=== block 1 ===
**Block 1: sequential cells grouped by signal name**

Other sequential cells in the stronger gray, the rest of the logic in the fainter gray.
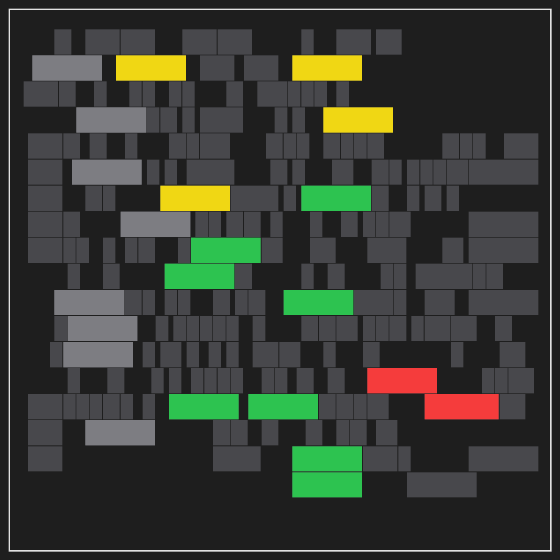
## config.mk

```make
export PLATFORM = sky130hd
export DESIGN_NAME = control_unit
export DESIGN_NICKNAME = d
export VERILOG_FILES = /design/src/rtl/cpu_pkg.sv /design/src/rtl/instruction_decoder.sv /design/src/rtl/control_unit.sv
export SDC_FILE = /design/constraint.sdc
export NUM_CORES = 1
export LEC_CHECK = 0
export ABC_AREA = 1
export CORE_UTILIZATION = 40
export CTS_BUF_LIST = sky130_fd_sc_hd__clkbuf_8 sky130_fd_sc_hd__clkbuf_16
export CTS_CLUSTER_SIZE = 30
export DETAILED_ROUTE_END_ITERATION = 7
export PLACE_DENSITY = 0.74
export SLEW_MARGIN = 10
export SYNTH_ARGS = -nofsm -noshare
export SYNTH_HDL_FRONTEND = slang
export SYNTH_HIERARCHICAL = 1
export SYNTH_SLANG_ARGS = --single-unit
```

## constraint.sdc

```tcl
create_clock -name clk -period 2.42 [get_ports clk]
set_clock_uncertainty 0.15 [all_clocks]
set_input_delay 0.726 -clock clk [delete_from_list [all_inputs] [get_ports clk]]
set_output_delay 0.726 -clock clk [all_outputs]
set_load 0.05 [all_outputs]
```

## src/rtl/cpu_pkg.sv

```systemverilog
// ---------------------------------------------------------------------------
// cpu_pkg
// Shared definitions for the 4-bit accumulator CPU:
//   - opcode values (instruction word bits [7:4])
//   - one-hot decode flag bit positions produced by instruction_decoder
//   - alu_sel encodings driven to the accumulator/ALU datapath
//   - control_unit FSM state encoding
// ---------------------------------------------------------------------------
package cpu_pkg;

  localparam logic [3:0] OP_LOAD      = 4'b0000;
  localparam logic [3:0] OP_BITAND    = 4'b0001;
  localparam logic [3:0] OP_ADD       = 4'b0100;
  localparam logic [3:0] OP_SUB       = 4'b0110;
  localparam logic [3:0] OP_JUMP      = 4'b1000;
  localparam logic [3:0] OP_JUMP_COND = 4'b1001;
  localparam logic [3:0] OP_INPUT     = 4'b1010;
  localparam logic [3:0] OP_OUTPUT    = 4'b1110;

  // Bit positions inside the eight-bit one-hot decode vector.
  localparam int F_LOAD   = 0;
  localparam int F_BITAND = 1;
  localparam int F_ADD    = 2;
  localparam int F_SUB    = 3;
  localparam int F_JUMP   = 4;
  localparam int F_JCOND  = 5;
  localparam int F_INPUT  = 6;
  localparam int F_OUTPUT = 7;
  localparam int N_FLAGS  = 8;

  localparam logic [1:0] ALU_PASS = 2'b00;
  localparam logic [1:0] ALU_ADD  = 2'b01;
  localparam logic [1:0] ALU_AND  = 2'b10;
  localparam logic [1:0] ALU_SUB  = 2'b11;

  typedef enum logic [1:0] {
    ST_FETCH  = 2'd0,
    ST_DECODE = 2'd1,
    ST_EXEC   = 2'd2,
    ST_HALT   = 2'd3
  } state_t;

endpackage

```

## src/rtl/instruction_decoder.sv

```systemverilog
// ---------------------------------------------------------------------------
// instruction_decoder
// Maps a 4-bit opcode to a one-hot flag vector (bit positions F_* in
// cpu_pkg). An opcode outside the instruction set yields all zeros, which
// the sequencer treats as illegal.
// Ports:
//   i_opcode  in  4  opcode field of the instruction register
//   o_flags   out 8  one-hot decode flags, all zero when illegal
// ---------------------------------------------------------------------------
module instruction_decoder
  import cpu_pkg::*;
(
  input  logic [3:0]         i_opcode,
  output logic [N_FLAGS-1:0] o_flags
);

  always_comb begin
    o_flags = '0;
    case (i_opcode)
      OP_LOAD:      o_flags[F_LOAD]   = 1'b1;
      OP_BITAND:    o_flags[F_BITAND] = 1'b1;
      OP_ADD:       o_flags[F_ADD]    = 1'b1;
      OP_SUB:       o_flags[F_SUB]    = 1'b1;
      OP_JUMP:      o_flags[F_JUMP]   = 1'b1;
      OP_JUMP_COND: o_flags[F_JCOND]  = 1'b1;
      OP_INPUT:     o_flags[F_INPUT]  = 1'b1;
      OP_OUTPUT:    o_flags[F_OUTPUT] = 1'b1;
      default:      o_flags = '0;
    endcase
  end

endmodule

```

## src/rtl/control_unit.sv

```systemverilog
// ---------------------------------------------------------------------------
// control_unit
// Sequencer for the 4-bit accumulator CPU. Steps each instruction through
// FETCH -> DECODE -> EXEC, drives the program counter, accumulator write
// strobe and ALU select, runs the INPUT/OUTPUT handshakes and halts on an
// illegal opcode until reset.
//
// Handshakes: INPUT completes in the EXEC cycle where in_valid is 1; in that
// same cycle in_ack, acc_we and in_sel pulse together (combinational from
// state and in_valid). OUTPUT holds out_valid for the whole EXEC residency
// (Moore, state only) and completes on the first cycle out_ready is 1.
//
// Ports:
//   clk, rst      clock, synchronous active-high reset
//   instr_in      program word at pc_out ([7:4] opcode, [3:0] operand)
//   zero_flag     accumulator == 0, sampled only in EXEC
//   in_valid      external input word available
//   out_ready     external sink accepts the accumulator value
//   pc_out        program counter
//   operand       IR[3:0]
//   alu_sel       00 pass, 01 add, 10 and, 11 sub
//   in_sel        accumulator source is the external input
//   acc_we        accumulator write strobe
//   in_ack        input consumed
//   out_valid     accumulator value offered to the sink
//   illegal       sticky halt indicator
//   o_state_dbg   current FSM state
// ---------------------------------------------------------------------------
module control_unit
  import cpu_pkg::*;
#(
  parameter int PC_BITS = 4,
  parameter int OP_BITS = 4
) (
  input  logic                 clk,
  input  logic                 rst,
  input  logic [2*OP_BITS-1:0] instr_in,
  input  logic                 zero_flag,
  input  logic                 in_valid,
  input  logic                 out_ready,
  output logic [PC_BITS-1:0]   pc_out,
  output logic [OP_BITS-1:0]   operand,
  output logic [1:0]           alu_sel,
  output logic                 in_sel,
  output logic                 acc_we,
  output logic                 in_ack,
  output logic                 out_valid,
  output logic                 illegal,
  output state_t               o_state_dbg
);

  state_t               r_state;
  state_t               w_next_state;
  logic [PC_BITS-1:0]   r_pc;
  logic [PC_BITS-1:0]   w_pc_next;
  logic [2*OP_BITS-1:0] r_ir;
  logic [N_FLAGS-1:0]   r_flags;
  logic [N_FLAGS-1:0]   w_dec_flags;
  logic [PC_BITS-1:0]   w_pc_inc;
  logic [PC_BITS-1:0]   w_pc_target;

  instruction_decoder u_dec (
    .i_opcode (r_ir[2*OP_BITS-1 -: 4]),
    .o_flags  (w_dec_flags)
  );

  // Natural wrap gives modulo 2^PC_BITS arithmetic.
  assign w_pc_inc    = r_pc + PC_BITS'(1);
  assign w_pc_target = PC_BITS'(r_ir[OP_BITS-1:0]);

  always_ff @(posedge clk) begin
    if (rst) begin
      r_state <= ST_FETCH;
      r_pc    <= '0;
      r_ir    <= '0;
      r_flags <= '0;
    end else begin
      r_state <= w_next_state;
      r_pc    <= w_pc_next;
      if (r_state == ST_FETCH)  r_ir    <= instr_in;
      if (r_state == ST_DECODE) r_flags <= w_dec_flags;
    end
  end

  always_comb begin
    w_next_state = r_state;
    w_pc_next    = r_pc;
    acc_we       = 1'b0;
    in_ack       = 1'b0;
    in_sel       = 1'b0;
    out_valid    = 1'b0;
    alu_sel      = ALU_PASS;
    case (r_state)
      ST_FETCH: w_next_state = ST_DECODE;
      ST_DECODE: begin
        w_next_state = (w_dec_flags == '0) ? ST_HALT : ST_EXEC;
      end
      ST_EXEC: begin
        if (r_flags[F_LOAD] || r_flags[F_BITAND] ||
            r_flags[F_ADD]  || r_flags[F_SUB]) begin
          acc_we       = 1'b1;
          if (r_flags[F_ADD])         alu_sel = ALU_ADD;
          else if (r_flags[F_BITAND]) alu_sel = ALU_AND;
          else if (r_flags[F_SUB])    alu_sel = ALU_SUB;
          else                        alu_sel = ALU_PASS;
          w_pc_next    = w_pc_inc;
          w_next_state = ST_FETCH;
        end else if (r_flags[F_JUMP]) begin
          w_pc_next    = w_pc_target;
          w_next_state = ST_FETCH;
        end else if (r_flags[F_JCOND]) begin
          w_pc_next    = zero_flag ? w_pc_target : w_pc_inc;
          w_next_state = ST_FETCH;
        end else if (r_flags[F_INPUT]) begin
          // Gated by rst so a word offered on the reset edge is not consumed.
          if (in_valid && !rst) begin
            in_sel       = 1'b1;
            acc_we       = 1'b1;
            in_ack       = 1'b1;
            w_pc_next    = w_pc_inc;
            w_next_state = ST_FETCH;
          end
        end else if (r_flags[F_OUTPUT]) begin
          out_valid = 1'b1;
          if (out_ready) begin
            w_pc_next    = w_pc_inc;
            w_next_state = ST_FETCH;
          end
        end else begin
          w_next_state = ST_HALT;
        end
      end
      ST_HALT: w_next_state = ST_HALT;
      default: w_next_state = ST_FETCH;
    endcase
  end

  assign pc_out      = r_pc;
  assign operand     = r_ir[OP_BITS-1:0];
  assign illegal     = (r_state == ST_HALT);
  assign o_state_dbg = r_state;

endmodule

```

==> notes.md <==
Observations from the implementation run.

Placed design:
- The run puts the number of buffer cells added on primary ports at 29.

Critical path:
- The run gives the family with the most delay on the worst path as simple AND/OR/NAND/NOR gates.
- The report lists the cells along the critical path as buf_2 -> inv_2 -> nand4_1 -> nor3_4 -> buf_12.
- The run gives the register-to-register setup slack as 950 ps.
- The run puts the number of cell instances on the worst register-to-register path at 4.

GRT:
- The total overflow left after global routing is 0.

Yosys:
- After Yosys synthesis, and, or, nand and nor cells account for 32.59% of the synthesized area.
- The run puts the number of synthesis warnings at 6.
- After synthesis, the most frequently instantiated cells are sky130_fd_sc_hd__nor2_1 (41), sky130_fd_sc_hd__nand2_1 (25), sky130_fd_sc_hd__inv_1 (24), sky130_fd_sc_hd__dfxtp_1 (22), sky130_fd_sc_hd__o21ai_0 (20).
- The run gives the area of the mapped netlist as 0.001182 sq mm.

Floorplan:
- The run puts the placeable core region at 0.002781 sq mm.
- The floorplan step set the die width to 56.37 microns.
- The run puts the die extent in y at 56.37 microns.

Clock network:
- The run puts the clock edge transition at the registers on the reported setup and hold paths at 70 ps.

STA:
- The run gives the number of failing hold endpoints at the final stage as 0.
- The run gives the remaining max-slew budget at the tightest pin as 66.74%.

Routing:
- The run gives the number of routed nets with antenna violations as 0.

Status:
- The flow ran to the end, and the final reports show no timing, DRC or antenna violations.

Flow run:
- The run reported a max-capacitance violation count of 0.
- The run puts the total number of warnings across the stage logs at 27.

Pwr:
- The power report shows net switching accounting for 48.37% of the total.
- The run gives the total leakage power as 0.7025 nW.
- In this run, the combinational gates consume 55.1% of the power.
- Looking at the power breakdown, the clock network takes 12.3% of the total.
- The run gives the reported net switching power as 0.0008623 W.

Cells and area:
- The run puts the number of nets in the layout at 225.
- Per the layout area report, the combinational gate area comes to 608.1 sq um.
Notes on 'sequential cells grouped by signal name' of block 1 above:
legend:
  `r_flags`:
    color: green
    flops: 8
  `o_state_dbg`:
    color: red
    flops: 2
  `pc_out`:
    color: yellow
    flops: 4
    where: top middle
not colored: 8

through the flow:
step / cells / worst slack, ps / area [sq um] / hold slack, ps
2_1_floorplan: 183 / -205.4 / 1204 / 289.3
3_3_place_gp: 237 / -293.3 / 1548 / 311.3
3_5_place_dp: 237 / -313.2 / 1548 / 318.2
4_1_cts: 240 / 2.392 / 1579 / 328.4
5_1_grt: 240 / 19.63 / 1584 / 364.5
6_report: 240 / 65.88 / 1584 / 323.2
layer usage:
layer	vias up	GRT usage (%)	share of wire, %
li1	621	-	-
met1	487	21.09	50
met2	30	25.68	43
met3	6	2.995	4.0
met4	0	7.666	2.0
met5	-	0	0
sequential cells by signal, indices dropped and copies added, names as in the netlist:
register     count
o_state_dbg      2
r_ir             8
pc_out           4
r_flags          8
timing repair:
item | in CTS | in global routing
hold buffers | 0 | 0
resized | 9 | 2
setup endpoints to repair | 3 | 3
pin swaps | 2 | 1
layout make-up:
class                      instances  share of cell area (%)
inverter                          27                   6.398
sequential                        22                   27.88
multi-input combinational        125                   38.39
timing repair buffer              32                   22.27
tap                               31                   2.449
clock buffer                       3                   2.607

=== block 2 ===
$ cat config.mk
export PLATFORM = sky130hd
export DESIGN_NAME = seq_divider
export DESIGN_NICKNAME = d
export VERILOG_FILES = /design/src/rtl/seq_divider.sv
export SDC_FILE = /design/constraint.sdc
export NUM_CORES = 1
export LEC_CHECK = 0
export CAP_MARGIN = 20
export CORE_ASPECT_RATIO = 0.5
export CORE_UTILIZATION = 45
export CTS_CLUSTER_SIZE = 28
export DETAILED_ROUTE_END_ITERATION = 10
export PLACE_DENSITY_LB_ADDON = 0.25
export RECOVER_POWER = 100
export SYNTH_ARGS = -nofsm -noshare
export SYNTH_HDL_FRONTEND = slang
export SYNTH_SLANG_ARGS = --single-unit
$ cat constraint.sdc
create_clock -name clk -period 5.55 [get_ports clk]
set_input_delay 1.11 -clock clk [delete_from_list [all_inputs] [get_ports clk]]
set_output_delay 1.11 -clock clk [all_outputs]
set_load 0.02 [all_outputs]
$ cat src/rtl/seq_divider.sv
// Sequential unsigned restoring divider: one quotient bit per clock using a
// subtract-mode trial (a + ~b + 1), with a start/busy/done handshake.
//
// state | meaning
// IDLE  | waiting for start; last result held on outputs
// RUN   | iterating, one quotient bit per edge (busy=1)
// DONE  | one-cycle result pulse (done=1); a new start may be accepted here
module seq_divider #(
    parameter int WIDTH = 4
) (
    input  logic             clk,
    input  logic             rst,
    input  logic             start,
    input  logic [WIDTH-1:0] dividend,
    input  logic [WIDTH-1:0] divisor,
    output logic             busy,
    output logic             done,
    output logic [WIDTH-1:0] quotient,
    output logic [WIDTH-1:0] remainder,
    output logic             div_by_zero
);

    localparam int CW = $clog2(WIDTH);
    localparam logic [CW-1:0] LAST = CW'(WIDTH - 1);

    typedef enum logic [1:0] {
        IDLE = 2'd0,
        RUN  = 2'd1,
        DONE = 2'd2
    } state_t;

    state_t state, state_next;

    logic [WIDTH-1:0] q_work;
    logic [WIDTH:0]   r_work;
    logic [WIDTH-1:0] d_work;
    logic [CW-1:0]    count;

    logic             accept;
    logic             iterate;
    logic             finish;
    logic             zero_div;

    logic [WIDTH:0]   r_shift;
    logic [WIDTH:0]   trial;
    logic [WIDTH:0]   r_step;
    logic [WIDTH-1:0] q_step;

    assign zero_div = (divisor == '0);

    always_comb begin
        state_next = state;
        accept     = 1'b0;
        iterate    = 1'b0;
        finish     = 1'b0;
        case (state)
            IDLE, DONE: begin
                if (start) begin
                    accept     = 1'b1;
                    state_next = zero_div ? DONE : RUN;
                end else begin
                    state_next = IDLE;
                end
            end
            RUN: begin
                iterate = 1'b1;
                if (count == LAST) begin
                    finish     = 1'b1;
                    state_next = DONE;
                end
            end
            default: state_next = IDLE;
        endcase
    end

    // Trial subtraction: a negative result (MSB set) means the divisor did not fit.
    always_comb begin
        r_shift = {r_work[WIDTH-1:0], q_work[WIDTH-1]};
        trial   = r_shift + ~{1'b0, d_work} + (WIDTH+1)'(1);
        if (!trial[WIDTH]) begin
            r_step = trial;
            q_step = {q_work[WIDTH-2:0], 1'b1};
        end else begin
            r_step = r_shift;
            q_step = {q_work[WIDTH-2:0], 1'b0};
        end
    end

    always_ff @(posedge clk or posedge rst) begin
        if (rst) begin
            state <= IDLE;
        end else begin
            state <= state_next;
        end
    end

    always_ff @(posedge clk or posedge rst) begin
        if (rst) begin
            q_work      <= '0;
            r_work      <= '0;
            d_work      <= '0;
            count       <= '0;
            quotient    <= '0;
            remainder   <= '0;
            div_by_zero <= 1'b0;
        end else begin
            if (accept && !zero_div) begin
                q_work <= dividend;
                r_work <= '0;
                d_work <= divisor;
                count  <= '0;
            end
            if (accept && zero_div) begin
                quotient    <= '1;
                remainder   <= dividend;
                div_by_zero <= 1'b1;
            end
            if (iterate) begin
                q_work <= q_step;
                r_work <= r_step;
                count  <= count + CW'(1);
            end
            if (finish) begin
                quotient    <= q_step;
                remainder   <= r_step[WIDTH-1:0];
                div_by_zero <= 1'b0;
            end
        end
    end

    assign busy = (state == RUN);
    assign done = (state == DONE);

endmodule

==> notes.md <==
Observations from the implementation run.

Status:
- The flow ran to the end, and the final reports show no timing, DRC or antenna violations.

Pwr:
- Switching power as a fraction of the total was reported as 42.77%.
- The run gives the power per standard cell area as 653.0 mW/mm^2.

Clock network:
- The run gives the total number of H-tree levels as 1.
- The tree is rooted in a sky130_fd_sc_hd__clkbuf_8.

STA:
- The run puts the worst path setup slack after routing at 2450 ps.
- In the final report, the number of pins over their slew limit comes to 0.
- The run gives the ratio of final minimum period to clock period as 55.86%.

Critical path:
- The critical path starts at state[1].
- The run gives the type of the worst setup path as reg2out.
- STA classifies the critical path startpoint as a flip-flop.
- The worst register-to-register path ends at r_work[1].

Yosys:
- The run gives the cell type with the largest total area after synthesis as sky130_fd_sc_hd__dfrtp_1.
- The run gives the area share of fa/ha/maj cells after synthesis as 6.587%.

Routing:
- The run puts the number of routed nets with antenna violations at 0.
- The run gives the met2 wire length as 1015 microns.

GRT:
- The run gives the met2 track demand over resource in global routing as 28.60%.
- In this run the most used layer during global routing was met2.

Cells and area:
- Excluding fillers, the count of instances in the completed layout stands at 178.
-- placed cells by master (no fill, tap or decap), types with 2 or more instances in the layout --
master                            Yosys  routed
sky130_fd_sc_hd__a21oi_1              5       5
sky130_fd_sc_hd__o22ai_1              3       3
sky130_fd_sc_hd__nand2b_1             3       3
sky130_fd_sc_hd__clkdlybuf4s50_1      0       8
sky130_fd_sc_hd__inv_1                8       8
sky130_fd_sc_hd__mux2i_1              3       3
sky130_fd_sc_hd__o21ai_0              1      11
sky130_fd_sc_hd__nor2b_1              2       2
sky130_fd_sc_hd__clkbuf_8             0       3
sky130_fd_sc_hd__ha_1                 5       5
sky130_fd_sc_hd__nor2_1              13      13
sky130_fd_sc_hd__nand3_1              7       7
sky130_fd_sc_hd__a22o_1               2       2
sky130_fd_sc_hd__xnor2_1              2       2
sky130_fd_sc_hd__dlygate4sd3_1        0      13
sky130_fd_sc_hd__nand2_1             10      10
sky130_fd_sc_hd__dfrtp_1             25      25
sky130_fd_sc_hd__mux2_1               6       6
-- area by class of cell --
type                    count  area (sq um)
clock buffers               3         41.29
flip-flops and latches     25         625.6
multi-input cells          83         563.0
clock inverters             1         7.507
repair buffers             21         210.2
well taps                  37         46.29
inverters                   8         30.03
fillers                   253          1095
**Block 2: clock network drawn from the DEF**

The bar under the picture is 20 microns long.
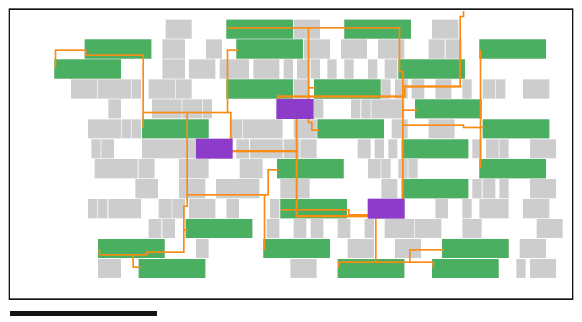
legend:
  flip-flops:
    color: green
    count: 25
  clock wires:
    color: orange
    length: 334 microns
  clock-net drivers:
    color: purple
    count: 3
flops lie: spread over the die
routed clock nets: 4

**Block 2: clock routing**

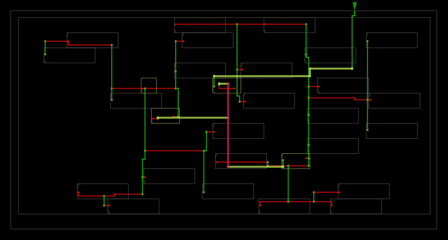
clock sinks: 25
count of flip-flops and latches: 25

**Block 2: I/O nets highlighted**

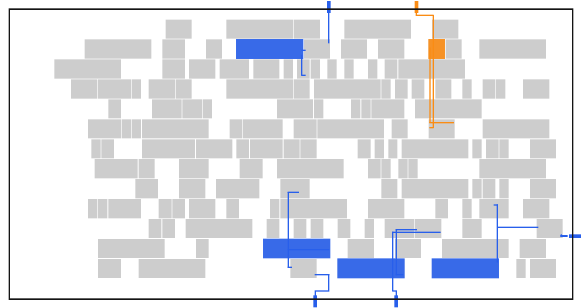
legend:
  `remainder`:
    color: blue
    direction: output
    edge: 2 bottom, 1 top, 1 right
    end_cells: 4
    wire: 72.0 microns
  `start`:
    color: orange
    direction: input
    edge: top
    end_cells: 1
    wire: 32.0 microns


=== block 3 ===
$ cat src/rtl/nand_pkg.sv
// Shared types and constants for the NAND async command/address sequencer.
package nand_pkg;

   typedef enum logic [2:0] {
      IDLE  = 3'd0,
      SETUP = 3'd1,
      WE_LO = 3'd2,
      WE_HI = 3'd3,
      HOLD  = 3'd4,
      DONE  = 3'd5
   } state_t;

   typedef enum logic [1:0] {
      KIND_CMD  = 2'd0,
      KIND_ADDR = 2'd1,
      KIND_CMD2 = 2'd2
   } kind_t;

   localparam int unsigned NAND_MAX_ADDR_BYTES = 5;
   localparam int unsigned IDX_W               = 3;

   // Byte index 0 is CMD, 1..naddr are ADDR bytes, anything after is CMD2.
   function automatic kind_t byte_kind(input logic [IDX_W-1:0] idx,
                                       input logic [IDX_W-1:0] naddr);
      if (idx == IDX_W'(0))
         return KIND_CMD;
      else if (idx <= naddr)
         return KIND_ADDR;
      else
         return KIND_CMD2;
   endfunction

   // Address counts 6 and 7 behave as the maximum of 5.
   function automatic logic [IDX_W-1:0] clamp_naddr(input logic [IDX_W-1:0] n);
      if (n > IDX_W'(NAND_MAX_ADDR_BYTES))
         return IDX_W'(NAND_MAX_ADDR_BYTES);
      else
         return n;
   endfunction

endpackage

$ cat src/rtl/nand_seq_timer.sv
// Loadable down-counter that stops at zero; expired while the count is zero.
module nand_seq_timer #(
   parameter int unsigned CNT_W = 4
) (
   input  logic             clk,
   input  logic             rst,
   input  logic             i_load,
   input  logic [CNT_W-1:0] i_load_val,
   output logic             o_expired
);

   logic [CNT_W-1:0] r_value;

   // Load on request, otherwise count down and hold at zero.
   always_ff @(posedge clk or posedge rst) begin
      if (rst)
         r_value <= '0;
      else if (i_load)
         r_value <= i_load_val;
      else if (r_value != '0)
         r_value <= r_value - CNT_W'(1);
   end

   assign o_expired = (r_value == '0);

endmodule

$ cat src/rtl/nand_async_cmd_seq.sv
// NAND async-mode CMD / ADDR / CMD2 latch sequencer driving the PHY command path.
// Optional CMD2 phase: define NAND_CMD_SEQ_CMD2_EN.
module nand_async_cmd_seq
   import nand_pkg::*;
#(
   parameter int unsigned T_SETUP = 3,
   parameter int unsigned T_WP    = 2,
   parameter int unsigned T_WH    = 2,
   parameter int unsigned T_HOLD  = 4,
   parameter int unsigned CNT_W   = 4
) (
   input  logic        clk0,
   input  logic        rst0,
   input  logic        req_valid,
   output logic        req_ready,
   input  logic        req_chip,
   input  logic [7:0]  req_cmd,
   input  logic [2:0]  req_naddr,
   input  logic [39:0] req_addr,
   input  logic [7:0]  req_cmd2,
   input  logic        req_cmd2_vld,
   output logic        busy,
   output logic        done,
   output logic        ctrl_cle,
   output logic        ctrl_ale,
   output logic        ctrl_wrn,
   output logic [1:0]  ctrl_cen,
   output logic        ctrl_wen,
   output logic        ctrl_wen_sel,
   output logic        dq_cmd_sel,
   output logic        dq_cmd_oe_n,
   output logic [7:0]  wr_cmd
);

   state_t             r_state, w_state_nxt;
   logic [IDX_W-1:0]   r_idx, w_idx_nxt;
   logic               r_chip;
   logic [7:0]         r_cmd;
   logic [IDX_W-1:0]   r_naddr;
   logic [39:0]        r_addr;

   logic               w_accept, w_last, w_tmr_exp, w_tmr_load, w_cmd2_on;
   logic [CNT_W-1:0]   w_tmr_val;
   logic               w_chip_n;
   logic [7:0]         w_cmd_n, w_cmd2_n, w_byte;
   logic [IDX_W-1:0]   w_naddr_n;
   logic [39:0]        w_addr_n;
   kind_t              w_kind;

   logic               r_req_ready, r_busy, r_done, r_cle, r_ale, r_wen, r_wen_sel;
   logic               r_dq_cmd_sel, r_oe_n;
   logic [1:0]         r_cen;
   logic [7:0]         r_wr_cmd;
   logic               w_req_ready, w_busy, w_done, w_cle, w_ale, w_wen, w_oe_n, w_seq;
   logic [1:0]         w_cen;
   logic [7:0]         w_wr_cmd;

   assign w_accept = req_valid & r_req_ready;

   // Request fields as they will be once this cycle's acceptance (if any) lands.
   assign w_chip_n  = w_accept ? req_chip : r_chip;
   assign w_cmd_n   = w_accept ? req_cmd : r_cmd;
   assign w_naddr_n = w_accept ? clamp_naddr(req_naddr) : r_naddr;
   assign w_addr_n  = w_accept ? req_addr : r_addr;

`ifdef NAND_CMD_SEQ_CMD2_EN
   logic [7:0] r_cmd2;
   logic       r_cmd2_vld;

   // Capture the second command byte and its enable at acceptance.
   always_ff @(posedge clk0 or posedge rst0) begin
      if (rst0) begin
         r_cmd2     <= 8'h00;
         r_cmd2_vld <= 1'b0;
      end else if (w_accept) begin
         r_cmd2     <= req_cmd2;
         r_cmd2_vld <= req_cmd2_vld;
      end
   end

   assign w_cmd2_n  = w_accept ? req_cmd2 : r_cmd2;
   assign w_cmd2_on = r_cmd2_vld;
`else
   logic w_unused_cmd2;
   assign w_unused_cmd2 = ^{req_cmd2, req_cmd2_vld};
   assign w_cmd2_n      = 8'h00;
   assign w_cmd2_on     = 1'b0;
`endif

   // Capture the request at acceptance; req_* are free to change afterwards.
   always_ff @(posedge clk0 or posedge rst0) begin
      if (rst0) begin
         r_chip  <= 1'b0;
         r_cmd   <= 8'h00;
         r_naddr <= '0;
         r_addr  <= '0;
      end else if (w_accept) begin
         r_chip  <= req_chip;
         r_cmd   <= req_cmd;
         r_naddr <= clamp_naddr(req_naddr);
         r_addr  <= req_addr;
      end
   end

   // The byte just latched is the last one of the series.
   assign w_last = (r_idx == (r_naddr + IDX_W'(w_cmd2_on)));

   nand_seq_timer #(.CNT_W(CNT_W)) u_timer (
      .clk        (clk0),
      .rst        (rst0),
      .i_load     (w_tmr_load),
      .i_load_val (w_tmr_val),
      .o_expired  (w_tmr_exp)
   );

   // State and byte index register.
   always_ff @(posedge clk0 or posedge rst0) begin
      if (rst0) begin
         r_state <= IDLE;
         r_idx   <= '0;
      end else begin
         r_state <= w_state_nxt;
         r_idx   <= w_idx_nxt;
      end
   end

   // Next state, byte index advance and timer reload on each state entry.
   always_comb begin
      w_state_nxt = r_state;
      w_idx_nxt   = r_idx;
      case (r_state)
         IDLE:  if (w_accept) begin
                   w_state_nxt = SETUP;
                   w_idx_nxt   = '0;
                end
         SETUP: if (w_tmr_exp) w_state_nxt = WE_LO;
         WE_LO: if (w_tmr_exp) w_state_nxt = WE_HI;
         WE_HI: if (w_tmr_exp) begin
                   if (w_last) begin
                      w_state_nxt = HOLD;
                   end else begin
                      w_state_nxt = SETUP;
                      w_idx_nxt   = r_idx + IDX_W'(1);
                   end
                end
         HOLD:  if (w_tmr_exp) w_state_nxt = DONE;
         DONE:  w_state_nxt = IDLE;
         default: w_state_nxt = IDLE;
      endcase

      w_tmr_load = (w_state_nxt != r_state);
      case (w_state_nxt)
         SETUP:   w_tmr_val = CNT_W'(T_SETUP - 1);
         WE_LO:   w_tmr_val = CNT_W'(T_WP - 1);
         WE_HI:   w_tmr_val = CNT_W'(T_WH - 1);
         HOLD:    w_tmr_val = CNT_W'(T_HOLD - 1);
         default: w_tmr_val = '0;
      endcase
   end

   // Select the byte for the upcoming index.
   always_comb begin
      w_kind = byte_kind(w_idx_nxt, w_naddr_n);
      w_byte = w_cmd_n;
      if (w_kind == KIND_CMD2) begin
         w_byte = w_cmd2_n;
      end else if (w_kind == KIND_ADDR) begin
         case (w_idx_nxt)
            3'd1:    w_byte = w_addr_n[7:0];
            3'd2:    w_byte = w_addr_n[15:8];
            3'd3:    w_byte = w_addr_n[23:16];
            3'd4:    w_byte = w_addr_n[31:24];
            3'd5:    w_byte = w_addr_n[39:32];
            default: w_byte = w_cmd_n;
         endcase
      end
   end

   // Output values decoded from the next state so registered outputs track the state.
   always_comb begin
      w_seq       = (w_state_nxt == SETUP) || (w_state_nxt == WE_LO) || (w_state_nxt == WE_HI);
      w_busy      = w_seq || (w_state_nxt == HOLD);
      w_req_ready = (w_state_nxt == IDLE);
      w_done      = (w_state_nxt == DONE);
      w_cen       = 2'b11;
      if (w_busy) w_cen[w_chip_n] = 1'b0;
      w_cle       = w_seq && (w_kind != KIND_ADDR);
      w_ale       = w_seq && (w_kind == KIND_ADDR);
      w_wen       = (w_state_nxt != WE_LO);
      w_oe_n      = !w_seq;
      w_wr_cmd    = w_seq ? w_byte : r_wr_cmd;
   end

   // Output registers.
   always_ff @(posedge clk0 or posedge rst0) begin
      if (rst0) begin
         r_req_ready  <= 1'b0;
         r_busy       <= 1'b0;
         r_done       <= 1'b0;
         r_cle        <= 1'b0;
         r_ale        <= 1'b0;
         r_cen        <= 2'b11;
         r_wen        <= 1'b1;
         r_wen_sel    <= 1'b0;
         r_dq_cmd_sel <= 1'b0;
         r_oe_n       <= 1'b1;
         r_wr_cmd     <= 8'h00;
      end else begin
         r_req_ready  <= w_req_ready;
         r_busy       <= w_busy;
         r_done       <= w_done;
         r_cle        <= w_cle;
         r_ale        <= w_ale;
         r_cen        <= w_cen;
         r_wen        <= w_wen;
         r_wen_sel    <= w_busy;
         r_dq_cmd_sel <= w_busy;
         r_oe_n       <= w_oe_n;
         r_wr_cmd     <= w_wr_cmd;
      end
   end

   assign req_ready    = r_req_ready;
   assign busy         = r_busy;
   assign done         = r_done;
   assign ctrl_cle     = r_cle;
   assign ctrl_ale     = r_ale;
   assign ctrl_wrn     = 1'b1;
   assign ctrl_cen     = r_cen;
   assign ctrl_wen     = r_wen;
   assign ctrl_wen_sel = r_wen_sel;
   assign dq_cmd_sel   = r_dq_cmd_sel;
   assign dq_cmd_oe_n  = r_oe_n;
   assign wr_cmd       = r_wr_cmd;

endmodule
$ cat config.mk
export PLATFORM = sky130hd
export DESIGN_NAME = nand_async_cmd_seq
export DESIGN_NICKNAME = d
export VERILOG_FILES = /design/src/rtl/nand_pkg.sv /design/src/rtl/nand_seq_timer.sv /design/src/rtl/nand_async_cmd_seq.sv
export SDC_FILE = /design/constraint.sdc
export NUM_CORES = 1
export LEC_CHECK = 0
export ABC_AREA = 1
export CELL_PAD_IN_SITES_DETAIL_PLACEMENT = 1
export CELL_PAD_IN_SITES_GLOBAL_PLACEMENT = 1
export CORE_UTILIZATION = 34
export CTS_BUF_LIST = sky130_fd_sc_hd__clkbuf_16
export CTS_CLUSTER_DIAMETER = 100
export DETAILED_ROUTE_END_ITERATION = 12
export GPL_TIMING_DRIVEN = 0
export PLACE_DENSITY_LB_ADDON = 0.1
export SYNTH_ARGS = -nofsm -noshare
export SYNTH_HDL_FRONTEND = slang
export SYNTH_SLANG_ARGS = --single-unit
$ cat constraint.sdc
create_clock -name clk0 -period 2.53 [get_ports clk0]
set_clock_uncertainty 0.05 [all_clocks]
set_input_delay 0.253 -clock clk0 [delete_from_list [all_inputs] [get_ports clk0]]
set_output_delay 0.253 -clock clk0 [all_outputs]
set_load 0.03 [all_outputs]
**Block 3: sequential cells grouped by signal name**

Other sequential cells in the stronger gray, the rest of the logic in the fainter gray.
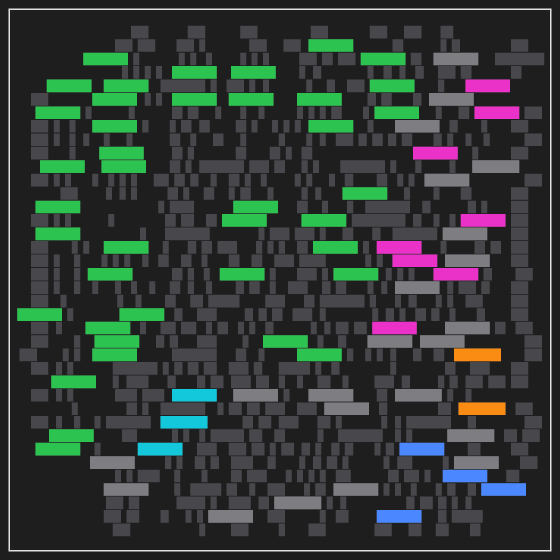
legend:
  `ctrl_cen`:
    color: orange
    flops: 2
  `u_timer.r_value`:
    color: blue
    flops: 4
    where: bottom right
  `r_addr`:
    color: green
    flops: 40
  `r_idx`:
    color: cyan
    flops: 3
  `wr_cmd`:
    color: magenta
    flops: 8

**Block 3: clock routing**

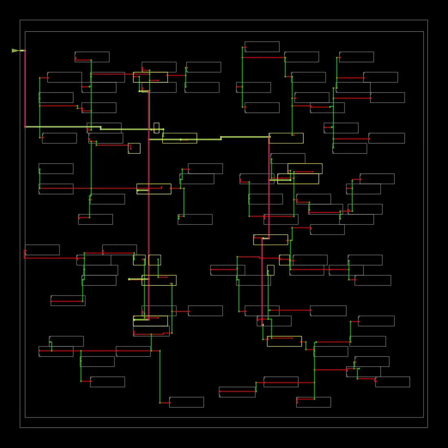
P_clk: 0.00131 W
count of clock-net buffers in the final layout: 9

**Block 3: clock network drawn from the DEF**

The bar under the picture is 20 microns long.
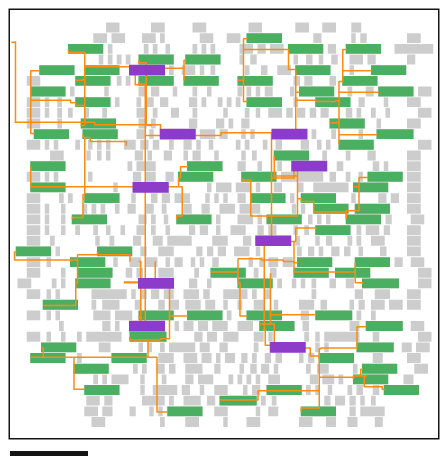
legend:
  flip-flops:
    color: green
    count: 79
  clock wires:
    color: orange
    length: 1070 microns
  clock-net drivers:
    color: purple
    count: 9
flops lie: spread over the die

-- metal layers --
metal  up-vias  track usage, %  wire length (microns)
met2        76           34.91                   5701
met1      1713           28.43                   5407
met4         0           5.714                    131
li1       1757               -                      -
met3        12           2.152                    387
met5         -               0                      0
-- critical path: cells and delay by family, from the launching register on --
| family | cells | cell delay (ps) |
|---|---|---|
| fa+ha+maj | 2 | 380 |
| simple gates | 9 | 740 |
| buf+inv | 4 | 460 |
| compound gates | 3 | 530 |
| flops | 1 | 400 |
-- per-stage QoR --
| stage | cells | utilization [%] |
|---|---|---|
| floorplan | 484 | - |
| global placement | 697 | 44.40 |
| detailed placement | 698 | 44.67 |
| CTS | 729 | 48.90 |
| global route | 734 | 50.42 |
| finish | 734 | 50.42 |
-- report_power, final --
group / internal, W / switching, W / total, W
combinational: 0.0000781 / 0.0000425 / 0.000121
clock: 0.000766 / 0.000545 / 0.00131
sequential: 0.00126 / 0 / 0.00126
-- what timing repair did --
item                       4_1_cts  5_1_grt
pin swaps                        2       18
setup endpoints to repair       10       10
setup buffers                   16        4
gates cloned                     1        1
resized                         20       30
==> notes.md <==
Observations from the implementation run.

STA:
- In the final report, the number of pins over their slew limit comes to 0.
- The run gives the worst path setup slack after routing as -128.7 ps.
- The run puts the highest clock rate at 376.1 MHz.
- The run gives the final number of setup-violating endpoints as 8.

GRT:
- The run puts the overall routing resource usage at 20.78%.

Routing:
- The run gives the DRC violation count after routing as 0.

Clock network:
- As reported, the later end of the worst-skew pair has a clock insertion delay of 340 ps.
- The run puts the total number of H-tree levels at 3.

Status:
- The flow ran to the end, but the final reports show violations.
- The final reports fail on setup timing.

Yosys:
- The run puts the number of synthesis warnings at 0.
- Counting flops with a built-in enable in the synthesized netlist gives 0.
- The run gives the cell type with the largest total area after synthesis as sky130_fd_sc_hd__dfrtp_1.

Flow run:
- The tool flagged a number of max-cap violations equal to 0.

Critical path:
- The run gives the endpoint type of the worst setup path as a flip-flop.
- The run gives the data required time at the worst endpoint as 2710 ps.
- The run gives the register-to-register setup slack as -130 ps.

Cells and area:
- The run puts the number of ordinary and repair buffers in the finished layout at 114.
- The run puts the number of logic inverters in the finished layout at 45.

Floorplan:
- The run gives the die width as 109.2 microns.
- The run gives the count of inserted tapcells as 140.

Pwr:
- The run puts the total leakage power at 2.963 nW.

=== block 4 ===
**Block 4: clock routing**

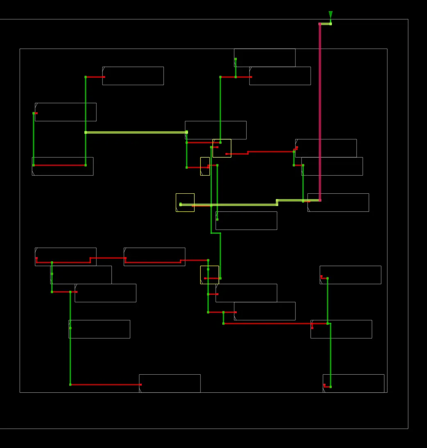
**Block 4: selected gate families**

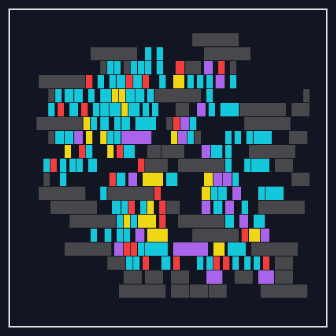
**src/rtl/nem_ohmux_pkg.sv**
```systemverilog
// rtl/nem_ohmux_pkg.sv - shared types, defaults and one-hot helper for the NEM mux select sequencer
package nem_ohmux_pkg;

  // Sequencer phases: idle/settled, all-selects-low break, post-assert make dwell
  typedef enum logic [1:0] {
    ST_IDLE  = 2'd0,
    ST_BREAK = 2'd1,
    ST_MAKE  = 2'd2
  } state_e;

  // Relay timing defaults, kept in step with the mux characterisation flow
  localparam int DEF_BREAK_CYC = 4;
  localparam int DEF_MAKE_CYC  = 8;

  // Widest select group the one-hot helper can encode
  localparam int ONEHOT_MAX_W = 64;

  // Binary index to one-hot; all-zero when idx is not below n so a bad index never closes a relay
  function automatic logic [ONEHOT_MAX_W-1:0] onehot(input int unsigned idx, input int unsigned n);
    logic [ONEHOT_MAX_W-1:0] r;
    r = '0;
    if (idx < n) r = {{(ONEHOT_MAX_W-1){1'b0}}, 1'b1} << idx;
    return r;
  endfunction

endpackage

```
**src/rtl/nem_dwell_counter.sv**
```systemverilog
// rtl/nem_dwell_counter.sv - loadable down-counter timing the break and make dwells
module nem_dwell_counter #(
  parameter int CNT_W = 8
) (
  input  logic             CP,
  input  logic             CDN,
  input  logic             load_i,
  input  logic [CNT_W-1:0] load_val_i,
  input  logic             en_i,
  output logic             zero_o
);

  logic [CNT_W-1:0] cnt_q;

  // Load wins over decrement; the count parks at zero once it gets there
  always_ff @(posedge CP or negedge CDN) begin
    if (!CDN) begin
      cnt_q <= '0;
    end else if (load_i) begin
      cnt_q <= load_val_i;
    end else if (en_i && (cnt_q != '0)) begin
      cnt_q <= cnt_q - 1'b1;
    end
  end

  assign zero_o = (cnt_q == '0);

endmodule

```
**src/rtl/nem_ohmux_sel_seq.sv**
```systemverilog
// rtl/nem_ohmux_sel_seq.sv - break-before-make one-hot select sequencer for NEM inverting mux cells
module nem_ohmux_sel_seq
  import nem_ohmux_pkg::*;
#(
  parameter  int N_IN      = 4,
  parameter  int BREAK_CYC = DEF_BREAK_CYC,
  parameter  int MAKE_CYC  = DEF_MAKE_CYC,
  parameter  int CNT_W     = 8,
  localparam int SEL_W     = $clog2(N_IN)
) (
  input  logic             CP,
  input  logic             CDN,
  input  logic             req_valid,
  output logic             req_ready,
  input  logic             req_en,
  input  logic [SEL_W-1:0] req_sel,
  output logic [N_IN-1:0]  S,
  output logic             sel_valid,
  output logic [SEL_W-1:0] cur_sel,
  output logic             cur_en,
  output logic             err
);

  state_e            state_q;
  logic [N_IN-1:0]   s_q;
  logic              sel_valid_q;
  logic              cur_en_q;
  logic [SEL_W-1:0]  cur_sel_q;
  logic              pend_en_q;
  logic [SEL_W-1:0]  pend_sel_q;
  logic              err_q;

  logic              accept;
  logic              req_in_range;
  logic              eff_en;
  logic              same_tgt;
  logic              go_connect;
  logic              go_break;
  logic              break_to_make;
  logic              cnt_load;
  logic [CNT_W-1:0]  cnt_val;
  logic              cnt_en;
  logic              cnt_zero;

  assign accept       = req_valid & (state_q == ST_IDLE);
  assign req_in_range = (32'(req_sel) < 32'(N_IN));
  // An out-of-range connect degrades to a disconnect
  assign eff_en       = req_en & req_in_range;
  assign same_tgt     = eff_en & cur_en_q & (req_sel == cur_sel_q) & sel_valid_q;

  assign go_connect    = accept & eff_en & ~cur_en_q;
  assign go_break      = accept & cur_en_q & ~same_tgt;
  assign break_to_make = (state_q == ST_BREAK) & cnt_zero & pend_en_q;

  assign cnt_load = go_connect | go_break | break_to_make;
  assign cnt_val  = go_break ? CNT_W'(BREAK_CYC - 1) : CNT_W'(MAKE_CYC - 1);
  assign cnt_en   = (state_q != ST_IDLE);

  nem_dwell_counter #(
    .CNT_W (CNT_W)
  ) u_dwell (
    .CP         (CP),
    .CDN        (CDN),
    .load_i     (cnt_load),
    .load_val_i (cnt_val),
    .en_i       (cnt_en),
    .zero_o     (cnt_zero)
  );

  // Sequencer FSM: all relay-facing outputs are registered and cleared asynchronously
  always_ff @(posedge CP or negedge CDN) begin
    if (!CDN) begin
      state_q     <= ST_IDLE;
      s_q         <= '0;
      sel_valid_q <= 1'b0;
      cur_en_q    <= 1'b0;
      cur_sel_q   <= '0;
      pend_en_q   <= 1'b0;
      pend_sel_q  <= '0;
      err_q       <= 1'b0;
    end else begin
      err_q <= accept & req_en & ~req_in_range;
      case (state_q)
        ST_IDLE: begin
          if (go_connect) begin
            s_q         <= N_IN'(onehot(32'(req_sel), N_IN));
            cur_sel_q   <= req_sel;
            cur_en_q    <= 1'b1;
            sel_valid_q <= 1'b0;
            state_q     <= ST_MAKE;
          end else if (go_break) begin
            s_q         <= '0;
            sel_valid_q <= 1'b0;
            pend_en_q   <= eff_en;
            pend_sel_q  <= req_sel;
            state_q     <= ST_BREAK;
          end
        end
        ST_BREAK: begin
          if (cnt_zero) begin
            if (pend_en_q) begin
              s_q       <= N_IN'(onehot(32'(pend_sel_q), N_IN));
              cur_sel_q <= pend_sel_q;
              cur_en_q  <= 1'b1;
              state_q   <= ST_MAKE;
            end else begin
              cur_en_q    <= 1'b0;
              sel_valid_q <= 1'b0;
              state_q     <= ST_IDLE;
            end
          end
        end
        ST_MAKE: begin
          if (cnt_zero) begin
            sel_valid_q <= 1'b1;
            state_q     <= ST_IDLE;
          end
        end
        default: state_q <= ST_IDLE;
      endcase
    end
  end

  assign req_ready = (state_q == ST_IDLE);
  assign S         = s_q;
  assign sel_valid = sel_valid_q;
  assign cur_sel   = cur_sel_q;
  assign cur_en    = cur_en_q;
  assign err       = err_q;

endmodule

```
**config.mk**
```make
export PLATFORM = sky130hd
export DESIGN_NAME = nem_ohmux_sel_seq
export DESIGN_NICKNAME = d
export VERILOG_FILES = /design/src/rtl/nem_ohmux_pkg.sv /design/src/rtl/nem_dwell_counter.sv /design/src/rtl/nem_ohmux_sel_seq.sv
export SDC_FILE = /design/constraint.sdc
export NUM_CORES = 1
export LEC_CHECK = 0
export ABC_AREA = 1
export CAP_MARGIN = 20
export CORE_MARGIN = 3
export CORE_UTILIZATION = 45
export DETAILED_ROUTE_END_ITERATION = 12
export GPL_TIMING_DRIVEN = 0
export PLACE_DENSITY = 0.71
export REMOVE_ABC_BUFFERS = 1
export SKIP_LAST_GASP = 1
export SYNTH_ARGS = -nofsm -noshare
export SYNTH_HDL_FRONTEND = slang
export SYNTH_HIERARCHICAL = 1
export SYNTH_SLANG_ARGS = --single-unit
```
**constraint.sdc**
```tcl
create_clock -name CP -period 4.38 [get_ports CP]
set_input_delay 0.657 -clock CP [delete_from_list [all_inputs] [get_ports CP]]
set_output_delay 0.657 -clock CP [all_outputs]
set_load 0.01 [all_outputs]
```
==> notes.md <==
Observations from the implementation run.

Pwr:
- The run puts the fraction of power spent switching nets at 48.00%.
- The run gives the worst-case vdd ir drop as 350.1 uV.
- The run gives the reported net switching power as 0.0005179 W.

GRT:
- The run puts the initial antenna violation count at 0.

Status:
- The flow ran to the end, and the final reports show no timing, DRC or antenna violations.

Clock network:
- TritonCTS built the clock tree.

Cells and area:
- The run gives the utilization of the core after routing as 55.35%.
- Compared with the post-synthesis result, the final layout area differs by 13.69%.

Critical path:
- The run gives the buffer and inverter count on the worst path as 4.
- The critical path's slowest stage uses the library cell sky130_fd_sc_hd__dfrtp_1.
- The run gives the kind of start point of the critical path as a flip-flop.
- The longest incremental delay of any stage on the critical path is reported as 390 ps.

Routing:
- Per the detail_route log, the uppermost layer with routed signals is met4.
- Per the detail_route report, vias per standard cell equal 5.091.
- The run puts the post-route met1 wirelength at 1242 microns.

Floorplan:
- The floorplan step set the die width to 61.56 microns.

STA:
- For the final routed database, the setup TNS stands at 0 ps.
- The run gives the final number of setup-violating endpoints as 0.

Yosys:
- The run puts the post-synthesis sequential area ratio at 37.84%.
- Summing every instance area after synthesis gives 0.001389 sq mm.
Notes on 'clock routing' of block 4 above:
insertion delay to the later sink of the worst-skew pair: 300 ps
number of CTS-inserted buffers: 3
P_clk: 0.0000963 W

Notes on 'selected gate families' of block 4 above:
legend:
  aoi and oai cells:
    color: purple
    cells: 21
    most_used: o21ai_0
  nor cells:
    color: yellow
    cells: 19
    most_used: nor2_1
  nand cells:
    color: cyan
    cells: 96
    most_used: nand2_1
  inv cells:
    color: red
    cells: 25
    most_used: inv_1

synthesized netlist by cell type (3+ instances only):
master and n:
sky130_fd_sc_hd__nor2_2 3, sky130_fd_sc_hd__dfrtp_1 21, sky130_fd_sc_hd__o21ai_0 10, sky130_fd_sc_hd__nand3_2 5, sky130_fd_sc_hd__o21ai_1 6, sky130_fd_sc_hd__inv_1 19, sky130_fd_sc_hd__nand2_1 63, sky130_fd_sc_hd__nand3_1 19
sky130_fd_sc_hd__nor2_1 11, sky130_fd_sc_hd__nand2_2 5, sky130_fd_sc_hd__inv_2 5
registers in the layout, indices dropped and copies added, names as in the netlist:
signal and flops:
S 4, sel_valid 1, pend_sel_q 2, cur_sel 2
pend_en_q 1, cur_en 1, u_dwell/cnt_q 8, state_q 2
cell type report:
cell class | instances | area, sq um | area share, %
Multi-Input combinational cell | 147 | 753.2 | 47.70
Clock buffer | 4 | 26.28 | 1.664
Timing Repair Buffer | 14 | 140.1 | 8.875
Tap cell | 31 | 38.79 | 2.456
Sequential cell | 21 | 525.5 | 33.28
Inverter | 25 | 95.09 | 6.022

=== block 5 ===
`config.mk`:
```
export PLATFORM = sky130hd
export DESIGN_NAME = mfda_route_sequencer
export DESIGN_NICKNAME = d
export VERILOG_FILES = /design/src/rtl/mfda_route_sequencer.sv
export SDC_FILE = /design/constraint.sdc
export NUM_CORES = 1
export LEC_CHECK = 0
export CAP_MARGIN = 20
export CORE_MARGIN = 2
export CORE_UTILIZATION = 45
export CTS_BUF_LIST = sky130_fd_sc_hd__clkbuf_4 sky130_fd_sc_hd__clkbuf_8 sky130_fd_sc_hd__clkbuf_16
export CTS_CLUSTER_SIZE = 12
export DETAILED_ROUTE_END_ITERATION = 7
export HOLD_SLACK_MARGIN = 0.06
export PLACE_DENSITY = 0.72
export SLEW_MARGIN = 20
export SYNTH_ARGS = -nofsm -noshare
export SYNTH_HDL_FRONTEND = slang
export SYNTH_SLANG_ARGS = --single-unit
```
`constraint.sdc`:
```
create_clock -name clk -period 3 [get_ports clk]
set_input_delay 0.6 -clock clk [delete_from_list [all_inputs] [get_ports clk]]
set_output_delay 0.6 -clock clk [all_outputs]
set_load 0.02 [all_outputs]
```
`src/rtl/mfda_route_sequencer.sv`:
```
// mfda_route_sequencer: valve sequencer for a microfluidic route (open/settle, peristaltic pump, close/settle, done).
// Optional reverse pumping via MFDA_PUMP_REVERSE_EN (adds cmd_dir).
module mfda_route_sequencer #(
  parameter int N_SRC      = 3,
  parameter int N_DST      = 2,
  parameter int N_PUMP     = 3,
  parameter int SETTLE_CYC = 4,
  parameter int STEP_CYC   = 8,
  parameter int STROKE_W   = 8
) (
  input  logic                     clk,
  input  logic                     rst,
  input  logic                     cmd_valid,
  output logic                     cmd_ready,
  input  logic [$clog2(N_SRC)-1:0] cmd_src,
  input  logic [$clog2(N_DST)-1:0] cmd_dst,
  input  logic [STROKE_W-1:0]      cmd_strokes,
`ifdef MFDA_PUMP_REVERSE_EN
  input  logic                     cmd_dir,
`endif
  input  logic                     cmd_abort,
  output logic [N_SRC-1:0]         src_open,
  output logic [N_DST-1:0]         dst_open,
  output logic [N_PUMP-1:0]        pump_open,
  output logic                     busy,
  output logic                     done,
  output logic                     aborted,
  output logic                     err
);
  localparam int SW   = $clog2(N_SRC);
  localparam int DW   = $clog2(N_DST);
  localparam int PW   = $clog2(N_PUMP);
  localparam int MAXC = SETTLE_CYC > STEP_CYC ? SETTLE_CYC : STEP_CYC;
  localparam int CW   = $clog2(MAXC + 1);
  localparam logic [CW-1:0] SET_END  = CW'(SETTLE_CYC - 1);
  localparam logic [CW-1:0] STEP_END = CW'(STEP_CYC - 1);
  localparam logic [PW-1:0] LAST     = PW'(N_PUMP - 1);
  typedef enum logic [1:0] {IDLE, OPEN, PUMP, CLOSE} state_t;
  state_t state_q, state_d;
  logic [CW-1:0] cnt_q, cnt_d;
  logic [PW-1:0] step_q, step_d, pidx;
  logic [STROKE_W-1:0] strk_q, strk_d;
  logic [SW-1:0] src_q, src_d;
  logic [DW-1:0] dst_q, dst_d;
  logic aborted_q, aborted_d, done_q, done_d, err_q, err_d, busy_q, busy_d, dir_d, acc, bad, route;
  logic [N_SRC-1:0] src_open_q, src_open_d;
  logic [N_DST-1:0] dst_open_q, dst_open_d;
  logic [N_PUMP-1:0] pump_open_q, pump_open_d;
  assign cmd_ready = state_q == IDLE && !rst;
  assign acc = cmd_valid && cmd_ready;
  assign bad = 32'(cmd_src) >= N_SRC || 32'(cmd_dst) >= N_DST || cmd_strokes == '0;
`ifdef MFDA_PUMP_REVERSE_EN
  logic dir_q;
  always_ff @(posedge clk) dir_q <= rst ? 1'b0 : dir_d;
`else
  assign dir_d = 1'b0;
`endif
  always_ff @(posedge clk) begin
    if (rst) begin
      state_q     <= IDLE;
      cnt_q       <= '0;
      step_q      <= '0;
      strk_q      <= '0;
      src_q       <= '0;
      dst_q       <= '0;
      aborted_q   <= 1'b0;
      done_q      <= 1'b0;
      err_q       <= 1'b0;
      busy_q      <= 1'b0;
      src_open_q  <= '0;
      dst_open_q  <= '0;
      pump_open_q <= '0;
    end else begin
      state_q     <= state_d;
      cnt_q       <= cnt_d;
      step_q      <= step_d;
      strk_q      <= strk_d;
      src_q       <= src_d;
      dst_q       <= dst_d;
      aborted_q   <= aborted_d;
      done_q      <= done_d;
      err_q       <= err_d;
      busy_q      <= busy_d;
      src_open_q  <= src_open_d;
      dst_open_q  <= dst_open_d;
      pump_open_q <= pump_open_d;
    end
  end
  always_comb begin
    state_d   = state_q;
    cnt_d     = cnt_q;
    step_d    = step_q;
    strk_d    = strk_q;
    src_d     = src_q;
    dst_d     = dst_q;
    aborted_d = aborted_q;
    done_d    = 1'b0;
    err_d     = 1'b0;
`ifdef MFDA_PUMP_REVERSE_EN
    dir_d     = dir_q;
`endif
    if (cmd_abort && (state_q == OPEN || state_q == PUMP)) begin
      state_d   = CLOSE;
      cnt_d     = '0;
      aborted_d = 1'b1;
    end else begin
      case (state_q)
        IDLE: if (acc) begin
          if (bad) err_d = 1'b1;
          else begin
            state_d   = OPEN;
            cnt_d     = '0;
            src_d     = cmd_src;
            dst_d     = cmd_dst;
            strk_d    = cmd_strokes;
            aborted_d = 1'b0;
`ifdef MFDA_PUMP_REVERSE_EN
            dir_d     = cmd_dir;
`endif
          end
        end
        OPEN: begin
          cnt_d   = cnt_q == SET_END ? '0 : cnt_q + 1'b1;
          step_d  = '0;
          state_d = cnt_q == SET_END ? PUMP : OPEN;
        end
        PUMP: if (cnt_q != STEP_END) cnt_d = cnt_q + 1'b1;
        else begin
          cnt_d  = '0;
          step_d = step_q == LAST ? '0 : step_q + 1'b1;
          // a stroke ends after the last pump valve; the final stroke ends the pump phase
          if (step_q == LAST) begin
            strk_d  = strk_q - 1'b1;
            state_d = strk_q == STROKE_W'(1) ? CLOSE : PUMP;
          end
        end
        CLOSE: begin
          cnt_d   = cnt_q == SET_END ? '0 : cnt_q + 1'b1;
          done_d  = cnt_q == SET_END;
          state_d = cnt_q == SET_END ? IDLE : CLOSE;
        end
        default: state_d = IDLE;
      endcase
    end
  end
  always_comb begin
    route       = state_d == OPEN || state_d == PUMP;
    pidx        = dir_d ? LAST - step_d : step_d;
    src_open_d  = route ? N_SRC'(1) << src_d : '0;
    dst_open_d  = route ? N_DST'(1) << dst_d : '0;
    pump_open_d = state_d == PUMP ? N_PUMP'(1) << pidx : '0;
    busy_d      = state_d != IDLE;
  end
  assign src_open  = src_open_q;
  assign dst_open  = dst_open_q;
  assign pump_open = pump_open_q;
  assign busy      = busy_q;
  assign done      = done_q;
  assign aborted   = aborted_q;
  assign err       = err_q;
endmodule

```
**Block 5: clock routing**

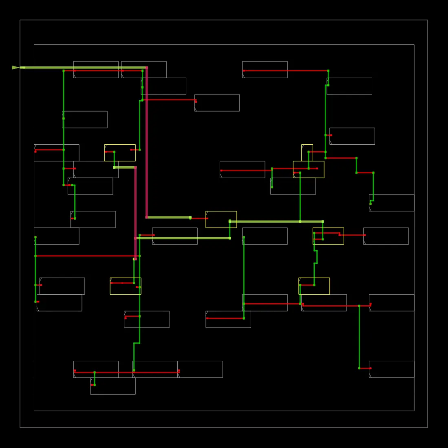
count of flip-flops and latches: 31
number of CTS-inserted buffers: 5
clock sinks: 31
insertion delay to the later sink of the worst-skew pair: 280 ps

**Block 5: sequential cells grouped by signal name**

Other sequential cells in the stronger gray, the rest of the logic in the fainter gray.
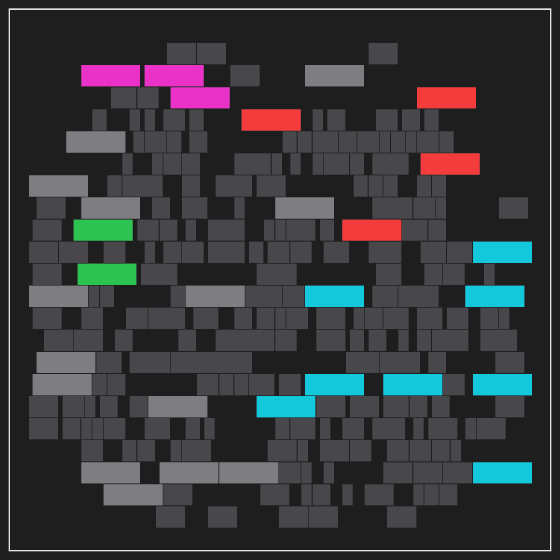
legend:
  `cnt_q`:
    color: red
    flops: 4
    where: top right
  `strk_q`:
    color: cyan
    flops: 8
  `dst_open`:
    color: green
    flops: 2
  `pump_open`:
    color: magenta
    flops: 3

sequential cells by signal (all words and copies together) (netlist names):
| signal | count |
|---|---|
| err | 1 |
| dst_open | 2 |
| dst_q | 1 |
| src_q | 2 |
| aborted | 1 |
| pump_open | 3 |
| step_q | 2 |
| done | 1 |
| cnt_q | 4 |
| src_open | 3 |
| strk_q | 8 |
| state_q | 2 |
| busy | 1 |
power by group through the flow:
stage	clock, W	combinational, W	sequential (W)
6_report	0.000327	0.00109	0.000597
5_1_grt	0.000356	0.00120	0.000608
4_1_cts	0.000338	0.00109	0.000594
3_5_place_dp	0	0.00107	0.000601
3_3_place_gp	0	0.00107	0.000600
2_1_floorplan	0	0.000746	0.000622
critical path: cells and delay by family:
kind	cells	cell delay [ps]
buf+inv	2	640
compound gates	2	420
simple gates	4	950
fa+ha+maj	1	300
layer usage:
layer / GRT usage (%) / share of wire (%)
met1: 24.48 / 50
met2: 30.38 / 45
met3: 4.054 / 3.5
met4: 8.163 / 1.3
met5: 0 / 0
area by class of cell:
class	count	area share [%]
tap	48	2.713
timing repair buffer	38	15.94
sequential	31	28.04
clock buffer	6	3.731
clock inverter	1	0.2261
inverter	8	1.357
multi-input combinational	151	47.99
==> notes.md <==
Observations from the implementation run.

Min path:
- The tightest min-delay check is of the reg2reg type.

Yosys:
- For this run, the register share of the synthesized area comes to 35.20%.
- Counting distinct cell types in the post-synthesis netlist gives 49.
- The run gives the number of synthesis warnings as 0.
- The synthesis run identifies the leading combinational cell family as simple AND/OR/NAND/NOR gates.
- Post-synthesis, Yosys gives the total cell area as 0.001763 sq mm.
- The run gives the number of standard cells reported by yosys as 199.
- The synthesis report lists the most area-consuming cells as sky130_fd_sc_hd__dfxtp_1 (35%), sky130_fd_sc_hd__ha_1 (7.1%), sky130_fd_sc_hd__mux2i_1 (4.0%).
- Per the synthesis report, the dominant area consumer among library cells is sky130_fd_sc_hd__dfxtp_1.
- The run gives the area share of fa/ha/maj cells after synthesis as 7.097%.
- The run gives the number of nets at floorplan as 224.

Routing:
- The run puts the mean routed wirelength per cell at 13.63 microns.

Status:
- The run finished with clean final reports.

Critical path:
- The timing report shows the most common cell along the critical path to be sky130_fd_sc_hd__or3_1.
- The run puts the critical-path maximum fanout at 3.

Placed design:
- The run puts the final weighted congestion of routability-driven global placement at 0.8238.

STA:
- The pin closest to its max-slew limit shows a slew of 487.6 ps.
- The run gives the worst path setup slack after routing as 275.1 ps.

Pwr:
- Internal power comes to 0.001194 W.

Floorplan:
- The run puts the overall chip area at 0.004434 sq mm.

=== block 6 ===
==> config.mk <==
export PLATFORM = sky130hd
export DESIGN_NAME = id_ex_stage
export DESIGN_NICKNAME = d
export VERILOG_FILES = /design/src/rtl/id_ex_pkg.sv /design/src/rtl/id_ex_fwd_mux.sv /design/src/rtl/id_ex_stage.sv
export SDC_FILE = /design/constraint.sdc
export NUM_CORES = 1
export LEC_CHECK = 0
export CORE_AREA = 2 2 245 247
export DETAILED_ROUTE_END_ITERATION = 8
export DIE_AREA = 0 0 247 249
export HOLD_SLACK_MARGIN = 0.08
export PLACE_DENSITY = 0.64
export SYNTH_ARGS = -nofsm -noshare
export SYNTH_HDL_FRONTEND = slang
export SYNTH_HIERARCHICAL = 1
export SYNTH_SLANG_ARGS = --single-unit
==> constraint.sdc <==
create_clock -name clk -period 1.9 [get_ports clk]
set_input_delay 0.285 -clock clk [delete_from_list [all_inputs] [get_ports clk]]
set_output_delay 0.285 -clock clk [all_outputs]
set_load 0.01 [all_outputs]
==> src/rtl/id_ex_pkg.sv <==
// Shared types for the ID/EX skid buffer: state encoding, entry control record, ALU func codes.
// Forwarding/snoop is built only when ID_EX_FORWARDING_EN is defined.
package id_ex_pkg;

  localparam int unsigned REG_W = 5;
  localparam int unsigned F3_W  = 3;
  localparam int unsigned F7_W  = 7;

  typedef enum logic [1:0] {
    ST_EMPTY = 2'd0,
    ST_ONE   = 2'd1,
    ST_TWO   = 2'd2
  } state_e;

  // Non-datapath fields of one buffered instruction; datapath words live beside it.
  typedef struct packed {
    logic [REG_W-1:0] rs1;
    logic [REG_W-1:0] rs2;
    logic [REG_W-1:0] rd;
    logic [F3_W-1:0]  func3;
    logic [F7_W-1:0]  func7;
    logic             reg_write;
    logic             imm_sel;
  } entry_ctrl_t;

  localparam logic [F3_W-1:0] FUNC3_ADD  = 3'b000;
  localparam logic [F3_W-1:0] FUNC3_SR   = 3'b101;
  localparam logic [F7_W-1:0] FUNC7_BASE = 7'b0000000;
  localparam logic [F7_W-1:0] FUNC7_SUB  = 7'b0100000;
  localparam logic [F7_W-1:0] FUNC7_SRA  = 7'b0100000;

  // A producer matches a source register only if it writes, names it, and it is not x0.
  function automatic logic fwd_hit(input logic we, input logic [REG_W-1:0] rd,
                                   input logic [REG_W-1:0] rs);
    return we && (rd == rs) && (rs != '0);
  endfunction

endpackage

==> src/rtl/id_ex_fwd_mux.sv <==
// Per-operand forwarding select: MEM result beats WB result beats register file.
// Pass-through unless ID_EX_FORWARDING_EN is defined.
module id_ex_fwd_mux
  import id_ex_pkg::*;
#(
  parameter int unsigned DATA_WIDTH = 64
) (
  input  logic [REG_W-1:0]      rs,
  input  logic [DATA_WIDTH-1:0] rs_data,
  input  logic                  mem_we,
  input  logic [REG_W-1:0]      mem_rd,
  input  logic [DATA_WIDTH-1:0] mem_data,
  input  logic                  wb_we,
  input  logic [REG_W-1:0]      wb_rd,
  input  logic [DATA_WIDTH-1:0] wb_data,
  output logic [DATA_WIDTH-1:0] data_c
);

`ifdef ID_EX_FORWARDING_EN
  always_comb begin
    data_c = rs_data;
    if (fwd_hit(mem_we, mem_rd, rs)) begin
      data_c = mem_data;
    end else if (fwd_hit(wb_we, wb_rd, rs)) begin
      data_c = wb_data;
    end
  end
`else
  logic unused_fwd;
  assign unused_fwd = ^{rs, mem_we, mem_rd, mem_data, wb_we, wb_rd, wb_data};
  assign data_c     = rs_data;
`endif

endmodule

==> src/rtl/id_ex_stage.sv <==
// ID/EX pipeline register as a 2-entry skid buffer; outputs always come from the head slot (slot 0).
// Define ID_EX_FORWARDING_EN to enable capture forwarding and WB snooping of buffered entries.
module id_ex_stage
  import id_ex_pkg::*;
#(
  parameter int unsigned DATA_WIDTH = 64
) (
  input  logic                  clk,
  input  logic                  rst_n,
  input  logic                  id_valid,
  output logic                  id_ready,
  input  logic [DATA_WIDTH-1:0] id_rs1_data,
  input  logic [DATA_WIDTH-1:0] id_rs2_data,
  input  logic [DATA_WIDTH-1:0] id_imm,
  input  logic [DATA_WIDTH-1:0] id_pc,
  input  logic [REG_W-1:0]      id_rs1,
  input  logic [REG_W-1:0]      id_rs2,
  input  logic [REG_W-1:0]      id_rd,
  input  logic [F3_W-1:0]       id_func3,
  input  logic [F7_W-1:0]       id_func7,
  input  logic                  id_alu_src_imm,
  input  logic                  id_reg_write,
  input  logic                  mem_fwd_we,
  input  logic                  wb_fwd_we,
  input  logic [REG_W-1:0]      mem_fwd_rd,
  input  logic [REG_W-1:0]      wb_fwd_rd,
  input  logic [DATA_WIDTH-1:0] mem_fwd_data,
  input  logic [DATA_WIDTH-1:0] wb_fwd_data,
  input  logic                  flush,
  output logic                  ex_valid,
  input  logic                  ex_ready,
  output logic [DATA_WIDTH-1:0] alu_in1,
  output logic [DATA_WIDTH-1:0] alu_in2,
  output logic [DATA_WIDTH-1:0] ex_pc,
  output logic [F3_W-1:0]       alu_func3,
  output logic [F7_W-1:0]       alu_func7,
  output logic [REG_W-1:0]      ex_rd,
  output logic                  ex_reg_write
);

  state_e state_q, state_d;
  logic   in_fire, out_fire;
  logic   ld_head, ld_tail, shift;

  logic [DATA_WIDTH-1:0] op1_q [2];
  logic [DATA_WIDTH-1:0] op2_q [2];
  logic [DATA_WIDTH-1:0] pc_q  [2];
  entry_ctrl_t           ctrl_q [2];

  logic [DATA_WIDTH-1:0] hold_op1 [2];
  logic [DATA_WIDTH-1:0] hold_op2 [2];

  logic [DATA_WIDTH-1:0] fwd1_c, fwd2_c, new_op2;
  entry_ctrl_t           new_ctrl;

  // Capture-time operand selection.
  id_ex_fwd_mux #(.DATA_WIDTH(DATA_WIDTH)) u_fwd_rs1 (
    .rs      (id_rs1),
    .rs_data (id_rs1_data),
    .mem_we  (mem_fwd_we),
    .mem_rd  (mem_fwd_rd),
    .mem_data(mem_fwd_data),
    .wb_we   (wb_fwd_we),
    .wb_rd   (wb_fwd_rd),
    .wb_data (wb_fwd_data),
    .data_c  (fwd1_c)
  );

  id_ex_fwd_mux #(.DATA_WIDTH(DATA_WIDTH)) u_fwd_rs2 (
    .rs      (id_rs2),
    .rs_data (id_rs2_data),
    .mem_we  (mem_fwd_we),
    .mem_rd  (mem_fwd_rd),
    .mem_data(mem_fwd_data),
    .wb_we   (wb_fwd_we),
    .wb_rd   (wb_fwd_rd),
    .wb_data (wb_fwd_data),
    .data_c  (fwd2_c)
  );

  assign new_op2 = id_alu_src_imm ? id_imm : fwd2_c;

  always_comb begin
    new_ctrl           = '0;
    new_ctrl.rs1       = id_rs1;
    new_ctrl.rs2       = id_rs2;
    new_ctrl.rd        = id_rd;
    new_ctrl.func3     = id_func3;
    new_ctrl.func7     = id_func7;
    new_ctrl.reg_write = id_reg_write;
    new_ctrl.imm_sel   = id_alu_src_imm;
  end

`ifdef ID_EX_FORWARDING_EN
  // Buffered entries pick up a late WB result for their register operands; immediates are left alone.
  always_comb begin
    for (int i = 0; i < 2; i++) begin
      hold_op1[i] = op1_q[i];
      hold_op2[i] = op2_q[i];
      if (fwd_hit(wb_fwd_we, wb_fwd_rd, ctrl_q[i].rs1)) begin
        hold_op1[i] = wb_fwd_data;
      end
      if (!ctrl_q[i].imm_sel && fwd_hit(wb_fwd_we, wb_fwd_rd, ctrl_q[i].rs2)) begin
        hold_op2[i] = wb_fwd_data;
      end
    end
  end
`else
  logic unused_snoop;
  assign unused_snoop = ^{ctrl_q[0].rs1, ctrl_q[0].rs2, ctrl_q[0].imm_sel,
                          ctrl_q[1].rs1, ctrl_q[1].rs2, ctrl_q[1].imm_sel};

  always_comb begin
    for (int i = 0; i < 2; i++) begin
      hold_op1[i] = op1_q[i];
      hold_op2[i] = op2_q[i];
    end
  end
`endif

  assign in_fire  = id_valid && id_ready;
  assign out_fire = ex_valid && ex_ready;

  // Next state and slot write enables.
  always_comb begin
    state_d = state_q;
    ld_head = 1'b0;
    ld_tail = 1'b0;
    shift   = 1'b0;
    if (flush) begin
      state_d = ST_EMPTY;
    end else begin
      unique case (state_q)
        ST_EMPTY: begin
          if (in_fire) begin
            state_d = ST_ONE;
            ld_head = 1'b1;
          end
        end
        ST_ONE: begin
          if (in_fire && out_fire) begin
            ld_head = 1'b1;
          end else if (in_fire) begin
            state_d = ST_TWO;
            ld_tail = 1'b1;
          end else if (out_fire) begin
            state_d = ST_EMPTY;
          end
        end
        ST_TWO: begin
          if (out_fire) begin
            state_d = ST_ONE;
            shift   = 1'b1;
          end
        end
        default: state_d = ST_EMPTY;
      endcase
    end
  end

  always_ff @(posedge clk or negedge rst_n) begin
    if (!rst_n) begin
      state_q  <= ST_EMPTY;
      id_ready <= 1'b0;
      ex_valid <= 1'b0;
      for (int i = 0; i < 2; i++) begin
        op1_q[i]  <= '0;
        op2_q[i]  <= '0;
        pc_q[i]   <= '0;
        ctrl_q[i] <= '0;
      end
    end else begin
      state_q  <= state_d;
      id_ready <= (state_d != ST_TWO);
      ex_valid <= (state_d != ST_EMPTY);

      if (ld_head) begin
        op1_q[0]  <= fwd1_c;
        op2_q[0]  <= new_op2;
        pc_q[0]   <= id_pc;
        ctrl_q[0] <= new_ctrl;
      end else if (shift) begin
        op1_q[0]  <= hold_op1[1];
        op2_q[0]  <= hold_op2[1];
        pc_q[0]   <= pc_q[1];
        ctrl_q[0] <= ctrl_q[1];
      end else begin
        op1_q[0] <= hold_op1[0];
        op2_q[0] <= hold_op2[0];
      end

      if (ld_tail) begin
        op1_q[1]  <= fwd1_c;
        op2_q[1]  <= new_op2;
        pc_q[1]   <= id_pc;
        ctrl_q[1] <= new_ctrl;
      end else begin
        op1_q[1] <= hold_op1[1];
        op2_q[1] <= hold_op2[1];
      end
    end
  end

  assign alu_in1      = op1_q[0];
  assign alu_in2      = op2_q[0];
  assign ex_pc        = pc_q[0];
  assign alu_func3    = ctrl_q[0].func3;
  assign alu_func7    = ctrl_q[0].func7;
  assign ex_rd        = ctrl_q[0].rd;
  assign ex_reg_write = ctrl_q[0].reg_write;

endmodule

**Block 6: placement by cell class**

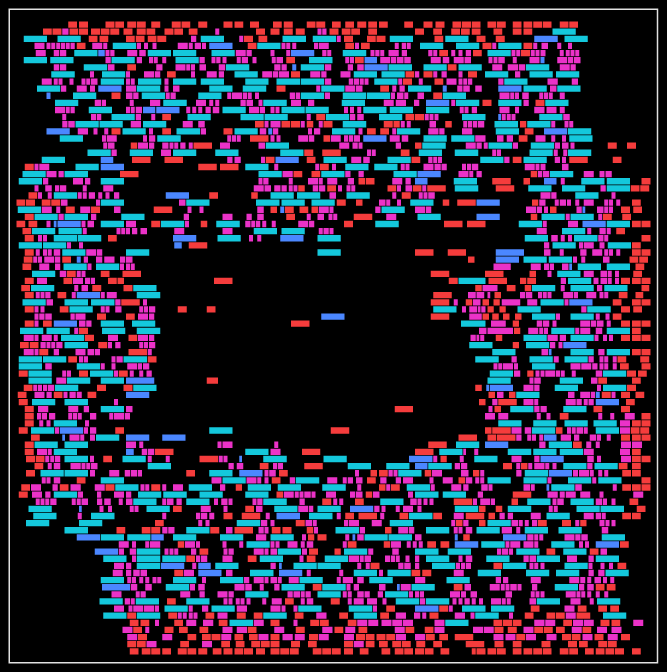
legend:
  sequential cells:
    color: cyan
    cells: 420
    share_of_their_area: 38%
  remaining logic cells:
    color: magenta
    cells: 1330
    share_of_their_area: 33%
  remaining buffers and delay cells:
    color: red
    cells: 611
    share_of_their_area: 23%
  clock drivers and dummy loads:
    color: blue
    cells: 86
    share_of_their_area: 5.6%

**Block 6: clock routing**

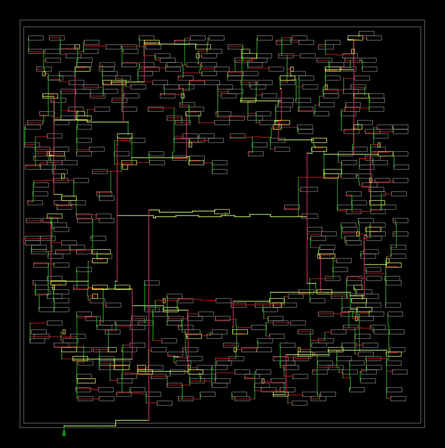
count of clock-net buffers in the final layout: 72
count of flip-flops and latches: 420

==> notes.md <==
Observations from the implementation run.

Routing:
- The run gives the per-cell via count in the routed design as 5.449.

Critical path:
- The launch point of the critical path was reported as ex_rd[4].
- OpenSTA lists the critical path endpoint as ex_rd[4].
- The run gives the type of the worst setup path as reg2out.

Flow run:
- The run puts the max-capacitance violation count at 0.

STA:
- Per the timing report, the achievable frequency comes out to 547.6 MHz.
- The run puts the final number of setup-violating endpoints at 0.

Pwr:
- The run gives the power per standard cell area as 1231 mW/mm^2.
- Per the power-grid run, VDD falls by no more than 693.5 uV.
- The completed layout was analyzed and its total power is 0.03539 W.

Yosys:
- The run puts the number of flops mapped to enable cells by yosys at 0.
- The run puts the yosys stat chip area at 0.02324 sq mm.
- Among all flip-flop cells after synthesis, the most frequent one is sky130_fd_sc_hd__dfrtp_1.
- Before any placement, the netlist area is recorded as 0.02324 sq mm.
- In this run, synthesis produced a sequential element count of 420.

GRT:
- Entering global routing, the biggest net connects 96 pins.

Cells and area:
- The flow measured a signed area growth from synthesis to layout of 23.67%.
- The run gives the layout cell share with drive strength beyond 1 as 14.63%.
- Fill cells in the final layout number 5220.

Clock network:
- The run puts the clock sink count at 420.
- For the worst-skew pair, the clock arrives at the later sink with an insertion delay of 570 ps.

Status:
- The run finished with clean final reports.
[logic make-up after synthesis]
logic type,Yosys count,synth area share [%]
AND-OR/OR-AND,630,15.89
XOR/XNOR,1,0.03769
buffers and inverters,549,15.22
flip-flops,420,45.22
multiplexers,272,13.18
AND/OR/NAND/NOR,426,10.44
[area by class of cell]
class	count	area [sq um]	area share (%)
Sequential cell	420	10520	36.59
Multi-Input combinational cell	1329	9239	32.14
Timing Repair Buffer	611	6446	22.43
Clock buffer	72	1403	4.880
Tap cell	773	967.2	3.365
Clock inverter	14	155.1	0.5398
Antenna cell	5	12.51	0.04353
Inverter	1	3.754	0.01306
[through the flow]
stage          cell area [sq um]  utilization [%]  std cells  hold WS, ps  worst slack, ps
2_1_floorplan              23240                -       2298       -10.59            315.8
3_3_place_gp               27150            46.27       3132        174.5           -187.5
3_5_place_dp               27150            46.27       3132        180.4           -226.3
4_1_cts                    28730            48.95       3220        160.6            4.058
5_1_grt                    28740            48.98       3225        177.4            8.571
6_report                   28740            48.98       3225        184.2            74.01
[timing repair]
action	CTS	global route
gates resized	3	1
endpoints found under the hold margin	283	0
endpoints found under the setup margin	2	1
hold buffers	1	0
setup buffers	1	0

=== block 7 ===
**Block 7: sequential cells grouped by signal name**

Other sequential cells in the stronger gray, the rest of the logic in the fainter gray.
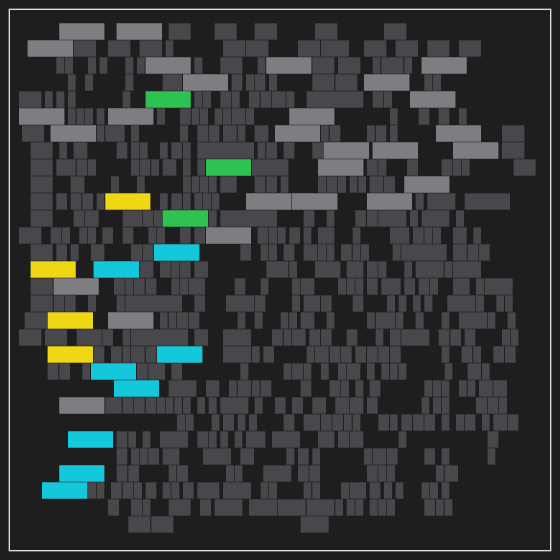
==> config.mk <==
export PLATFORM = sky130hd
export DESIGN_NAME = chip8_alu_sequencer
export DESIGN_NICKNAME = d
export VERILOG_FILES = /design/src/rtl/chip8_alu_sequencer_pkg.sv /design/src/rtl/chip8_alu_sequencer_alu.sv /design/src/rtl/chip8_alu_sequencer.sv
export SDC_FILE = /design/constraint.sdc
export NUM_CORES = 1
export LEC_CHECK = 0
export ABC_AREA = 1
export CAP_MARGIN = 20
export CORE_UTILIZATION = 45
export CTS_BUF_LIST = sky130_fd_sc_hd__clkbuf_16
export DETAILED_ROUTE_END_ITERATION = 8
export GPL_ROUTABILITY_DRIVEN = 1
export GPL_TIMING_DRIVEN = 0
export PLACE_DENSITY_LB_ADDON = 0.2
export SLEW_MARGIN = 25
export SYNTH_ARGS = -nofsm -noshare
export SYNTH_HDL_FRONTEND = slang
export SYNTH_SLANG_ARGS = --single-unit
export TNS_END_PERCENT = 100
==> constraint.sdc <==
create_clock -name clk -period 4.5 [get_ports clk]
set_input_delay 0.9 -clock clk [delete_from_list [all_inputs] [get_ports clk]]
set_output_delay 0.9 -clock clk [all_outputs]
set_load 0.05 [all_outputs]
==> src/rtl/chip8_alu_sequencer_pkg.sv <==
// Shared definitions for the CHIP-8 8XYN ALU sequencer: ALU op codes,
// sequencer FSM states, the flag register index and the N-field decoder.
package chip8_alu_sequencer_pkg;

  localparam int         CHIP8_DATA_W     = 8;
  localparam int         CHIP8_REG_ADDR_W = 4;
  localparam logic [3:0] CHIP8_FLAG_REG   = 4'hF;

  typedef enum logic [2:0] {
    ALU_Y           = 3'd0,
    ALU_OR          = 3'd1,
    ALU_AND         = 3'd2,
    ALU_XOR         = 3'd3,
    ALU_PLUS        = 3'd4,
    ALU_MINUS       = 3'd5,
    ALU_SHIFT_RIGHT = 3'd6,
    ALU_SHIFT_LEFT  = 3'd7
  } alu_op_e;

  typedef enum logic [2:0] {
    S_IDLE = 3'd0,
    S_RD_X = 3'd1,
    S_RD_Y = 3'd2,
    S_EXEC = 3'd3,
    S_WR_X = 3'd4,
    S_WR_F = 3'd5,
    S_DONE = 3'd6
  } seq_state_e;

  typedef struct packed {
    alu_op_e op;
    logic    swap;   // feed VY as the left operand (SUBN)
    logic    flag;   // op produces a VF write
    logic    legal;
  } op_decode_t;

  // Map a full 8XYN instruction onto an ALU operation.
  function automatic op_decode_t decode_op(input logic [15:0] instr);
    op_decode_t d;
    d.op    = ALU_Y;
    d.swap  = 1'b0;
    d.flag  = 1'b0;
    d.legal = (instr[15:12] == 4'h8);
    case (instr[3:0])
      4'h0: d.op = ALU_Y;
      4'h1: d.op = ALU_OR;
      4'h2: d.op = ALU_AND;
      4'h3: d.op = ALU_XOR;
      4'h4: begin d.op = ALU_PLUS;        d.flag = 1'b1; end
      4'h5: begin d.op = ALU_MINUS;       d.flag = 1'b1; end
      4'h6: begin d.op = ALU_SHIFT_RIGHT; d.flag = 1'b1; end
      4'h7: begin d.op = ALU_MINUS;       d.flag = 1'b1; d.swap = 1'b1; end
      4'hE: begin d.op = ALU_SHIFT_LEFT;  d.flag = 1'b1; end
      default: d.legal = 1'b0;
    endcase
    return d;
  endfunction

endpackage

==> src/rtl/chip8_alu_sequencer_alu.sv <==
// Combinational CHIP-8 ALU: one result plus the carry/borrow/shift-out bit.
module chip8_alu_sequencer_alu
  import chip8_alu_sequencer_pkg::*;
#(
  parameter int DATA_W = CHIP8_DATA_W
) (
  input  logic [DATA_W-1:0] x,
  input  logic [DATA_W-1:0] y,
  input  logic [2:0]        operation,
  output logic [DATA_W-1:0] out,
  output logic              carry_out
);

  // Evaluate the selected operation; carry is 0 for the pure logic ops.
  always_comb begin
    out       = '0;
    carry_out = 1'b0;
    case (alu_op_e'(operation))
      ALU_Y:   out = y;
      ALU_OR:  out = x | y;
      ALU_AND: out = x & y;
      ALU_XOR: out = x ^ y;
      ALU_PLUS: {carry_out, out} = {1'b0, x} + {1'b0, y};
      ALU_MINUS: begin
        out       = x - y;
        carry_out = (x > y);
      end
      ALU_SHIFT_RIGHT: begin
        out       = x >> 1;
        carry_out = x[0];
      end
      ALU_SHIFT_LEFT: begin
        out       = x << 1;
        carry_out = x[DATA_W-1];
      end
      default: begin
        out       = '0;
        carry_out = 1'b0;
      end
    endcase
  end

endmodule

==> src/rtl/chip8_alu_sequencer.sv <==
// Sequences one 8XYN instruction over a single-port V-register file:
// read VX, read VY, execute, write VX, optionally write VF, pulse done.
module chip8_alu_sequencer
  import chip8_alu_sequencer_pkg::*;
#(
  parameter int                    DATA_W     = CHIP8_DATA_W,
  parameter int                    REG_ADDR_W = CHIP8_REG_ADDR_W,
  parameter logic [REG_ADDR_W-1:0] FLAG_REG   = CHIP8_FLAG_REG
) (
  input  logic                  clk,
  input  logic                  reset,
  input  logic                  start,
  input  logic [15:0]           opcode,
  output logic                  ready,
  output logic                  done,
  output logic                  illegal,
  output logic [REG_ADDR_W-1:0] rf_addr,
  output logic                  rf_rd_en,
  input  logic [DATA_W-1:0]     rf_rd_data,
  output logic                  rf_wr_en,
  output logic [DATA_W-1:0]     rf_wr_data
);

  seq_state_e            state;
  op_decode_t            dec;
  logic [REG_ADDR_W-1:0] x_idx, y_idx;
  logic [2:0]            op_q;
  logic                  swap_q, flag_q;
  logic [DATA_W-1:0]     op_x;
  logic                  carry_q;
  logic [DATA_W-1:0]     alu_a, alu_b, alu_out;
  logic                  alu_carry;

  assign dec = decode_op(opcode);

  // VY is consumed straight off the read port in EXEC, so the ALU result is
  // ready to register at the end of that cycle. SUBN swaps the operands.
  assign alu_a = swap_q ? rf_rd_data : op_x;
  assign alu_b = swap_q ? op_x       : rf_rd_data;

  chip8_alu_sequencer_alu #(.DATA_W(DATA_W)) u_alu (
    .x         (alu_a),
    .y         (alu_b),
    .operation (op_q),
    .out       (alu_out),
    .carry_out (alu_carry)
  );

  // Sequencer FSM; all outputs registered. rf_wr_data doubles as the result
  // register so the VX write needs no extra staging flop.
  always_ff @(posedge clk) begin
    if (reset) begin
      state      <= S_IDLE;
      ready      <= 1'b1;
      done       <= 1'b0;
      illegal    <= 1'b0;
      rf_addr    <= '0;
      rf_rd_en   <= 1'b0;
      rf_wr_en   <= 1'b0;
      rf_wr_data <= '0;
      x_idx      <= '0;
      y_idx      <= '0;
      op_q       <= '0;
      swap_q     <= 1'b0;
      flag_q     <= 1'b0;
      op_x       <= '0;
      carry_q    <= 1'b0;
    end else begin
      done     <= 1'b0;
      illegal  <= 1'b0;
      rf_rd_en <= 1'b0;
      rf_wr_en <= 1'b0;
      case (state)
        S_IDLE: begin
          if (start) begin
            if (dec.legal) begin
              state    <= S_RD_X;
              ready    <= 1'b0;
              x_idx    <= REG_ADDR_W'(opcode[11:8]);
              y_idx    <= REG_ADDR_W'(opcode[7:4]);
              op_q     <= dec.op;
              swap_q   <= dec.swap;
              flag_q   <= dec.flag;
              rf_addr  <= REG_ADDR_W'(opcode[11:8]);
              rf_rd_en <= 1'b1;
            end else begin
              illegal <= 1'b1;
            end
          end
        end
        S_RD_X: begin
          state    <= S_RD_Y;
          rf_addr  <= y_idx;
          rf_rd_en <= 1'b1;
        end
        S_RD_Y: begin
          op_x  <= rf_rd_data;
          state <= S_EXEC;
        end
        S_EXEC: begin
          rf_wr_data <= alu_out;
          carry_q    <= alu_carry;
          rf_addr    <= x_idx;
          rf_wr_en   <= 1'b1;
          state      <= S_WR_X;
        end
        S_WR_X: begin
          if (flag_q) begin
            state      <= S_WR_F;
            rf_addr    <= FLAG_REG;
            rf_wr_en   <= 1'b1;
            rf_wr_data <= DATA_W'(carry_q);
          end else begin
            state <= S_DONE;
            done  <= 1'b1;
          end
        end
        S_WR_F: begin
          state <= S_DONE;
          done  <= 1'b1;
        end
        S_DONE: begin
          state <= S_IDLE;
          ready <= 1'b1;
        end
        default: begin
          state <= S_IDLE;
          ready <= 1'b1;
        end
      endcase
    end
  end

endmodule

==> notes.md <==
Observations from the implementation run.

GRT:
- The global routing stage identified its most utilized layer as met2.

Yosys:
- The run puts the area of the mapped netlist at 0.003206 sq mm.
- The run puts the proportion of synthesized area in mux cells at 0%.
- Summing the sequential cell areas from Yosys gives 26.23% of the chip area.
- Yosys reports that the most numerous cell types are sky130_fd_sc_hd__nand2_1 (107), sky130_fd_sc_hd__inv_1 (75), sky130_fd_sc_hd__nor2_1 (48), sky130_fd_sc_hd__a21oi_1 (47), sky130_fd_sc_hd__o21ai_0 (46).
- The run gives the most frequent cell after synthesis as sky130_fd_sc_hd__nand2_1.
- The run gives the number of flops mapped to enable cells by yosys as 0.
- The run puts the number of synthesized register bits at 42.

Placed design:
- The run puts the detailed-placement wirelength estimate at 7391 microns.

Routing:
- The final route contains 3529 vias.
- Per the detail_route report, DRC violations left total 0.
- The routed design has 9226 microns of wire.

STA:
- The run gives the ratio of final minimum period to clock period as 72.08%.
- Hold timing on the final database bottoms out at a slack of 466.9 ps.

Pwr:
- The run gives the sequential group power as 0.000436 W.
- The run gives the reported net switching power as 0.0005687 W.
- The run puts the total leakage power at 1.702 nW.
- Ranked by power, first place goes to combinational logic.

Cells and area:
- Counting only logic cells after layout, the most numerous master is sky130_fd_sc_hd__nand2_1.
- The run puts the layout overhead on the synthesized area at 21.43%.
- The run gives the largest contributor to cell area by class as multi-input combinational cells.

Critical path:
- The run gives the critical-path maximum fanout as 10.

Clock network:
- Looking at the clock tree report, the H-tree level count equals 2.
- TritonCTS built the clock tree.

Flow run:
- The run gives the max-capacitance violation count as 0.

Status:
- The flow ran to the end, and the final reports show no timing, DRC or antenna violations.

Floorplan:
- The initialized floorplan defines 30 standard-cell rows.
## Picture notes: 'sequential cells grouped by signal name' of block 7
legend:
  `y_idx`:
    color: yellow
    flops: 4
    where: left middle
  `state`:
    color: green
    flops: 3
  `op_x`:
    color: cyan
    flops: 8
not colored: 27

[worst max-delay path, stage by stage]
cell	delay (ps)
sky130_fd_sc_hd__clkdlybuf4s50_1	440
sky130_fd_sc_hd__o21ai_0	580
sky130_fd_sc_hd__ha_1	370
sky130_fd_sc_hd__buf_2	190
sky130_fd_sc_hd__nor2_1	160
sky130_fd_sc_hd__nand2_1	70
sky130_fd_sc_hd__nand2_1	150
sky130_fd_sc_hd__nand2_1	90
sky130_fd_sc_hd__nand2_1	70
sky130_fd_sc_hd__nand2_1	40
sky130_fd_sc_hd__nand3_1	80
sky130_fd_sc_hd__nand3_1	80
sky130_fd_sc_hd__nand2_1	100
sky130_fd_sc_hd__a21oi_1	70
[how the worst min path moves through the flow]
stage	from	endpoint	slack [ps]	cells after the start
global route	y_idx[2]	y_idx[2]	480	2
detailed placement	carry_q	carry_q	460	2
global placement	x_idx[3]	x_idx[3]	440	2
finish	y_idx[0]	y_idx[0]	470	2
CTS	y_idx[2]	y_idx[2]	470	2
floorplan	x_idx[3]	x_idx[3]	420	2
[metal layers]
metal	up-vias	wire [microns]
met5	-	0
met2	163	4190
met4	0	210
met3	19	693
met1	1586	4132
li1	1761	-

=== block 8 ===
$ cat config.mk
export PLATFORM = sky130hd
export DESIGN_NAME = fwd_hazard_unit
export DESIGN_NICKNAME = d
export VERILOG_FILES = /design/src/rtl/hazard_pkg.sv /design/src/rtl/mc_scoreboard.sv /design/src/rtl/fwd_hazard_unit.sv
export SDC_FILE = /design/constraint.sdc
export NUM_CORES = 1
export LEC_CHECK = 0
export CORE_UTILIZATION = 41
export CTS_BUF_LIST = sky130_fd_sc_hd__clkbuf_2 sky130_fd_sc_hd__clkbuf_4 sky130_fd_sc_hd__clkbuf_8
export CTS_CLUSTER_DIAMETER = 60
export DETAILED_ROUTE_END_ITERATION = 8
export GPL_TIMING_DRIVEN = 0
export HOLD_SLACK_MARGIN = 0.15
export PLACE_DENSITY = 0.77
export SYNTH_ARGS = -nofsm -noshare
export SYNTH_HDL_FRONTEND = slang
export SYNTH_SLANG_ARGS = --single-unit
$ cat constraint.sdc
create_clock -name clk -period 2.8 [get_ports clk]
set_clock_uncertainty 0.15 [all_clocks]
set_input_delay 0.56 -clock clk [delete_from_list [all_inputs] [get_ports clk]]
set_output_delay 0.56 -clock clk [all_outputs]
set_load 0.02 [all_outputs]
$ cat src/rtl/hazard_pkg.sv
// Shared types and widths for the forwarding / hazard unit and its multi-cycle scoreboard.
package hazard_pkg;

    localparam int REG_ADDR_W = 5;
    localparam int MC_CNT_W   = 5;

    typedef enum logic [1:0] {
        FWD_RF  = 2'b00,
        FWD_WB  = 2'b01,
        FWD_MEM = 2'b10
    } fwd_sel_e;

    typedef enum logic [1:0] {
        IDLE = 2'b00,
        BUSY = 2'b01,
        DONE = 2'b10
    } mc_state_e;

endpackage

$ cat src/rtl/mc_scoreboard.sv
// Tracks one in-flight multi-cycle op: IDLE -> BUSY (countdown) -> DONE (one cycle).
module mc_scoreboard
    import hazard_pkg::*;
#(
    parameter int MC_LAT = 4
) (
    input  logic                  clk,
    input  logic                  rst_n,
    input  logic                  issue_req_i,
    input  logic [REG_ADDR_W-1:0] rd_i,
    output logic                  mc_busy_o,
    output logic                  mc_done_o,
    output logic [REG_ADDR_W-1:0] mc_rd_o
);

    localparam logic [MC_CNT_W-1:0] CNT_LOAD = MC_CNT_W'(MC_LAT - 2);

    mc_state_e             state_q, state_d;
    logic [MC_CNT_W-1:0]   cnt_q, cnt_d;
    logic [REG_ADDR_W-1:0] rd_q, rd_d;
    logic                  issue;

    always_ff @(posedge clk or negedge rst_n) begin
        if (!rst_n) begin
            state_q <= IDLE;
            cnt_q   <= '0;
            rd_q    <= '0;
        end else begin
            state_q <= state_d;
            cnt_q   <= cnt_d;
            rd_q    <= rd_d;
        end
    end

    always_comb begin
        state_d = state_q;
        cnt_d   = cnt_q;
        rd_d    = rd_q;
        issue   = issue_req_i && (state_q != BUSY);
        unique case (state_q)
            IDLE, DONE: begin
                state_d = IDLE;
                if (issue) begin
                    state_d = BUSY;
                    cnt_d   = CNT_LOAD;
                    rd_d    = rd_i;
                end
            end
            BUSY: begin
                // Leave BUSY on the cycle the decrement lands on zero (a load of 0 also exits).
                cnt_d = (cnt_q == '0) ? '0 : cnt_q - 1'b1;
                if (cnt_d == '0) state_d = DONE;
            end
            default: begin
                state_d = IDLE;
                cnt_d   = '0;
            end
        endcase
    end

    assign mc_busy_o = (state_q == BUSY);
    assign mc_done_o = (state_q == DONE);
    assign mc_rd_o   = rd_q;

endmodule

$ cat src/rtl/fwd_hazard_unit.sv
// EX operand forwarding, load-use and multi-cycle hazard detection.
// Optional HAZ_STATS_EN adds a saturating stall_cycles counter output.
module fwd_hazard_unit
    import hazard_pkg::*;
#(
    parameter int NUM_SRC = 2,
    parameter int MC_LAT  = 4
) (
    input  logic                          clk,
    input  logic                          rst_n,
    input  logic [NUM_SRC*REG_ADDR_W-1:0] rs_id,
    input  logic [REG_ADDR_W-1:0]         rd_id,
    input  logic                          mc_req_id,
    input  logic [NUM_SRC*REG_ADDR_W-1:0] rs_ex,
    input  logic [REG_ADDR_W-1:0]         rd_ex,
    input  logic                          reg_write_ex,
    input  logic                          mem_read_ex,
    input  logic [REG_ADDR_W-1:0]         rd_mem,
    input  logic                          reg_write_mem,
    input  logic [REG_ADDR_W-1:0]         rd_wb,
    input  logic                          reg_write_wb,
    input  logic                          flush,
    output logic [NUM_SRC*2-1:0]          fwd_sel,
    output logic                          stall,
    output logic                          bubble,
    output logic                          mc_busy,
    output logic                          mc_done,
    output logic [REG_ADDR_W-1:0]         mc_rd
`ifdef HAZ_STATS_EN
    ,
    output logic [31:0]                   stall_cycles
`endif
);

    if (NUM_SRC < 2 || NUM_SRC > 3) begin : g_bad_num_src
        $error("fwd_hazard_unit: NUM_SRC must be 2..3");
    end
    if (MC_LAT < 2 || MC_LAT > 31) begin : g_bad_mc_lat
        $error("fwd_hazard_unit: MC_LAT must be 2..31");
    end

    logic lu_match, mc_raw, load_use, mc_haz, hazard;

    always_comb begin
        fwd_sel = '0;
        for (int i = 0; i < NUM_SRC; i++) begin
            if (reg_write_mem && rd_mem != '0 && rd_mem == rs_ex[i*REG_ADDR_W +: REG_ADDR_W])
                fwd_sel[2*i +: 2] = FWD_MEM;
            else if (reg_write_wb && rd_wb != '0 && rd_wb == rs_ex[i*REG_ADDR_W +: REG_ADDR_W])
                fwd_sel[2*i +: 2] = FWD_WB;
            else
                fwd_sel[2*i +: 2] = FWD_RF;
        end
    end

    always_comb begin
        lu_match = 1'b0;
        mc_raw   = 1'b0;
        for (int i = 0; i < NUM_SRC; i++) begin
            if (rs_id[i*REG_ADDR_W +: REG_ADDR_W] != '0) begin
                if (rs_id[i*REG_ADDR_W +: REG_ADDR_W] == rd_ex) lu_match = 1'b1;
                if (rs_id[i*REG_ADDR_W +: REG_ADDR_W] == mc_rd) mc_raw   = 1'b1;
            end
        end
    end

    assign load_use = mem_read_ex && reg_write_ex && (rd_ex != '0) && lu_match;
    // DONE raises nothing: the result lands in the write-first register file that cycle.
    assign mc_haz   = mc_busy && (mc_raw || (rd_id != '0 && rd_id == mc_rd) || mc_req_id);
    assign hazard   = load_use || mc_haz;

    // Outputs are gated by rst_n so the pipeline sees no stall while reset is asserted.
    assign stall  = rst_n && !flush && hazard;
    assign bubble = rst_n && (flush || hazard);

    mc_scoreboard #(
        .MC_LAT (MC_LAT)
    ) u_mc_scoreboard (
        .clk         (clk),
        .rst_n       (rst_n),
        .issue_req_i (mc_req_id && !stall && !flush),
        .rd_i        (rd_id),
        .mc_busy_o   (mc_busy),
        .mc_done_o   (mc_done),
        .mc_rd_o     (mc_rd)
    );

`ifdef HAZ_STATS_EN
    logic [31:0] stall_cnt_q, stall_cnt_d;

    always_comb begin
        stall_cnt_d = stall_cnt_q;
        if (stall && stall_cnt_q != 32'hFFFF_FFFF) stall_cnt_d = stall_cnt_q + 32'd1;
    end

    always_ff @(posedge clk or negedge rst_n) begin
        if (!rst_n) stall_cnt_q <= '0;
        else        stall_cnt_q <= stall_cnt_d;
    end

    assign stall_cycles = stall_cnt_q;
`endif

endmodule

**Block 8: clock routing**

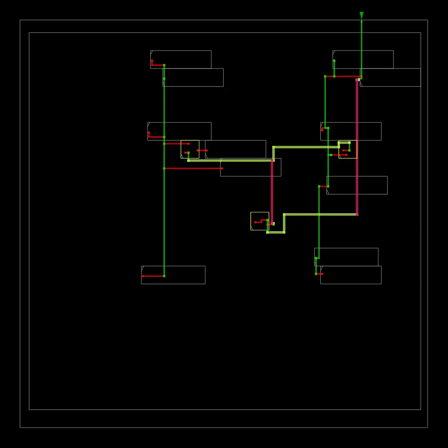
P_clk: 0.000107 W
count of flip-flops and latches: 12
number of CTS-inserted buffers: 3
count of clock-net buffers in the final layout: 3
insertion delay to the later sink of the worst-skew pair: 280 ps

==> notes.md <==
Observations from the implementation run.

Yosys:
- The post-synth register bit count is 12.
- The run gives the area share of and-or/or-and cells after synthesis as 20.68%.
- Counting instances in the post-synthesis netlist gives the leading cell types as sky130_fd_sc_hd__xnor2_1 (23), sky130_fd_sc_hd__xor2_1 (22), sky130_fd_sc_hd__nand3_1 (18), sky130_fd_sc_hd__dfrtp_1 (12), sky130_fd_sc_hd__a21oi_1 (10).
- The run gives the post-synthesis average cell area as 8.462 sq um.
- The run gives the yosys stat chip area as 0.001464 sq mm.

Critical path:
- The run puts the arrival time at the worst endpoint at 2080 ps.
- The run puts the path length in cells of the critical path at 8.
- The run gives the endpoint of the most critical setup path as bubble.
- The script reports the combined buffer and inverter count of the critical path as 3.
- The run gives the worst reg2reg path endpoint as u_mc_scoreboard.cnt_q[1].

Min path:
- The run gives the startpoint of the lowest-slack hold path as u_mc_scoreboard.cnt_q[4].

Cells and area:
- After layout, the inverter instance count without clock inverters stands at 6.
- The run gives the multi-input combinational area share as 52.83%.
- The most common logic cells in the final layout are sky130_fd_sc_hd__xnor2_1 (23), sky130_fd_sc_hd__xor2_1 (22), sky130_fd_sc_hd__nand3_1 (17), sky130_fd_sc_hd__buf_4 (17), sky130_fd_sc_hd__clkdlybuf4s50_1 (17).
- After layout the signal buffers, clock cells excluded, come to 30.01% of cell area.
- The run puts the number of multi-input combinational cells at 146.

Clock network:
- Per the CTS log, the maximum H-tree level is 1.
- The run gives the library cell used as clock root buffer as sky130_fd_sc_hd__clkbuf_4.

GRT:
- The run gives the overall routing resource usage as 25.58%.
- The run gives the global routing's busiest layer as met2.
- The run gives the met3 layer usage reported by global route as 4.555%.

Status:
- The run finished with clean final reports.

Placed design:
- The run gives the instance area at placement as 0.002135 sq mm.

STA:
- For this run, the final setup violation count is recorded as 0.
- The run gives the number of failing hold endpoints at the final stage as 0.

Flow run:
- The run puts the total number of warnings across the stage logs at 28.

Routing:
- The violation tally recorded at the end of detailed-routing iteration 0 is 82.
power breakdown:
group	total (W)	switching, W	internal (W)
sequential	0.000391	0.000136	0.000256
clock	0.000107	0.0000576	0.0000499
combinational	0.000934	0.000480	0.000453
total	0.00143	0.000673	0.000759
stage by stage:
| stage | total power (W) | instances | worst slack [ps] | util, % |
|---|---|---|---|---|
| after floorplan | 0.0009314 | 173 | 116.8 | - |
| after global placement | 0.001251 | 279 | -962.9 | 62.98 |
| after detailed placement | 0.001274 | 279 | -974.7 | 62.98 |
| after CTS | 0.001393 | 287 | -17.10 | 66.26 |
| after global routing | 0.001535 | 292 | -35.90 | 69.88 |
| final | 0.001432 | 292 | 6.272 | 69.88 |
worst register-to-register path, cell delays in order, from the launching register on:
cell and delay, ps:
sky130_fd_sc_hd__dfrtp_1 400, sky130_fd_sc_hd__inv_1 120, sky130_fd_sc_hd__ha_1 250, sky130_fd_sc_hd__inv_1 100
sky130_fd_sc_hd__or3_1 370, sky130_fd_sc_hd__o21ai_0 420, sky130_fd_sc_hd__o22ai_1 120, sky130_fd_sc_hd__a31o_2 230

=== block 9 ===
[src/rtl/uart_bus_arbiter_if.sv]
// Bus bundle for uart_bus_arbiter: two master request/return ports, the
// forwarded UART register-bus port and the debug grant vector.
// Ports (per master N): mN_addr/mN_wdata/mN_we/mN_stb toward the arbiter,
// mN_rdata/mN_ack/mN_err back. UART side: s_addr/s_wdata/s_we/s_stb out,
// s_rdata/s_ack in. grant: one-hot owner, 00 when idle.
// modport master: arbiter view (it masters the UART bus).
// modport slave: environment view (bus masters and UART slave).
interface uart_bus_arbiter_if #(
    parameter int unsigned ADDR_W = 2,
    parameter int unsigned DATA_W = 8
);
    logic [ADDR_W-1:0] m0_addr;
    logic [DATA_W-1:0] m0_wdata;
    logic              m0_we;
    logic              m0_stb;
    logic [DATA_W-1:0] m0_rdata;
    logic              m0_ack;
    logic              m0_err;

    logic [ADDR_W-1:0] m1_addr;
    logic [DATA_W-1:0] m1_wdata;
    logic              m1_we;
    logic              m1_stb;
    logic [DATA_W-1:0] m1_rdata;
    logic              m1_ack;
    logic              m1_err;

    logic [ADDR_W-1:0] s_addr;
    logic [DATA_W-1:0] s_wdata;
    logic              s_we;
    logic              s_stb;
    logic [DATA_W-1:0] s_rdata;
    logic              s_ack;

    logic [1:0]        grant;

    modport master (
        input  m0_addr, m0_wdata, m0_we, m0_stb,
        input  m1_addr, m1_wdata, m1_we, m1_stb,
        input  s_rdata, s_ack,
        output m0_rdata, m0_ack, m0_err,
        output m1_rdata, m1_ack, m1_err,
        output s_addr, s_wdata, s_we, s_stb,
        output grant
    );

    modport slave (
        output m0_addr, m0_wdata, m0_we, m0_stb,
        output m1_addr, m1_wdata, m1_we, m1_stb,
        output s_rdata, s_ack,
        input  m0_rdata, m0_ack, m0_err,
        input  m1_rdata, m1_ack, m1_err,
        input  s_addr, s_wdata, s_we, s_stb,
        input  grant
    );
endinterface

[src/rtl/uart_bus_arbiter.sv]
// Two-master round-robin arbiter in front of the UART register bus.
// Registered forwarding of the winner's request to the UART, per-master
// ack/err/rdata return, and a bus timeout that aborts a stuck access.
// Ports: clk (rising edge), reset (async, active high),
//        bus (uart_bus_arbiter_if.master: m0_*/m1_* masters, s_* UART, grant).
module uart_bus_arbiter #(
    parameter int unsigned ADDR_W  = 2,
    parameter int unsigned DATA_W  = 8,
    parameter int unsigned TIMEOUT = 15
) (
    input  logic                   clk,
    input  logic                   reset,
    uart_bus_arbiter_if.master     bus
);
    localparam int unsigned CNT_W = $clog2(TIMEOUT + 1);

    typedef enum logic [1:0] {
        IDLE   = 2'd0,
        ACCESS = 2'd1,
        DONE   = 2'd2
    } state_t;

    state_t            state_q, state_d;
    logic [ADDR_W-1:0] s_addr_q, s_addr_d;
    logic [DATA_W-1:0] s_wdata_q, s_wdata_d;
    logic              s_we_q, s_we_d;
    logic              s_stb_q, s_stb_d;
    logic [1:0]        grant_q, grant_d;
    logic              last_q, last_d;      // 1 = m1 owned the last grant
    logic [CNT_W-1:0]  cnt_q, cnt_d;
    logic [DATA_W-1:0] m0_rdata_q, m0_rdata_d;
    logic [DATA_W-1:0] m1_rdata_q, m1_rdata_d;
    logic              m0_ack_q, m0_ack_d;
    logic              m1_ack_q, m1_ack_d;
    logic              m0_err_q, m0_err_d;
    logic              m1_err_q, m1_err_d;

    logic              sel_c;               // winner in IDLE: 1 = m1
    logic [CNT_W-1:0]  cnt_inc_c;

    // State and output registers
    always_ff @(posedge clk or posedge reset) begin
        if (reset) begin
            state_q    <= IDLE;
            s_addr_q   <= '0;
            s_wdata_q  <= '0;
            s_we_q     <= 1'b0;
            s_stb_q    <= 1'b0;
            grant_q    <= 2'b00;
            last_q     <= 1'b1;
            cnt_q      <= '0;
            m0_rdata_q <= '0;
            m1_rdata_q <= '0;
            m0_ack_q   <= 1'b0;
            m1_ack_q   <= 1'b0;
            m0_err_q   <= 1'b0;
            m1_err_q   <= 1'b0;
        end else begin
            state_q    <= state_d;
            s_addr_q   <= s_addr_d;
            s_wdata_q  <= s_wdata_d;
            s_we_q     <= s_we_d;
            s_stb_q    <= s_stb_d;
            grant_q    <= grant_d;
            last_q     <= last_d;
            cnt_q      <= cnt_d;
            m0_rdata_q <= m0_rdata_d;
            m1_rdata_q <= m1_rdata_d;
            m0_ack_q   <= m0_ack_d;
            m1_ack_q   <= m1_ack_d;
            m0_err_q   <= m0_err_d;
            m1_err_q   <= m1_err_d;
        end
    end

    // Next-state and next-output logic
    always_comb begin
        state_d    = state_q;
        s_addr_d   = s_addr_q;
        s_wdata_d  = s_wdata_q;
        s_we_d     = s_we_q;
        s_stb_d    = s_stb_q;
        grant_d    = grant_q;
        last_d     = last_q;
        cnt_d      = cnt_q;
        m0_rdata_d = m0_rdata_q;
        m1_rdata_d = m1_rdata_q;
        m0_ack_d   = 1'b0;
        m1_ack_d   = 1'b0;
        m0_err_d   = 1'b0;
        m1_err_d   = 1'b0;

        // On a tie the master that did not win last time takes the bus
        sel_c     = (bus.m0_stb && bus.m1_stb) ? ~last_q : bus.m1_stb;
        cnt_inc_c = cnt_q + CNT_W'(1);

        case (state_q)
            IDLE: begin
                if (bus.m0_stb || bus.m1_stb) begin
                    s_addr_d  = sel_c ? bus.m1_addr  : bus.m0_addr;
                    s_wdata_d = sel_c ? bus.m1_wdata : bus.m0_wdata;
                    s_we_d    = sel_c ? bus.m1_we    : bus.m0_we;
                    s_stb_d   = 1'b1;
                    grant_d   = sel_c ? 2'b10 : 2'b01;
                    last_d    = sel_c;
                    cnt_d     = '0;
                    state_d   = ACCESS;
                end
            end
            ACCESS: begin
                cnt_d = cnt_inc_c;
                // Ack is checked first so it wins over a same-cycle timeout
                if (bus.s_ack) begin
                    if (last_q) begin
                        m1_rdata_d = bus.s_rdata;
                        m1_ack_d   = 1'b1;
                    end else begin
                        m0_rdata_d = bus.s_rdata;
                        m0_ack_d   = 1'b1;
                    end
                    s_stb_d = 1'b0;
                    grant_d = 2'b00;
                    state_d = DONE;
                end else if (cnt_inc_c == CNT_W'(TIMEOUT)) begin
                    if (last_q) begin
                        m1_rdata_d = '0;
                        m1_err_d   = 1'b1;
                    end else begin
                        m0_rdata_d = '0;
                        m0_err_d   = 1'b1;
                    end
                    s_stb_d = 1'b0;
                    grant_d = 2'b00;
                    state_d = DONE;
                end
            end
            DONE: begin
                // One dead cycle lets the served master drop its strobe
                state_d = IDLE;
            end
            default: begin
                state_d = IDLE;
                s_stb_d = 1'b0;
                grant_d = 2'b00;
            end
        endcase
    end

    assign bus.s_addr   = s_addr_q;
    assign bus.s_wdata  = s_wdata_q;
    assign bus.s_we     = s_we_q;
    assign bus.s_stb    = s_stb_q;
    assign bus.grant    = grant_q;
    assign bus.m0_rdata = m0_rdata_q;
    assign bus.m1_rdata = m1_rdata_q;
    assign bus.m0_ack   = m0_ack_q;
    assign bus.m1_ack   = m1_ack_q;
    assign bus.m0_err   = m0_err_q;
    assign bus.m1_err   = m1_err_q;
endmodule

[src/flat_wrapper.sv]
// flat-port wrapper written by rule: the top's interface ports become plain ports
module uart_bus_arbiter_flat 
#(
    parameter int unsigned ADDR_W  = 2,
    parameter int unsigned DATA_W  = 8,
    parameter int unsigned TIMEOUT = 15
)
  (clk, reset, bus_m0_addr, bus_m0_wdata, bus_m0_we, bus_m0_stb, bus_m1_addr, bus_m1_wdata, bus_m1_we, bus_m1_stb, bus_s_rdata, bus_s_ack, bus_m0_rdata, bus_m0_ack, bus_m0_err, bus_m1_rdata, bus_m1_ack, bus_m1_err, bus_s_addr, bus_s_wdata, bus_s_we, bus_s_stb, bus_grant);
  uart_bus_arbiter_if #(.ADDR_W(ADDR_W), .DATA_W(DATA_W)) bus_i ();
  input  logic clk;
  input  logic reset;
  input wire logic [$bits(bus_i.m0_addr)-1:0] bus_m0_addr;
  input wire logic [$bits(bus_i.m0_wdata)-1:0] bus_m0_wdata;
  input wire logic [$bits(bus_i.m0_we)-1:0] bus_m0_we;
  input wire logic [$bits(bus_i.m0_stb)-1:0] bus_m0_stb;
  input wire logic [$bits(bus_i.m1_addr)-1:0] bus_m1_addr;
  input wire logic [$bits(bus_i.m1_wdata)-1:0] bus_m1_wdata;
  input wire logic [$bits(bus_i.m1_we)-1:0] bus_m1_we;
  input wire logic [$bits(bus_i.m1_stb)-1:0] bus_m1_stb;
  input wire logic [$bits(bus_i.s_rdata)-1:0] bus_s_rdata;
  input wire logic [$bits(bus_i.s_ack)-1:0] bus_s_ack;
  output wire logic [$bits(bus_i.m0_rdata)-1:0] bus_m0_rdata;
  output wire logic [$bits(bus_i.m0_ack)-1:0] bus_m0_ack;
  output wire logic [$bits(bus_i.m0_err)-1:0] bus_m0_err;
  output wire logic [$bits(bus_i.m1_rdata)-1:0] bus_m1_rdata;
  output wire logic [$bits(bus_i.m1_ack)-1:0] bus_m1_ack;
  output wire logic [$bits(bus_i.m1_err)-1:0] bus_m1_err;
  output wire logic [$bits(bus_i.s_addr)-1:0] bus_s_addr;
  output wire logic [$bits(bus_i.s_wdata)-1:0] bus_s_wdata;
  output wire logic [$bits(bus_i.s_we)-1:0] bus_s_we;
  output wire logic [$bits(bus_i.s_stb)-1:0] bus_s_stb;
  output wire logic [$bits(bus_i.grant)-1:0] bus_grant;
  assign bus_i.m0_addr = bus_m0_addr;
  assign bus_i.m0_wdata = bus_m0_wdata;
  assign bus_i.m0_we = bus_m0_we;
  assign bus_i.m0_stb = bus_m0_stb;
  assign bus_i.m1_addr = bus_m1_addr;
  assign bus_i.m1_wdata = bus_m1_wdata;
  assign bus_i.m1_we = bus_m1_we;
  assign bus_i.m1_stb = bus_m1_stb;
  assign bus_i.s_rdata = bus_s_rdata;
  assign bus_i.s_ack = bus_s_ack;
  assign bus_m0_rdata = bus_i.m0_rdata;
  assign bus_m0_ack = bus_i.m0_ack;
  assign bus_m0_err = bus_i.m0_err;
  assign bus_m1_rdata = bus_i.m1_rdata;
  assign bus_m1_ack = bus_i.m1_ack;
  assign bus_m1_err = bus_i.m1_err;
  assign bus_s_addr = bus_i.s_addr;
  assign bus_s_wdata = bus_i.s_wdata;
  assign bus_s_we = bus_i.s_we;
  assign bus_s_stb = bus_i.s_stb;
  assign bus_grant = bus_i.grant;
  uart_bus_arbiter #(.ADDR_W(ADDR_W), .DATA_W(DATA_W), .TIMEOUT(TIMEOUT)) u_core (.clk(clk), .reset(reset), .bus(bus_i));
endmodule
[config.mk]
export PLATFORM = sky130hd
export DESIGN_NAME = uart_bus_arbiter_flat
export DESIGN_NICKNAME = d
export VERILOG_FILES = /design/src/rtl/uart_bus_arbiter_if.sv /design/src/rtl/uart_bus_arbiter.sv /design/src/flat_wrapper.sv
export SDC_FILE = /design/constraint.sdc
export NUM_CORES = 1
export LEC_CHECK = 0
export CORE_MARGIN = 3
export CORE_UTILIZATION = 43
export DETAILED_ROUTE_END_ITERATION = 12
export PLACE_DENSITY = 0.89
export SLEW_MARGIN = 20
export SYNTH_ARGS = -nofsm -noshare
export SYNTH_HDL_FRONTEND = slang
export SYNTH_SLANG_ARGS = --single-unit
[constraint.sdc]
create_clock -name clk -period 2.37 [get_ports clk]
set_input_delay 0.5925 -clock clk [delete_from_list [all_inputs] [get_ports clk]]
set_output_delay 0.5925 -clock clk [all_outputs]
set_load 0.02 [all_outputs]
**Block 9: sequential cells grouped by signal name**

Other sequential cells in the stronger gray, the rest of the logic in the fainter gray.
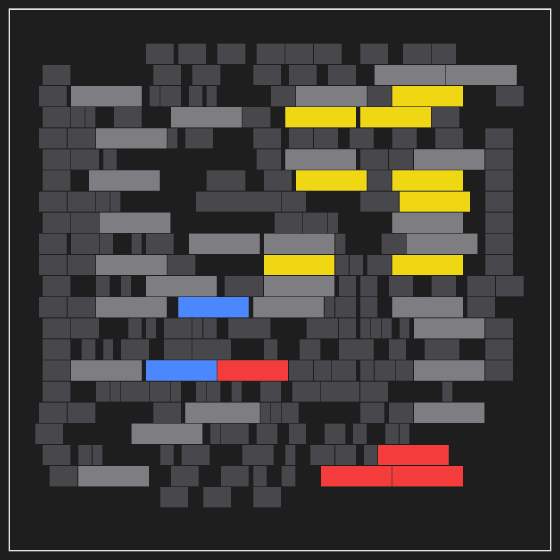
legend:
  `u_core.cnt_q`:
    color: red
    flops: 4
  `u_core.bus.grant`:
    color: blue
    flops: 2
  `u_core.bus.m0_rdata`:
    color: yellow
    flops: 8

==> notes.md <==
Observations from the implementation run.

Status:
- The run finished with clean final reports.

Cells and area:
- The run puts the area fraction of clock buffers and clock inverters at 4.457%.
- The run gives the number of multi-input combinational cells as 96.
- Per the layout area report, the register area comes to 0.001027 sq mm.
- The final layout report lists a non-clock buffer count of 71.
- The run gives the number of logic inverters in the finished layout as 6.

Critical path:
- The run puts the path length in cells of the critical path at 5.
- According to the timing report, the critical path is captured at u_core.bus.m1_rdata[7].
- The run gives the maximum single-stage delay on the critical path as 450 ps.
- The run puts the arrival time at the worst endpoint at 2060 ps.

Clock network:
- The run gives the worst-case clock buffer depth as 2.
- Per the post-CTS timing run, clock transition at the registers of the reported paths is 80 ps.
- The run gives the number of gates given a new drive strength after cts as 0.

Routing:
- Nets still carrying antenna violations after routing amount to 0.

Yosys:
- The run gives the area share of and-or/or-and cells after synthesis as 17.93%.
- The synthesized netlist devotes 1.440% of its cell area to adder and majority cells.
- The run gives the yosys stat chip area as 0.001738 sq mm.
- The run puts the synthesized netlist cell count at 149.

Placed design:
- The run puts the number of buffer cells added on primary ports at 68.
- The run gives the final weighted congestion of routability-driven global placement as 0.7862.

Flow run:
- The run puts the total number of warnings across the stage logs at 27.

STA:
- The run puts the highest clock rate at 531.2 MHz.
- Setup repair after global routing left no endpoint under its margin.

Pwr:
- The run gives the clock network fraction of design power as 17.4%.
- The run gives the worst-case vdd ir drop as 569.4 uV.

GRT:
- The run gives the largest net degree at the start of global routing as 42.
- The run puts the first-pass GRT wire length at 6486 microns.

Floorplan:
- The run gives the placeable core region as 0.003771 sq mm.
- In this run the count of I/O pins placed on the die edge is 69.
- From left edge to right edge, the die measures 69.58 microns.
-- power groups by stage --
stage / clock network [W] / registers (W) / logic [W]
after floorplan: 0 / 0.00149 / 0.000521
after global placement: 0 / 0.00121 / 0.00144
after detailed placement: 0 / 0.00122 / 0.00148
after CTS: 0.000574 / 0.00121 / 0.00149
after global routing: 0.000598 / 0.00126 / 0.00159
final: 0.000563 / 0.00121 / 0.00146
-- stage by stage --
| step | std cells | util (%) | total power, W | worst slack [ps] | hold slack [ps] |
|---|---|---|---|---|---|
| 3_5_place_dp | 262 | 65.43 | 0.002704 | 249.1 | 470.4 |
| 5_1_grt | 270 | 68.48 | 0.003440 | 334.0 | 510.3 |
| 3_3_place_gp | 262 | 65.43 | 0.002657 | 349.2 | 461.0 |
| 4_1_cts | 270 | 68.48 | 0.003272 | 479.4 | 488.0 |
| 6_report | 270 | 68.48 | 0.003236 | 487.5 | 482.6 |
| 2_1_floorplan | 149 | - | 0.002011 | 689.7 | 465.3 |
-- per-layer routing --
metal / wire, microns / up-vias / GRT usage (%)
li1: - / 676 / -
met1: 1610 / 630 / 20.00
met2: 1749 / 58 / 27.75
met3: 351 / 8 / 6.812
met4: 66 / 0 / 5.423
met5: 0 / - / 0

=== block 10 ===
<file path="src/rtl/pc_fetch_unit.sv">
// -----------------------------------------------------------------------------
// pc_fetch_unit
//
// Instruction fetch stage: owns the program counter, issues fetch requests to
// instruction memory, and presents fetched instructions to decode through the
// IF/ID register. A one-entry skid buffer absorbs an instruction that returns
// while decode is stalled, so no fetched word is ever lost or duplicated.
// Taken branches (and, optionally, jumps) from decode redirect the PC with a
// one-cycle latency and squash everything in flight.
//
// Configuration macro:
//   PC_FETCH_JUMP_EN  defined   -> jump/jump_target redirect the PC
//                     undefined -> jump/jump_target are accepted but ignored
//
// Parameters:
//   WIDTH       PC / address width in bits (>= 28)
//   RESET_ADDR  word-aligned PC value loaded on reset
//
// Ports:
//   clk                in   single clock, rising edge
//   reset              in   asynchronous active-high reset
//   stall              in   decode cannot accept; IF/ID holds
//   branch_taken       in   taken-branch redirect from decode
//   branch_imm         in   sign-extended word offset of the branch
//   redirect_pc_plus4  in   PC+4 of the redirecting instruction
//   jump               in   unconditional jump redirect
//   jump_target        in   instr[25:0] of the jump
//   imem_req           out  fetch request outstanding
//   imem_addr          out  fetch address (current PC)
//   imem_ready         in   imem_rdata valid for the outstanding request
//   imem_rdata         in   fetched instruction
//   instr_out          out  IF/ID instruction
//   pc_out             out  IF/ID PC
//   pc_plus4_out       out  IF/ID PC+4
//   valid_out          out  IF/ID valid
// -----------------------------------------------------------------------------
module pc_fetch_unit #(
  parameter int unsigned      WIDTH      = 32,
  parameter logic [WIDTH-1:0] RESET_ADDR = '0
) (
  input  logic             clk,
  input  logic             reset,
  input  logic             stall,
  input  logic             branch_taken,
  input  logic [WIDTH-1:0] branch_imm,
  input  logic [WIDTH-1:0] redirect_pc_plus4,
  input  logic             jump,
  input  logic [25:0]      jump_target,
  output logic             imem_req,
  output logic [WIDTH-1:0] imem_addr,
  input  logic             imem_ready,
  input  logic [31:0]      imem_rdata,
  output logic [31:0]      instr_out,
  output logic [WIDTH-1:0] pc_out,
  output logic [WIDTH-1:0] pc_plus4_out,
  output logic             valid_out
);

  // HOLD means the skid buffer is full and no request is issued.
  typedef enum logic {
    ST_FETCH = 1'b0,
    ST_HOLD  = 1'b1
  } state_t;

  // Address arithmetic always wraps modulo 2^WIDTH.
  function automatic logic [WIDTH-1:0] add_wrap(input logic [WIDTH-1:0] a,
                                                input logic [WIDTH-1:0] b);
    return a + b;
  endfunction

  // Converts a signed word offset into a byte offset, dropping overflow bits.
  function automatic logic signed [WIDTH-1:0] word_to_byte(input logic signed [WIDTH-1:0] w);
    return w <<< 2;
  endfunction

  state_t           r_state;
  logic [WIDTH-1:0] r_pc;
  logic [31:0]      r_skid_instr;
  logic [WIDTH-1:0] r_skid_pc;
  logic [WIDTH-1:0] r_skid_pc4;
  logic [31:0]      r_ifid_instr;
  logic [WIDTH-1:0] r_ifid_pc;
  logic [WIDTH-1:0] r_ifid_pc4;
  logic             r_ifid_valid;

  state_t           w_state_nxt;
  logic [WIDTH-1:0] w_pc_nxt;
  logic [31:0]      w_skid_instr_nxt;
  logic [WIDTH-1:0] w_skid_pc_nxt;
  logic [WIDTH-1:0] w_skid_pc4_nxt;
  logic [31:0]      w_ifid_instr_nxt;
  logic [WIDTH-1:0] w_ifid_pc_nxt;
  logic [WIDTH-1:0] w_ifid_pc4_nxt;
  logic             w_ifid_valid_nxt;
  logic             w_imem_req;

  logic [WIDTH-1:0]        w_pc_plus4;
  logic signed [WIDTH-1:0] w_branch_off;
  logic [WIDTH-1:0]        w_branch_tgt;
  logic                    w_redirect;
  logic [WIDTH-1:0]        w_target;

  assign w_pc_plus4   = add_wrap(r_pc, WIDTH'(4));
  assign w_branch_off = word_to_byte($signed(branch_imm));
  assign w_branch_tgt = add_wrap(redirect_pc_plus4, $unsigned(w_branch_off));

`ifdef PC_FETCH_JUMP_EN
  logic [WIDTH-1:0] w_jump_tgt;

  // Jump keeps the upper region bits of the redirecting instruction's PC+4.
  if (WIDTH > 28) begin : g_jump_region
    assign w_jump_tgt = {redirect_pc_plus4[WIDTH-1:28], jump_target, 2'b00};
  end else begin : g_jump_flat
    assign w_jump_tgt = {jump_target, 2'b00};
  end

  // Branch has priority when both redirects arrive together.
  assign w_redirect = branch_taken | jump;
  assign w_target   = branch_taken ? w_branch_tgt : w_jump_tgt;
`else
  // Jump inputs stay on the port list but drive nothing.
  logic w_unused_jump;
  assign w_unused_jump = ^{jump, jump_target};

  assign w_redirect = branch_taken;
  assign w_target   = w_branch_tgt;
`endif

  always_comb begin
    w_state_nxt      = r_state;
    w_pc_nxt         = r_pc;
    w_skid_instr_nxt = r_skid_instr;
    w_skid_pc_nxt    = r_skid_pc;
    w_skid_pc4_nxt   = r_skid_pc4;
    w_ifid_instr_nxt = r_ifid_instr;
    w_ifid_pc_nxt    = r_ifid_pc;
    w_ifid_pc4_nxt   = r_ifid_pc4;
    w_ifid_valid_nxt = r_ifid_valid;
    w_imem_req       = 1'b0;

    case (r_state)
      ST_FETCH: w_imem_req = 1'b1;
      default:  w_imem_req = 1'b0;
    endcase

    if (w_redirect) begin
      // Squash: the buffered word and any same-cycle return are dropped by
      // leaving HOLD and never loading them into IF/ID.
      w_pc_nxt         = w_target;
      w_ifid_valid_nxt = 1'b0;
      w_state_nxt      = ST_FETCH;
    end else begin
      case (r_state)
        ST_FETCH: begin
          if (imem_ready) begin
            w_pc_nxt = w_pc_plus4;
            if (stall) begin
              w_skid_instr_nxt = imem_rdata;
              w_skid_pc_nxt    = r_pc;
              w_skid_pc4_nxt   = w_pc_plus4;
              w_state_nxt      = ST_HOLD;
            end else begin
              w_ifid_instr_nxt = imem_rdata;
              w_ifid_pc_nxt    = r_pc;
              w_ifid_pc4_nxt   = w_pc_plus4;
              w_ifid_valid_nxt = 1'b1;
            end
          end else if (!stall) begin
            // Decode consumed the previous word and nothing arrived: bubble.
            w_ifid_valid_nxt = 1'b0;
          end
        end
        ST_HOLD: begin
          if (!stall) begin
            w_ifid_instr_nxt = r_skid_instr;
            w_ifid_pc_nxt    = r_skid_pc;
            w_ifid_pc4_nxt   = r_skid_pc4;
            w_ifid_valid_nxt = 1'b1;
            w_state_nxt      = ST_FETCH;
          end
        end
        default: w_state_nxt = ST_FETCH;
      endcase
    end
  end

  // Reset clears the data registers as well, so IF/ID reads as zero.
  always_ff @(posedge clk or posedge reset) begin
    if (reset) begin
      r_state      <= ST_FETCH;
      r_pc         <= RESET_ADDR;
      r_skid_instr <= '0;
      r_skid_pc    <= '0;
      r_skid_pc4   <= '0;
      r_ifid_instr <= '0;
      r_ifid_pc    <= '0;
      r_ifid_pc4   <= '0;
      r_ifid_valid <= 1'b0;
    end else begin
      r_state      <= w_state_nxt;
      r_pc         <= w_pc_nxt;
      r_skid_instr <= w_skid_instr_nxt;
      r_skid_pc    <= w_skid_pc_nxt;
      r_skid_pc4   <= w_skid_pc4_nxt;
      r_ifid_instr <= w_ifid_instr_nxt;
      r_ifid_pc    <= w_ifid_pc_nxt;
      r_ifid_pc4   <= w_ifid_pc4_nxt;
      r_ifid_valid <= w_ifid_valid_nxt;
    end
  end

  assign imem_req     = w_imem_req;
  assign imem_addr    = r_pc;
  assign instr_out    = r_ifid_instr;
  assign pc_out       = r_ifid_pc;
  assign pc_plus4_out = r_ifid_pc4;
  assign valid_out    = r_ifid_valid;

endmodule
</file>
<file path="config.mk">
export PLATFORM = sky130hd
export DESIGN_NAME = pc_fetch_unit
export DESIGN_NICKNAME = d
export VERILOG_FILES = /design/src/rtl/pc_fetch_unit.sv
export SDC_FILE = /design/constraint.sdc
export NUM_CORES = 1
export LEC_CHECK = 0
export ABC_AREA = 1
export CORE_MARGIN = 3
export CORE_UTILIZATION = 32
export CTS_CLUSTER_DIAMETER = 200
export DETAILED_ROUTE_END_ITERATION = 12
export SLEW_MARGIN = 20
export SYNTH_ARGS = -nofsm -noshare
export SYNTH_HDL_FRONTEND = slang
export SYNTH_SLANG_ARGS = --single-unit
</file>
<file path="constraint.sdc">
create_clock -name clk -period 8.2 [get_ports clk]
set_input_delay 2.05 -clock clk [delete_from_list [all_inputs] [get_ports clk]]
set_output_delay 2.05 -clock clk [all_outputs]
set_load 0.02 [all_outputs]
</file>
==> notes.md <==
Observations from the implementation run.

Min path:
- Per the hold report, the tightest min-delay path originates at r_skid_instr[27].

STA:
- The final timing report lists a hold violation count of 0.
- The run puts the worst path setup slack after routing at 3099 ps.
- The run puts the actual slew at the worst max-slew pin at 998.3 ps.

Routing:
- The run gives the DRC violation count after routing as 0.
- Summed over all layers, the routed wires come to 36860 microns.
- The run gives the number of routed nets with antenna violations as 0.

GRT:
- In the global route stage, met2 resource usage came out at 30.15%.
- The run gives the initial antenna violation count as 0.

Status:
- The flow ran to the end, and the final reports show no timing, DRC or antenna violations.

Critical path:
- The run puts the data required time at the worst endpoint at 8590 ps.

Yosys:
- The run gives the number of synthesized register bits as 222.
- The run puts the fraction of registers with async set or reset after synthesis at 100.0%.
- The gate-level netlist out of Yosys references 36 unique cell types.

Cells and area:
- The run gives the sequential cell area as 0.005559 sq mm.
- The fraction of final cell area spent on clock buffers and inverters in this run is 5.336%.
- The finished design was reported to have a net count of 1894.
## critical path, cell delays in order
cell and delay (ps):
sky130_fd_sc_hd__clkdlybuf4s50_1 450, sky130_fd_sc_hd__buf_4 380, sky130_fd_sc_hd__clkinv_1 680, sky130_fd_sc_hd__nand2_1 1010
sky130_fd_sc_hd__inv_1 500, sky130_fd_sc_hd__a22oi_1 280, sky130_fd_sc_hd__o21ai_0 100
## power groups by stage
stage / registers (W) / logic (W) / clock network [W]
floorplan: 0.00164 / 0.000461 / 0
global placement: 0.00151 / 0.00110 / 0
detailed placement: 0.00152 / 0.00111 / 0
CTS: 0.00150 / 0.00112 / 0.00112
global route: 0.00153 / 0.00123 / 0.00117
finish: 0.00150 / 0.00111 / 0.00110
## through the flow
step / total power (W) / hold slack (ps) / area [sq um]
after detailed placement: 0.002631 / 457.8 / 14380
final: 0.003699 / 470.5 / 15190
after global routing: 0.003919 / 487.7 / 15190
after global placement: 0.002610 / 452.7 / 14380
after CTS: 0.003741 / 472.2 / 15190
after floorplan: 0.002098 / 441.7 / 11730
**Block 10: placement by cell class**

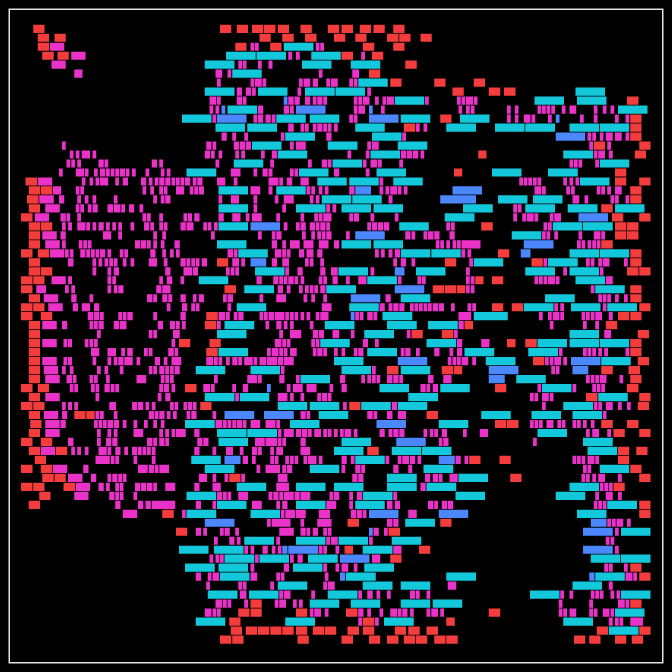
legend:
  clock drivers and dummy loads:
    color: blue
    cells: 45
    share_of_their_area: 5.5%
  remaining logic cells:
    color: magenta
    cells: 1248
    share_of_their_area: 40%
  sequential cells:
    color: cyan
    cells: 222
    share_of_their_area: 38%
  remaining buffers and delay cells:
    color: red
    cells: 238
    share_of_their_area: 16%

**Block 10: clock routing**

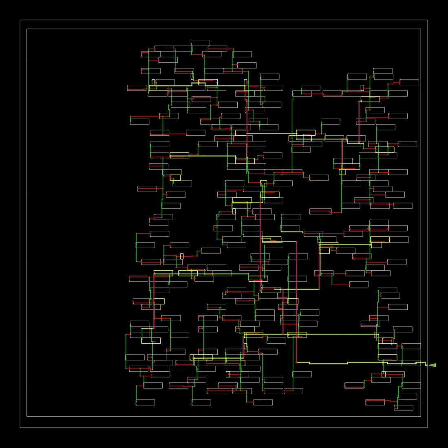
Max Clock Skew: 9.292 ps
clock sinks: 222
P_clk: 0.00110 W
number of CTS-inserted buffers: 25
count of flip-flops and latches: 222



## Gallery

Placement by cell class.
picture 1
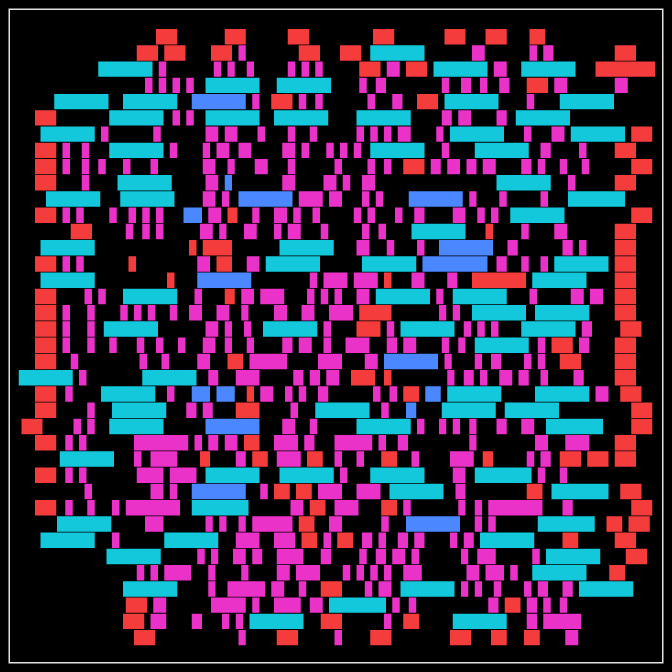
picture 2
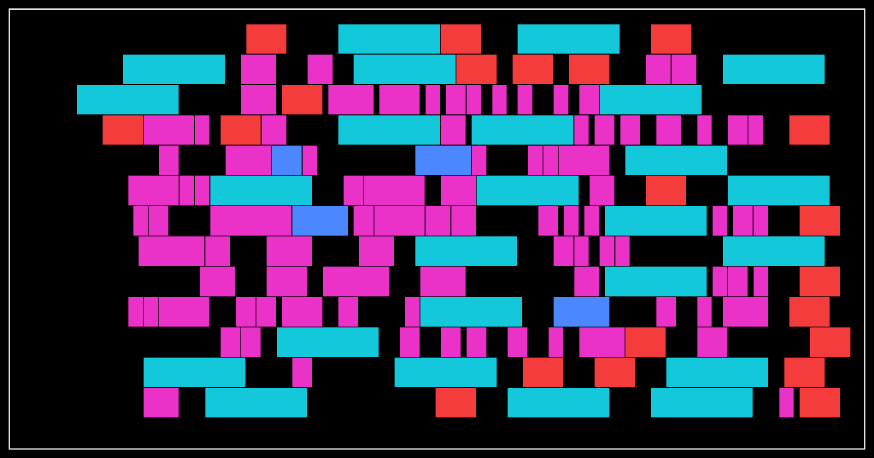
picture 3
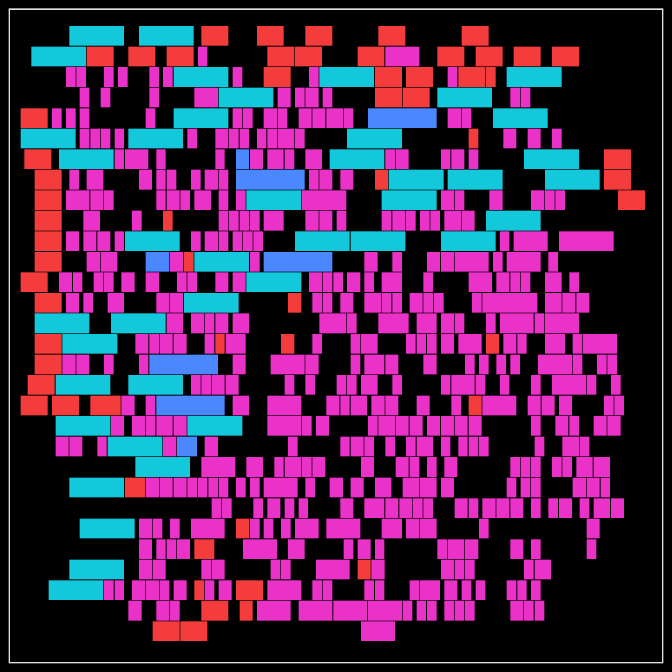
picture 4
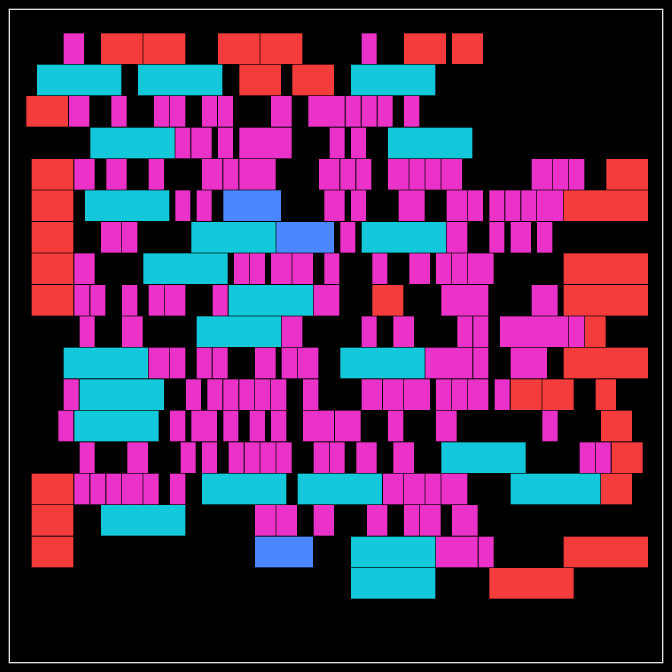
picture 5
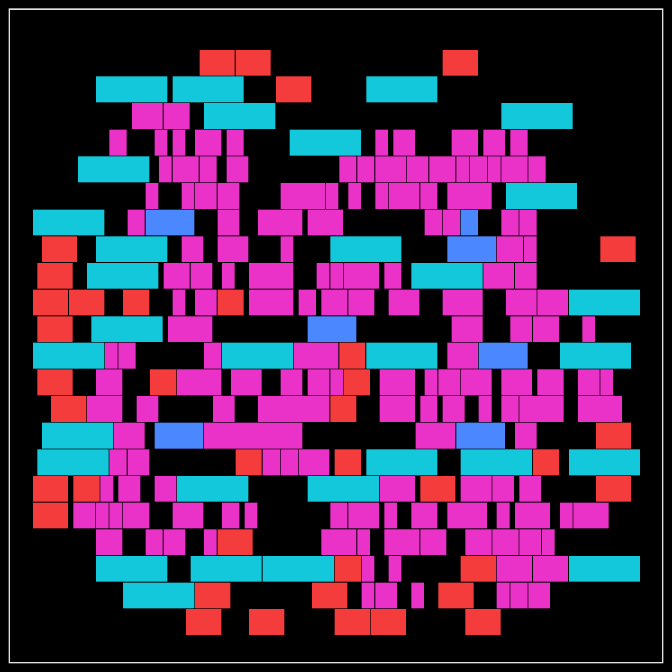
picture 6
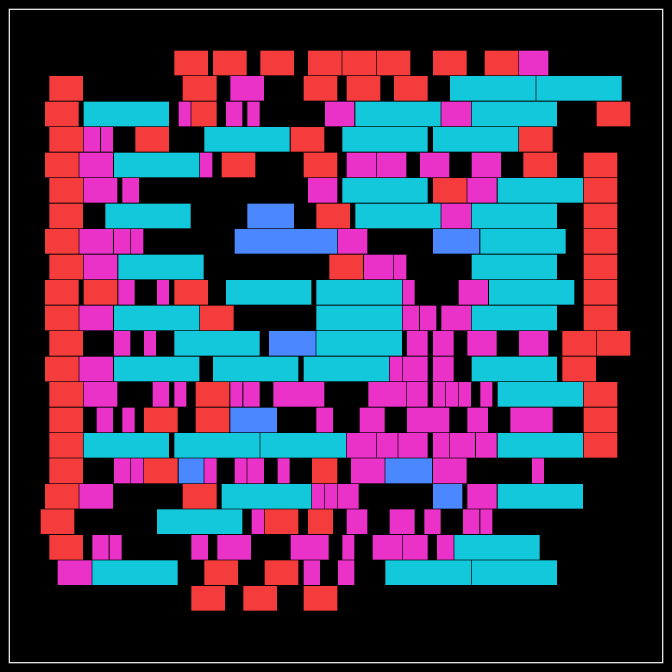
Of these, fewest cells: picture 2
Of these, most sequential cells: picture 1
picture 5 -> block 5
picture 2 -> block 2
picture 6 -> block 9
picture 4 -> block 1
picture 3 -> block 7
picture 1 -> block 3

Key to picture 4:
legend:
  clock-net drivers:
    color: blue
    cells: 3
    share_of_their_area: 2.7%
  remaining buffers and delay cells:
    color: red
    cells: 32
    share_of_their_area: 23%
  sequential cells:
    color: cyan
    cells: 22
    share_of_their_area: 29%
  remaining logic cells:
    color: magenta
    cells: 152
    share_of_their_area: 46%

Power figures rest on the tool's default switching activity, not on a simulated workload.
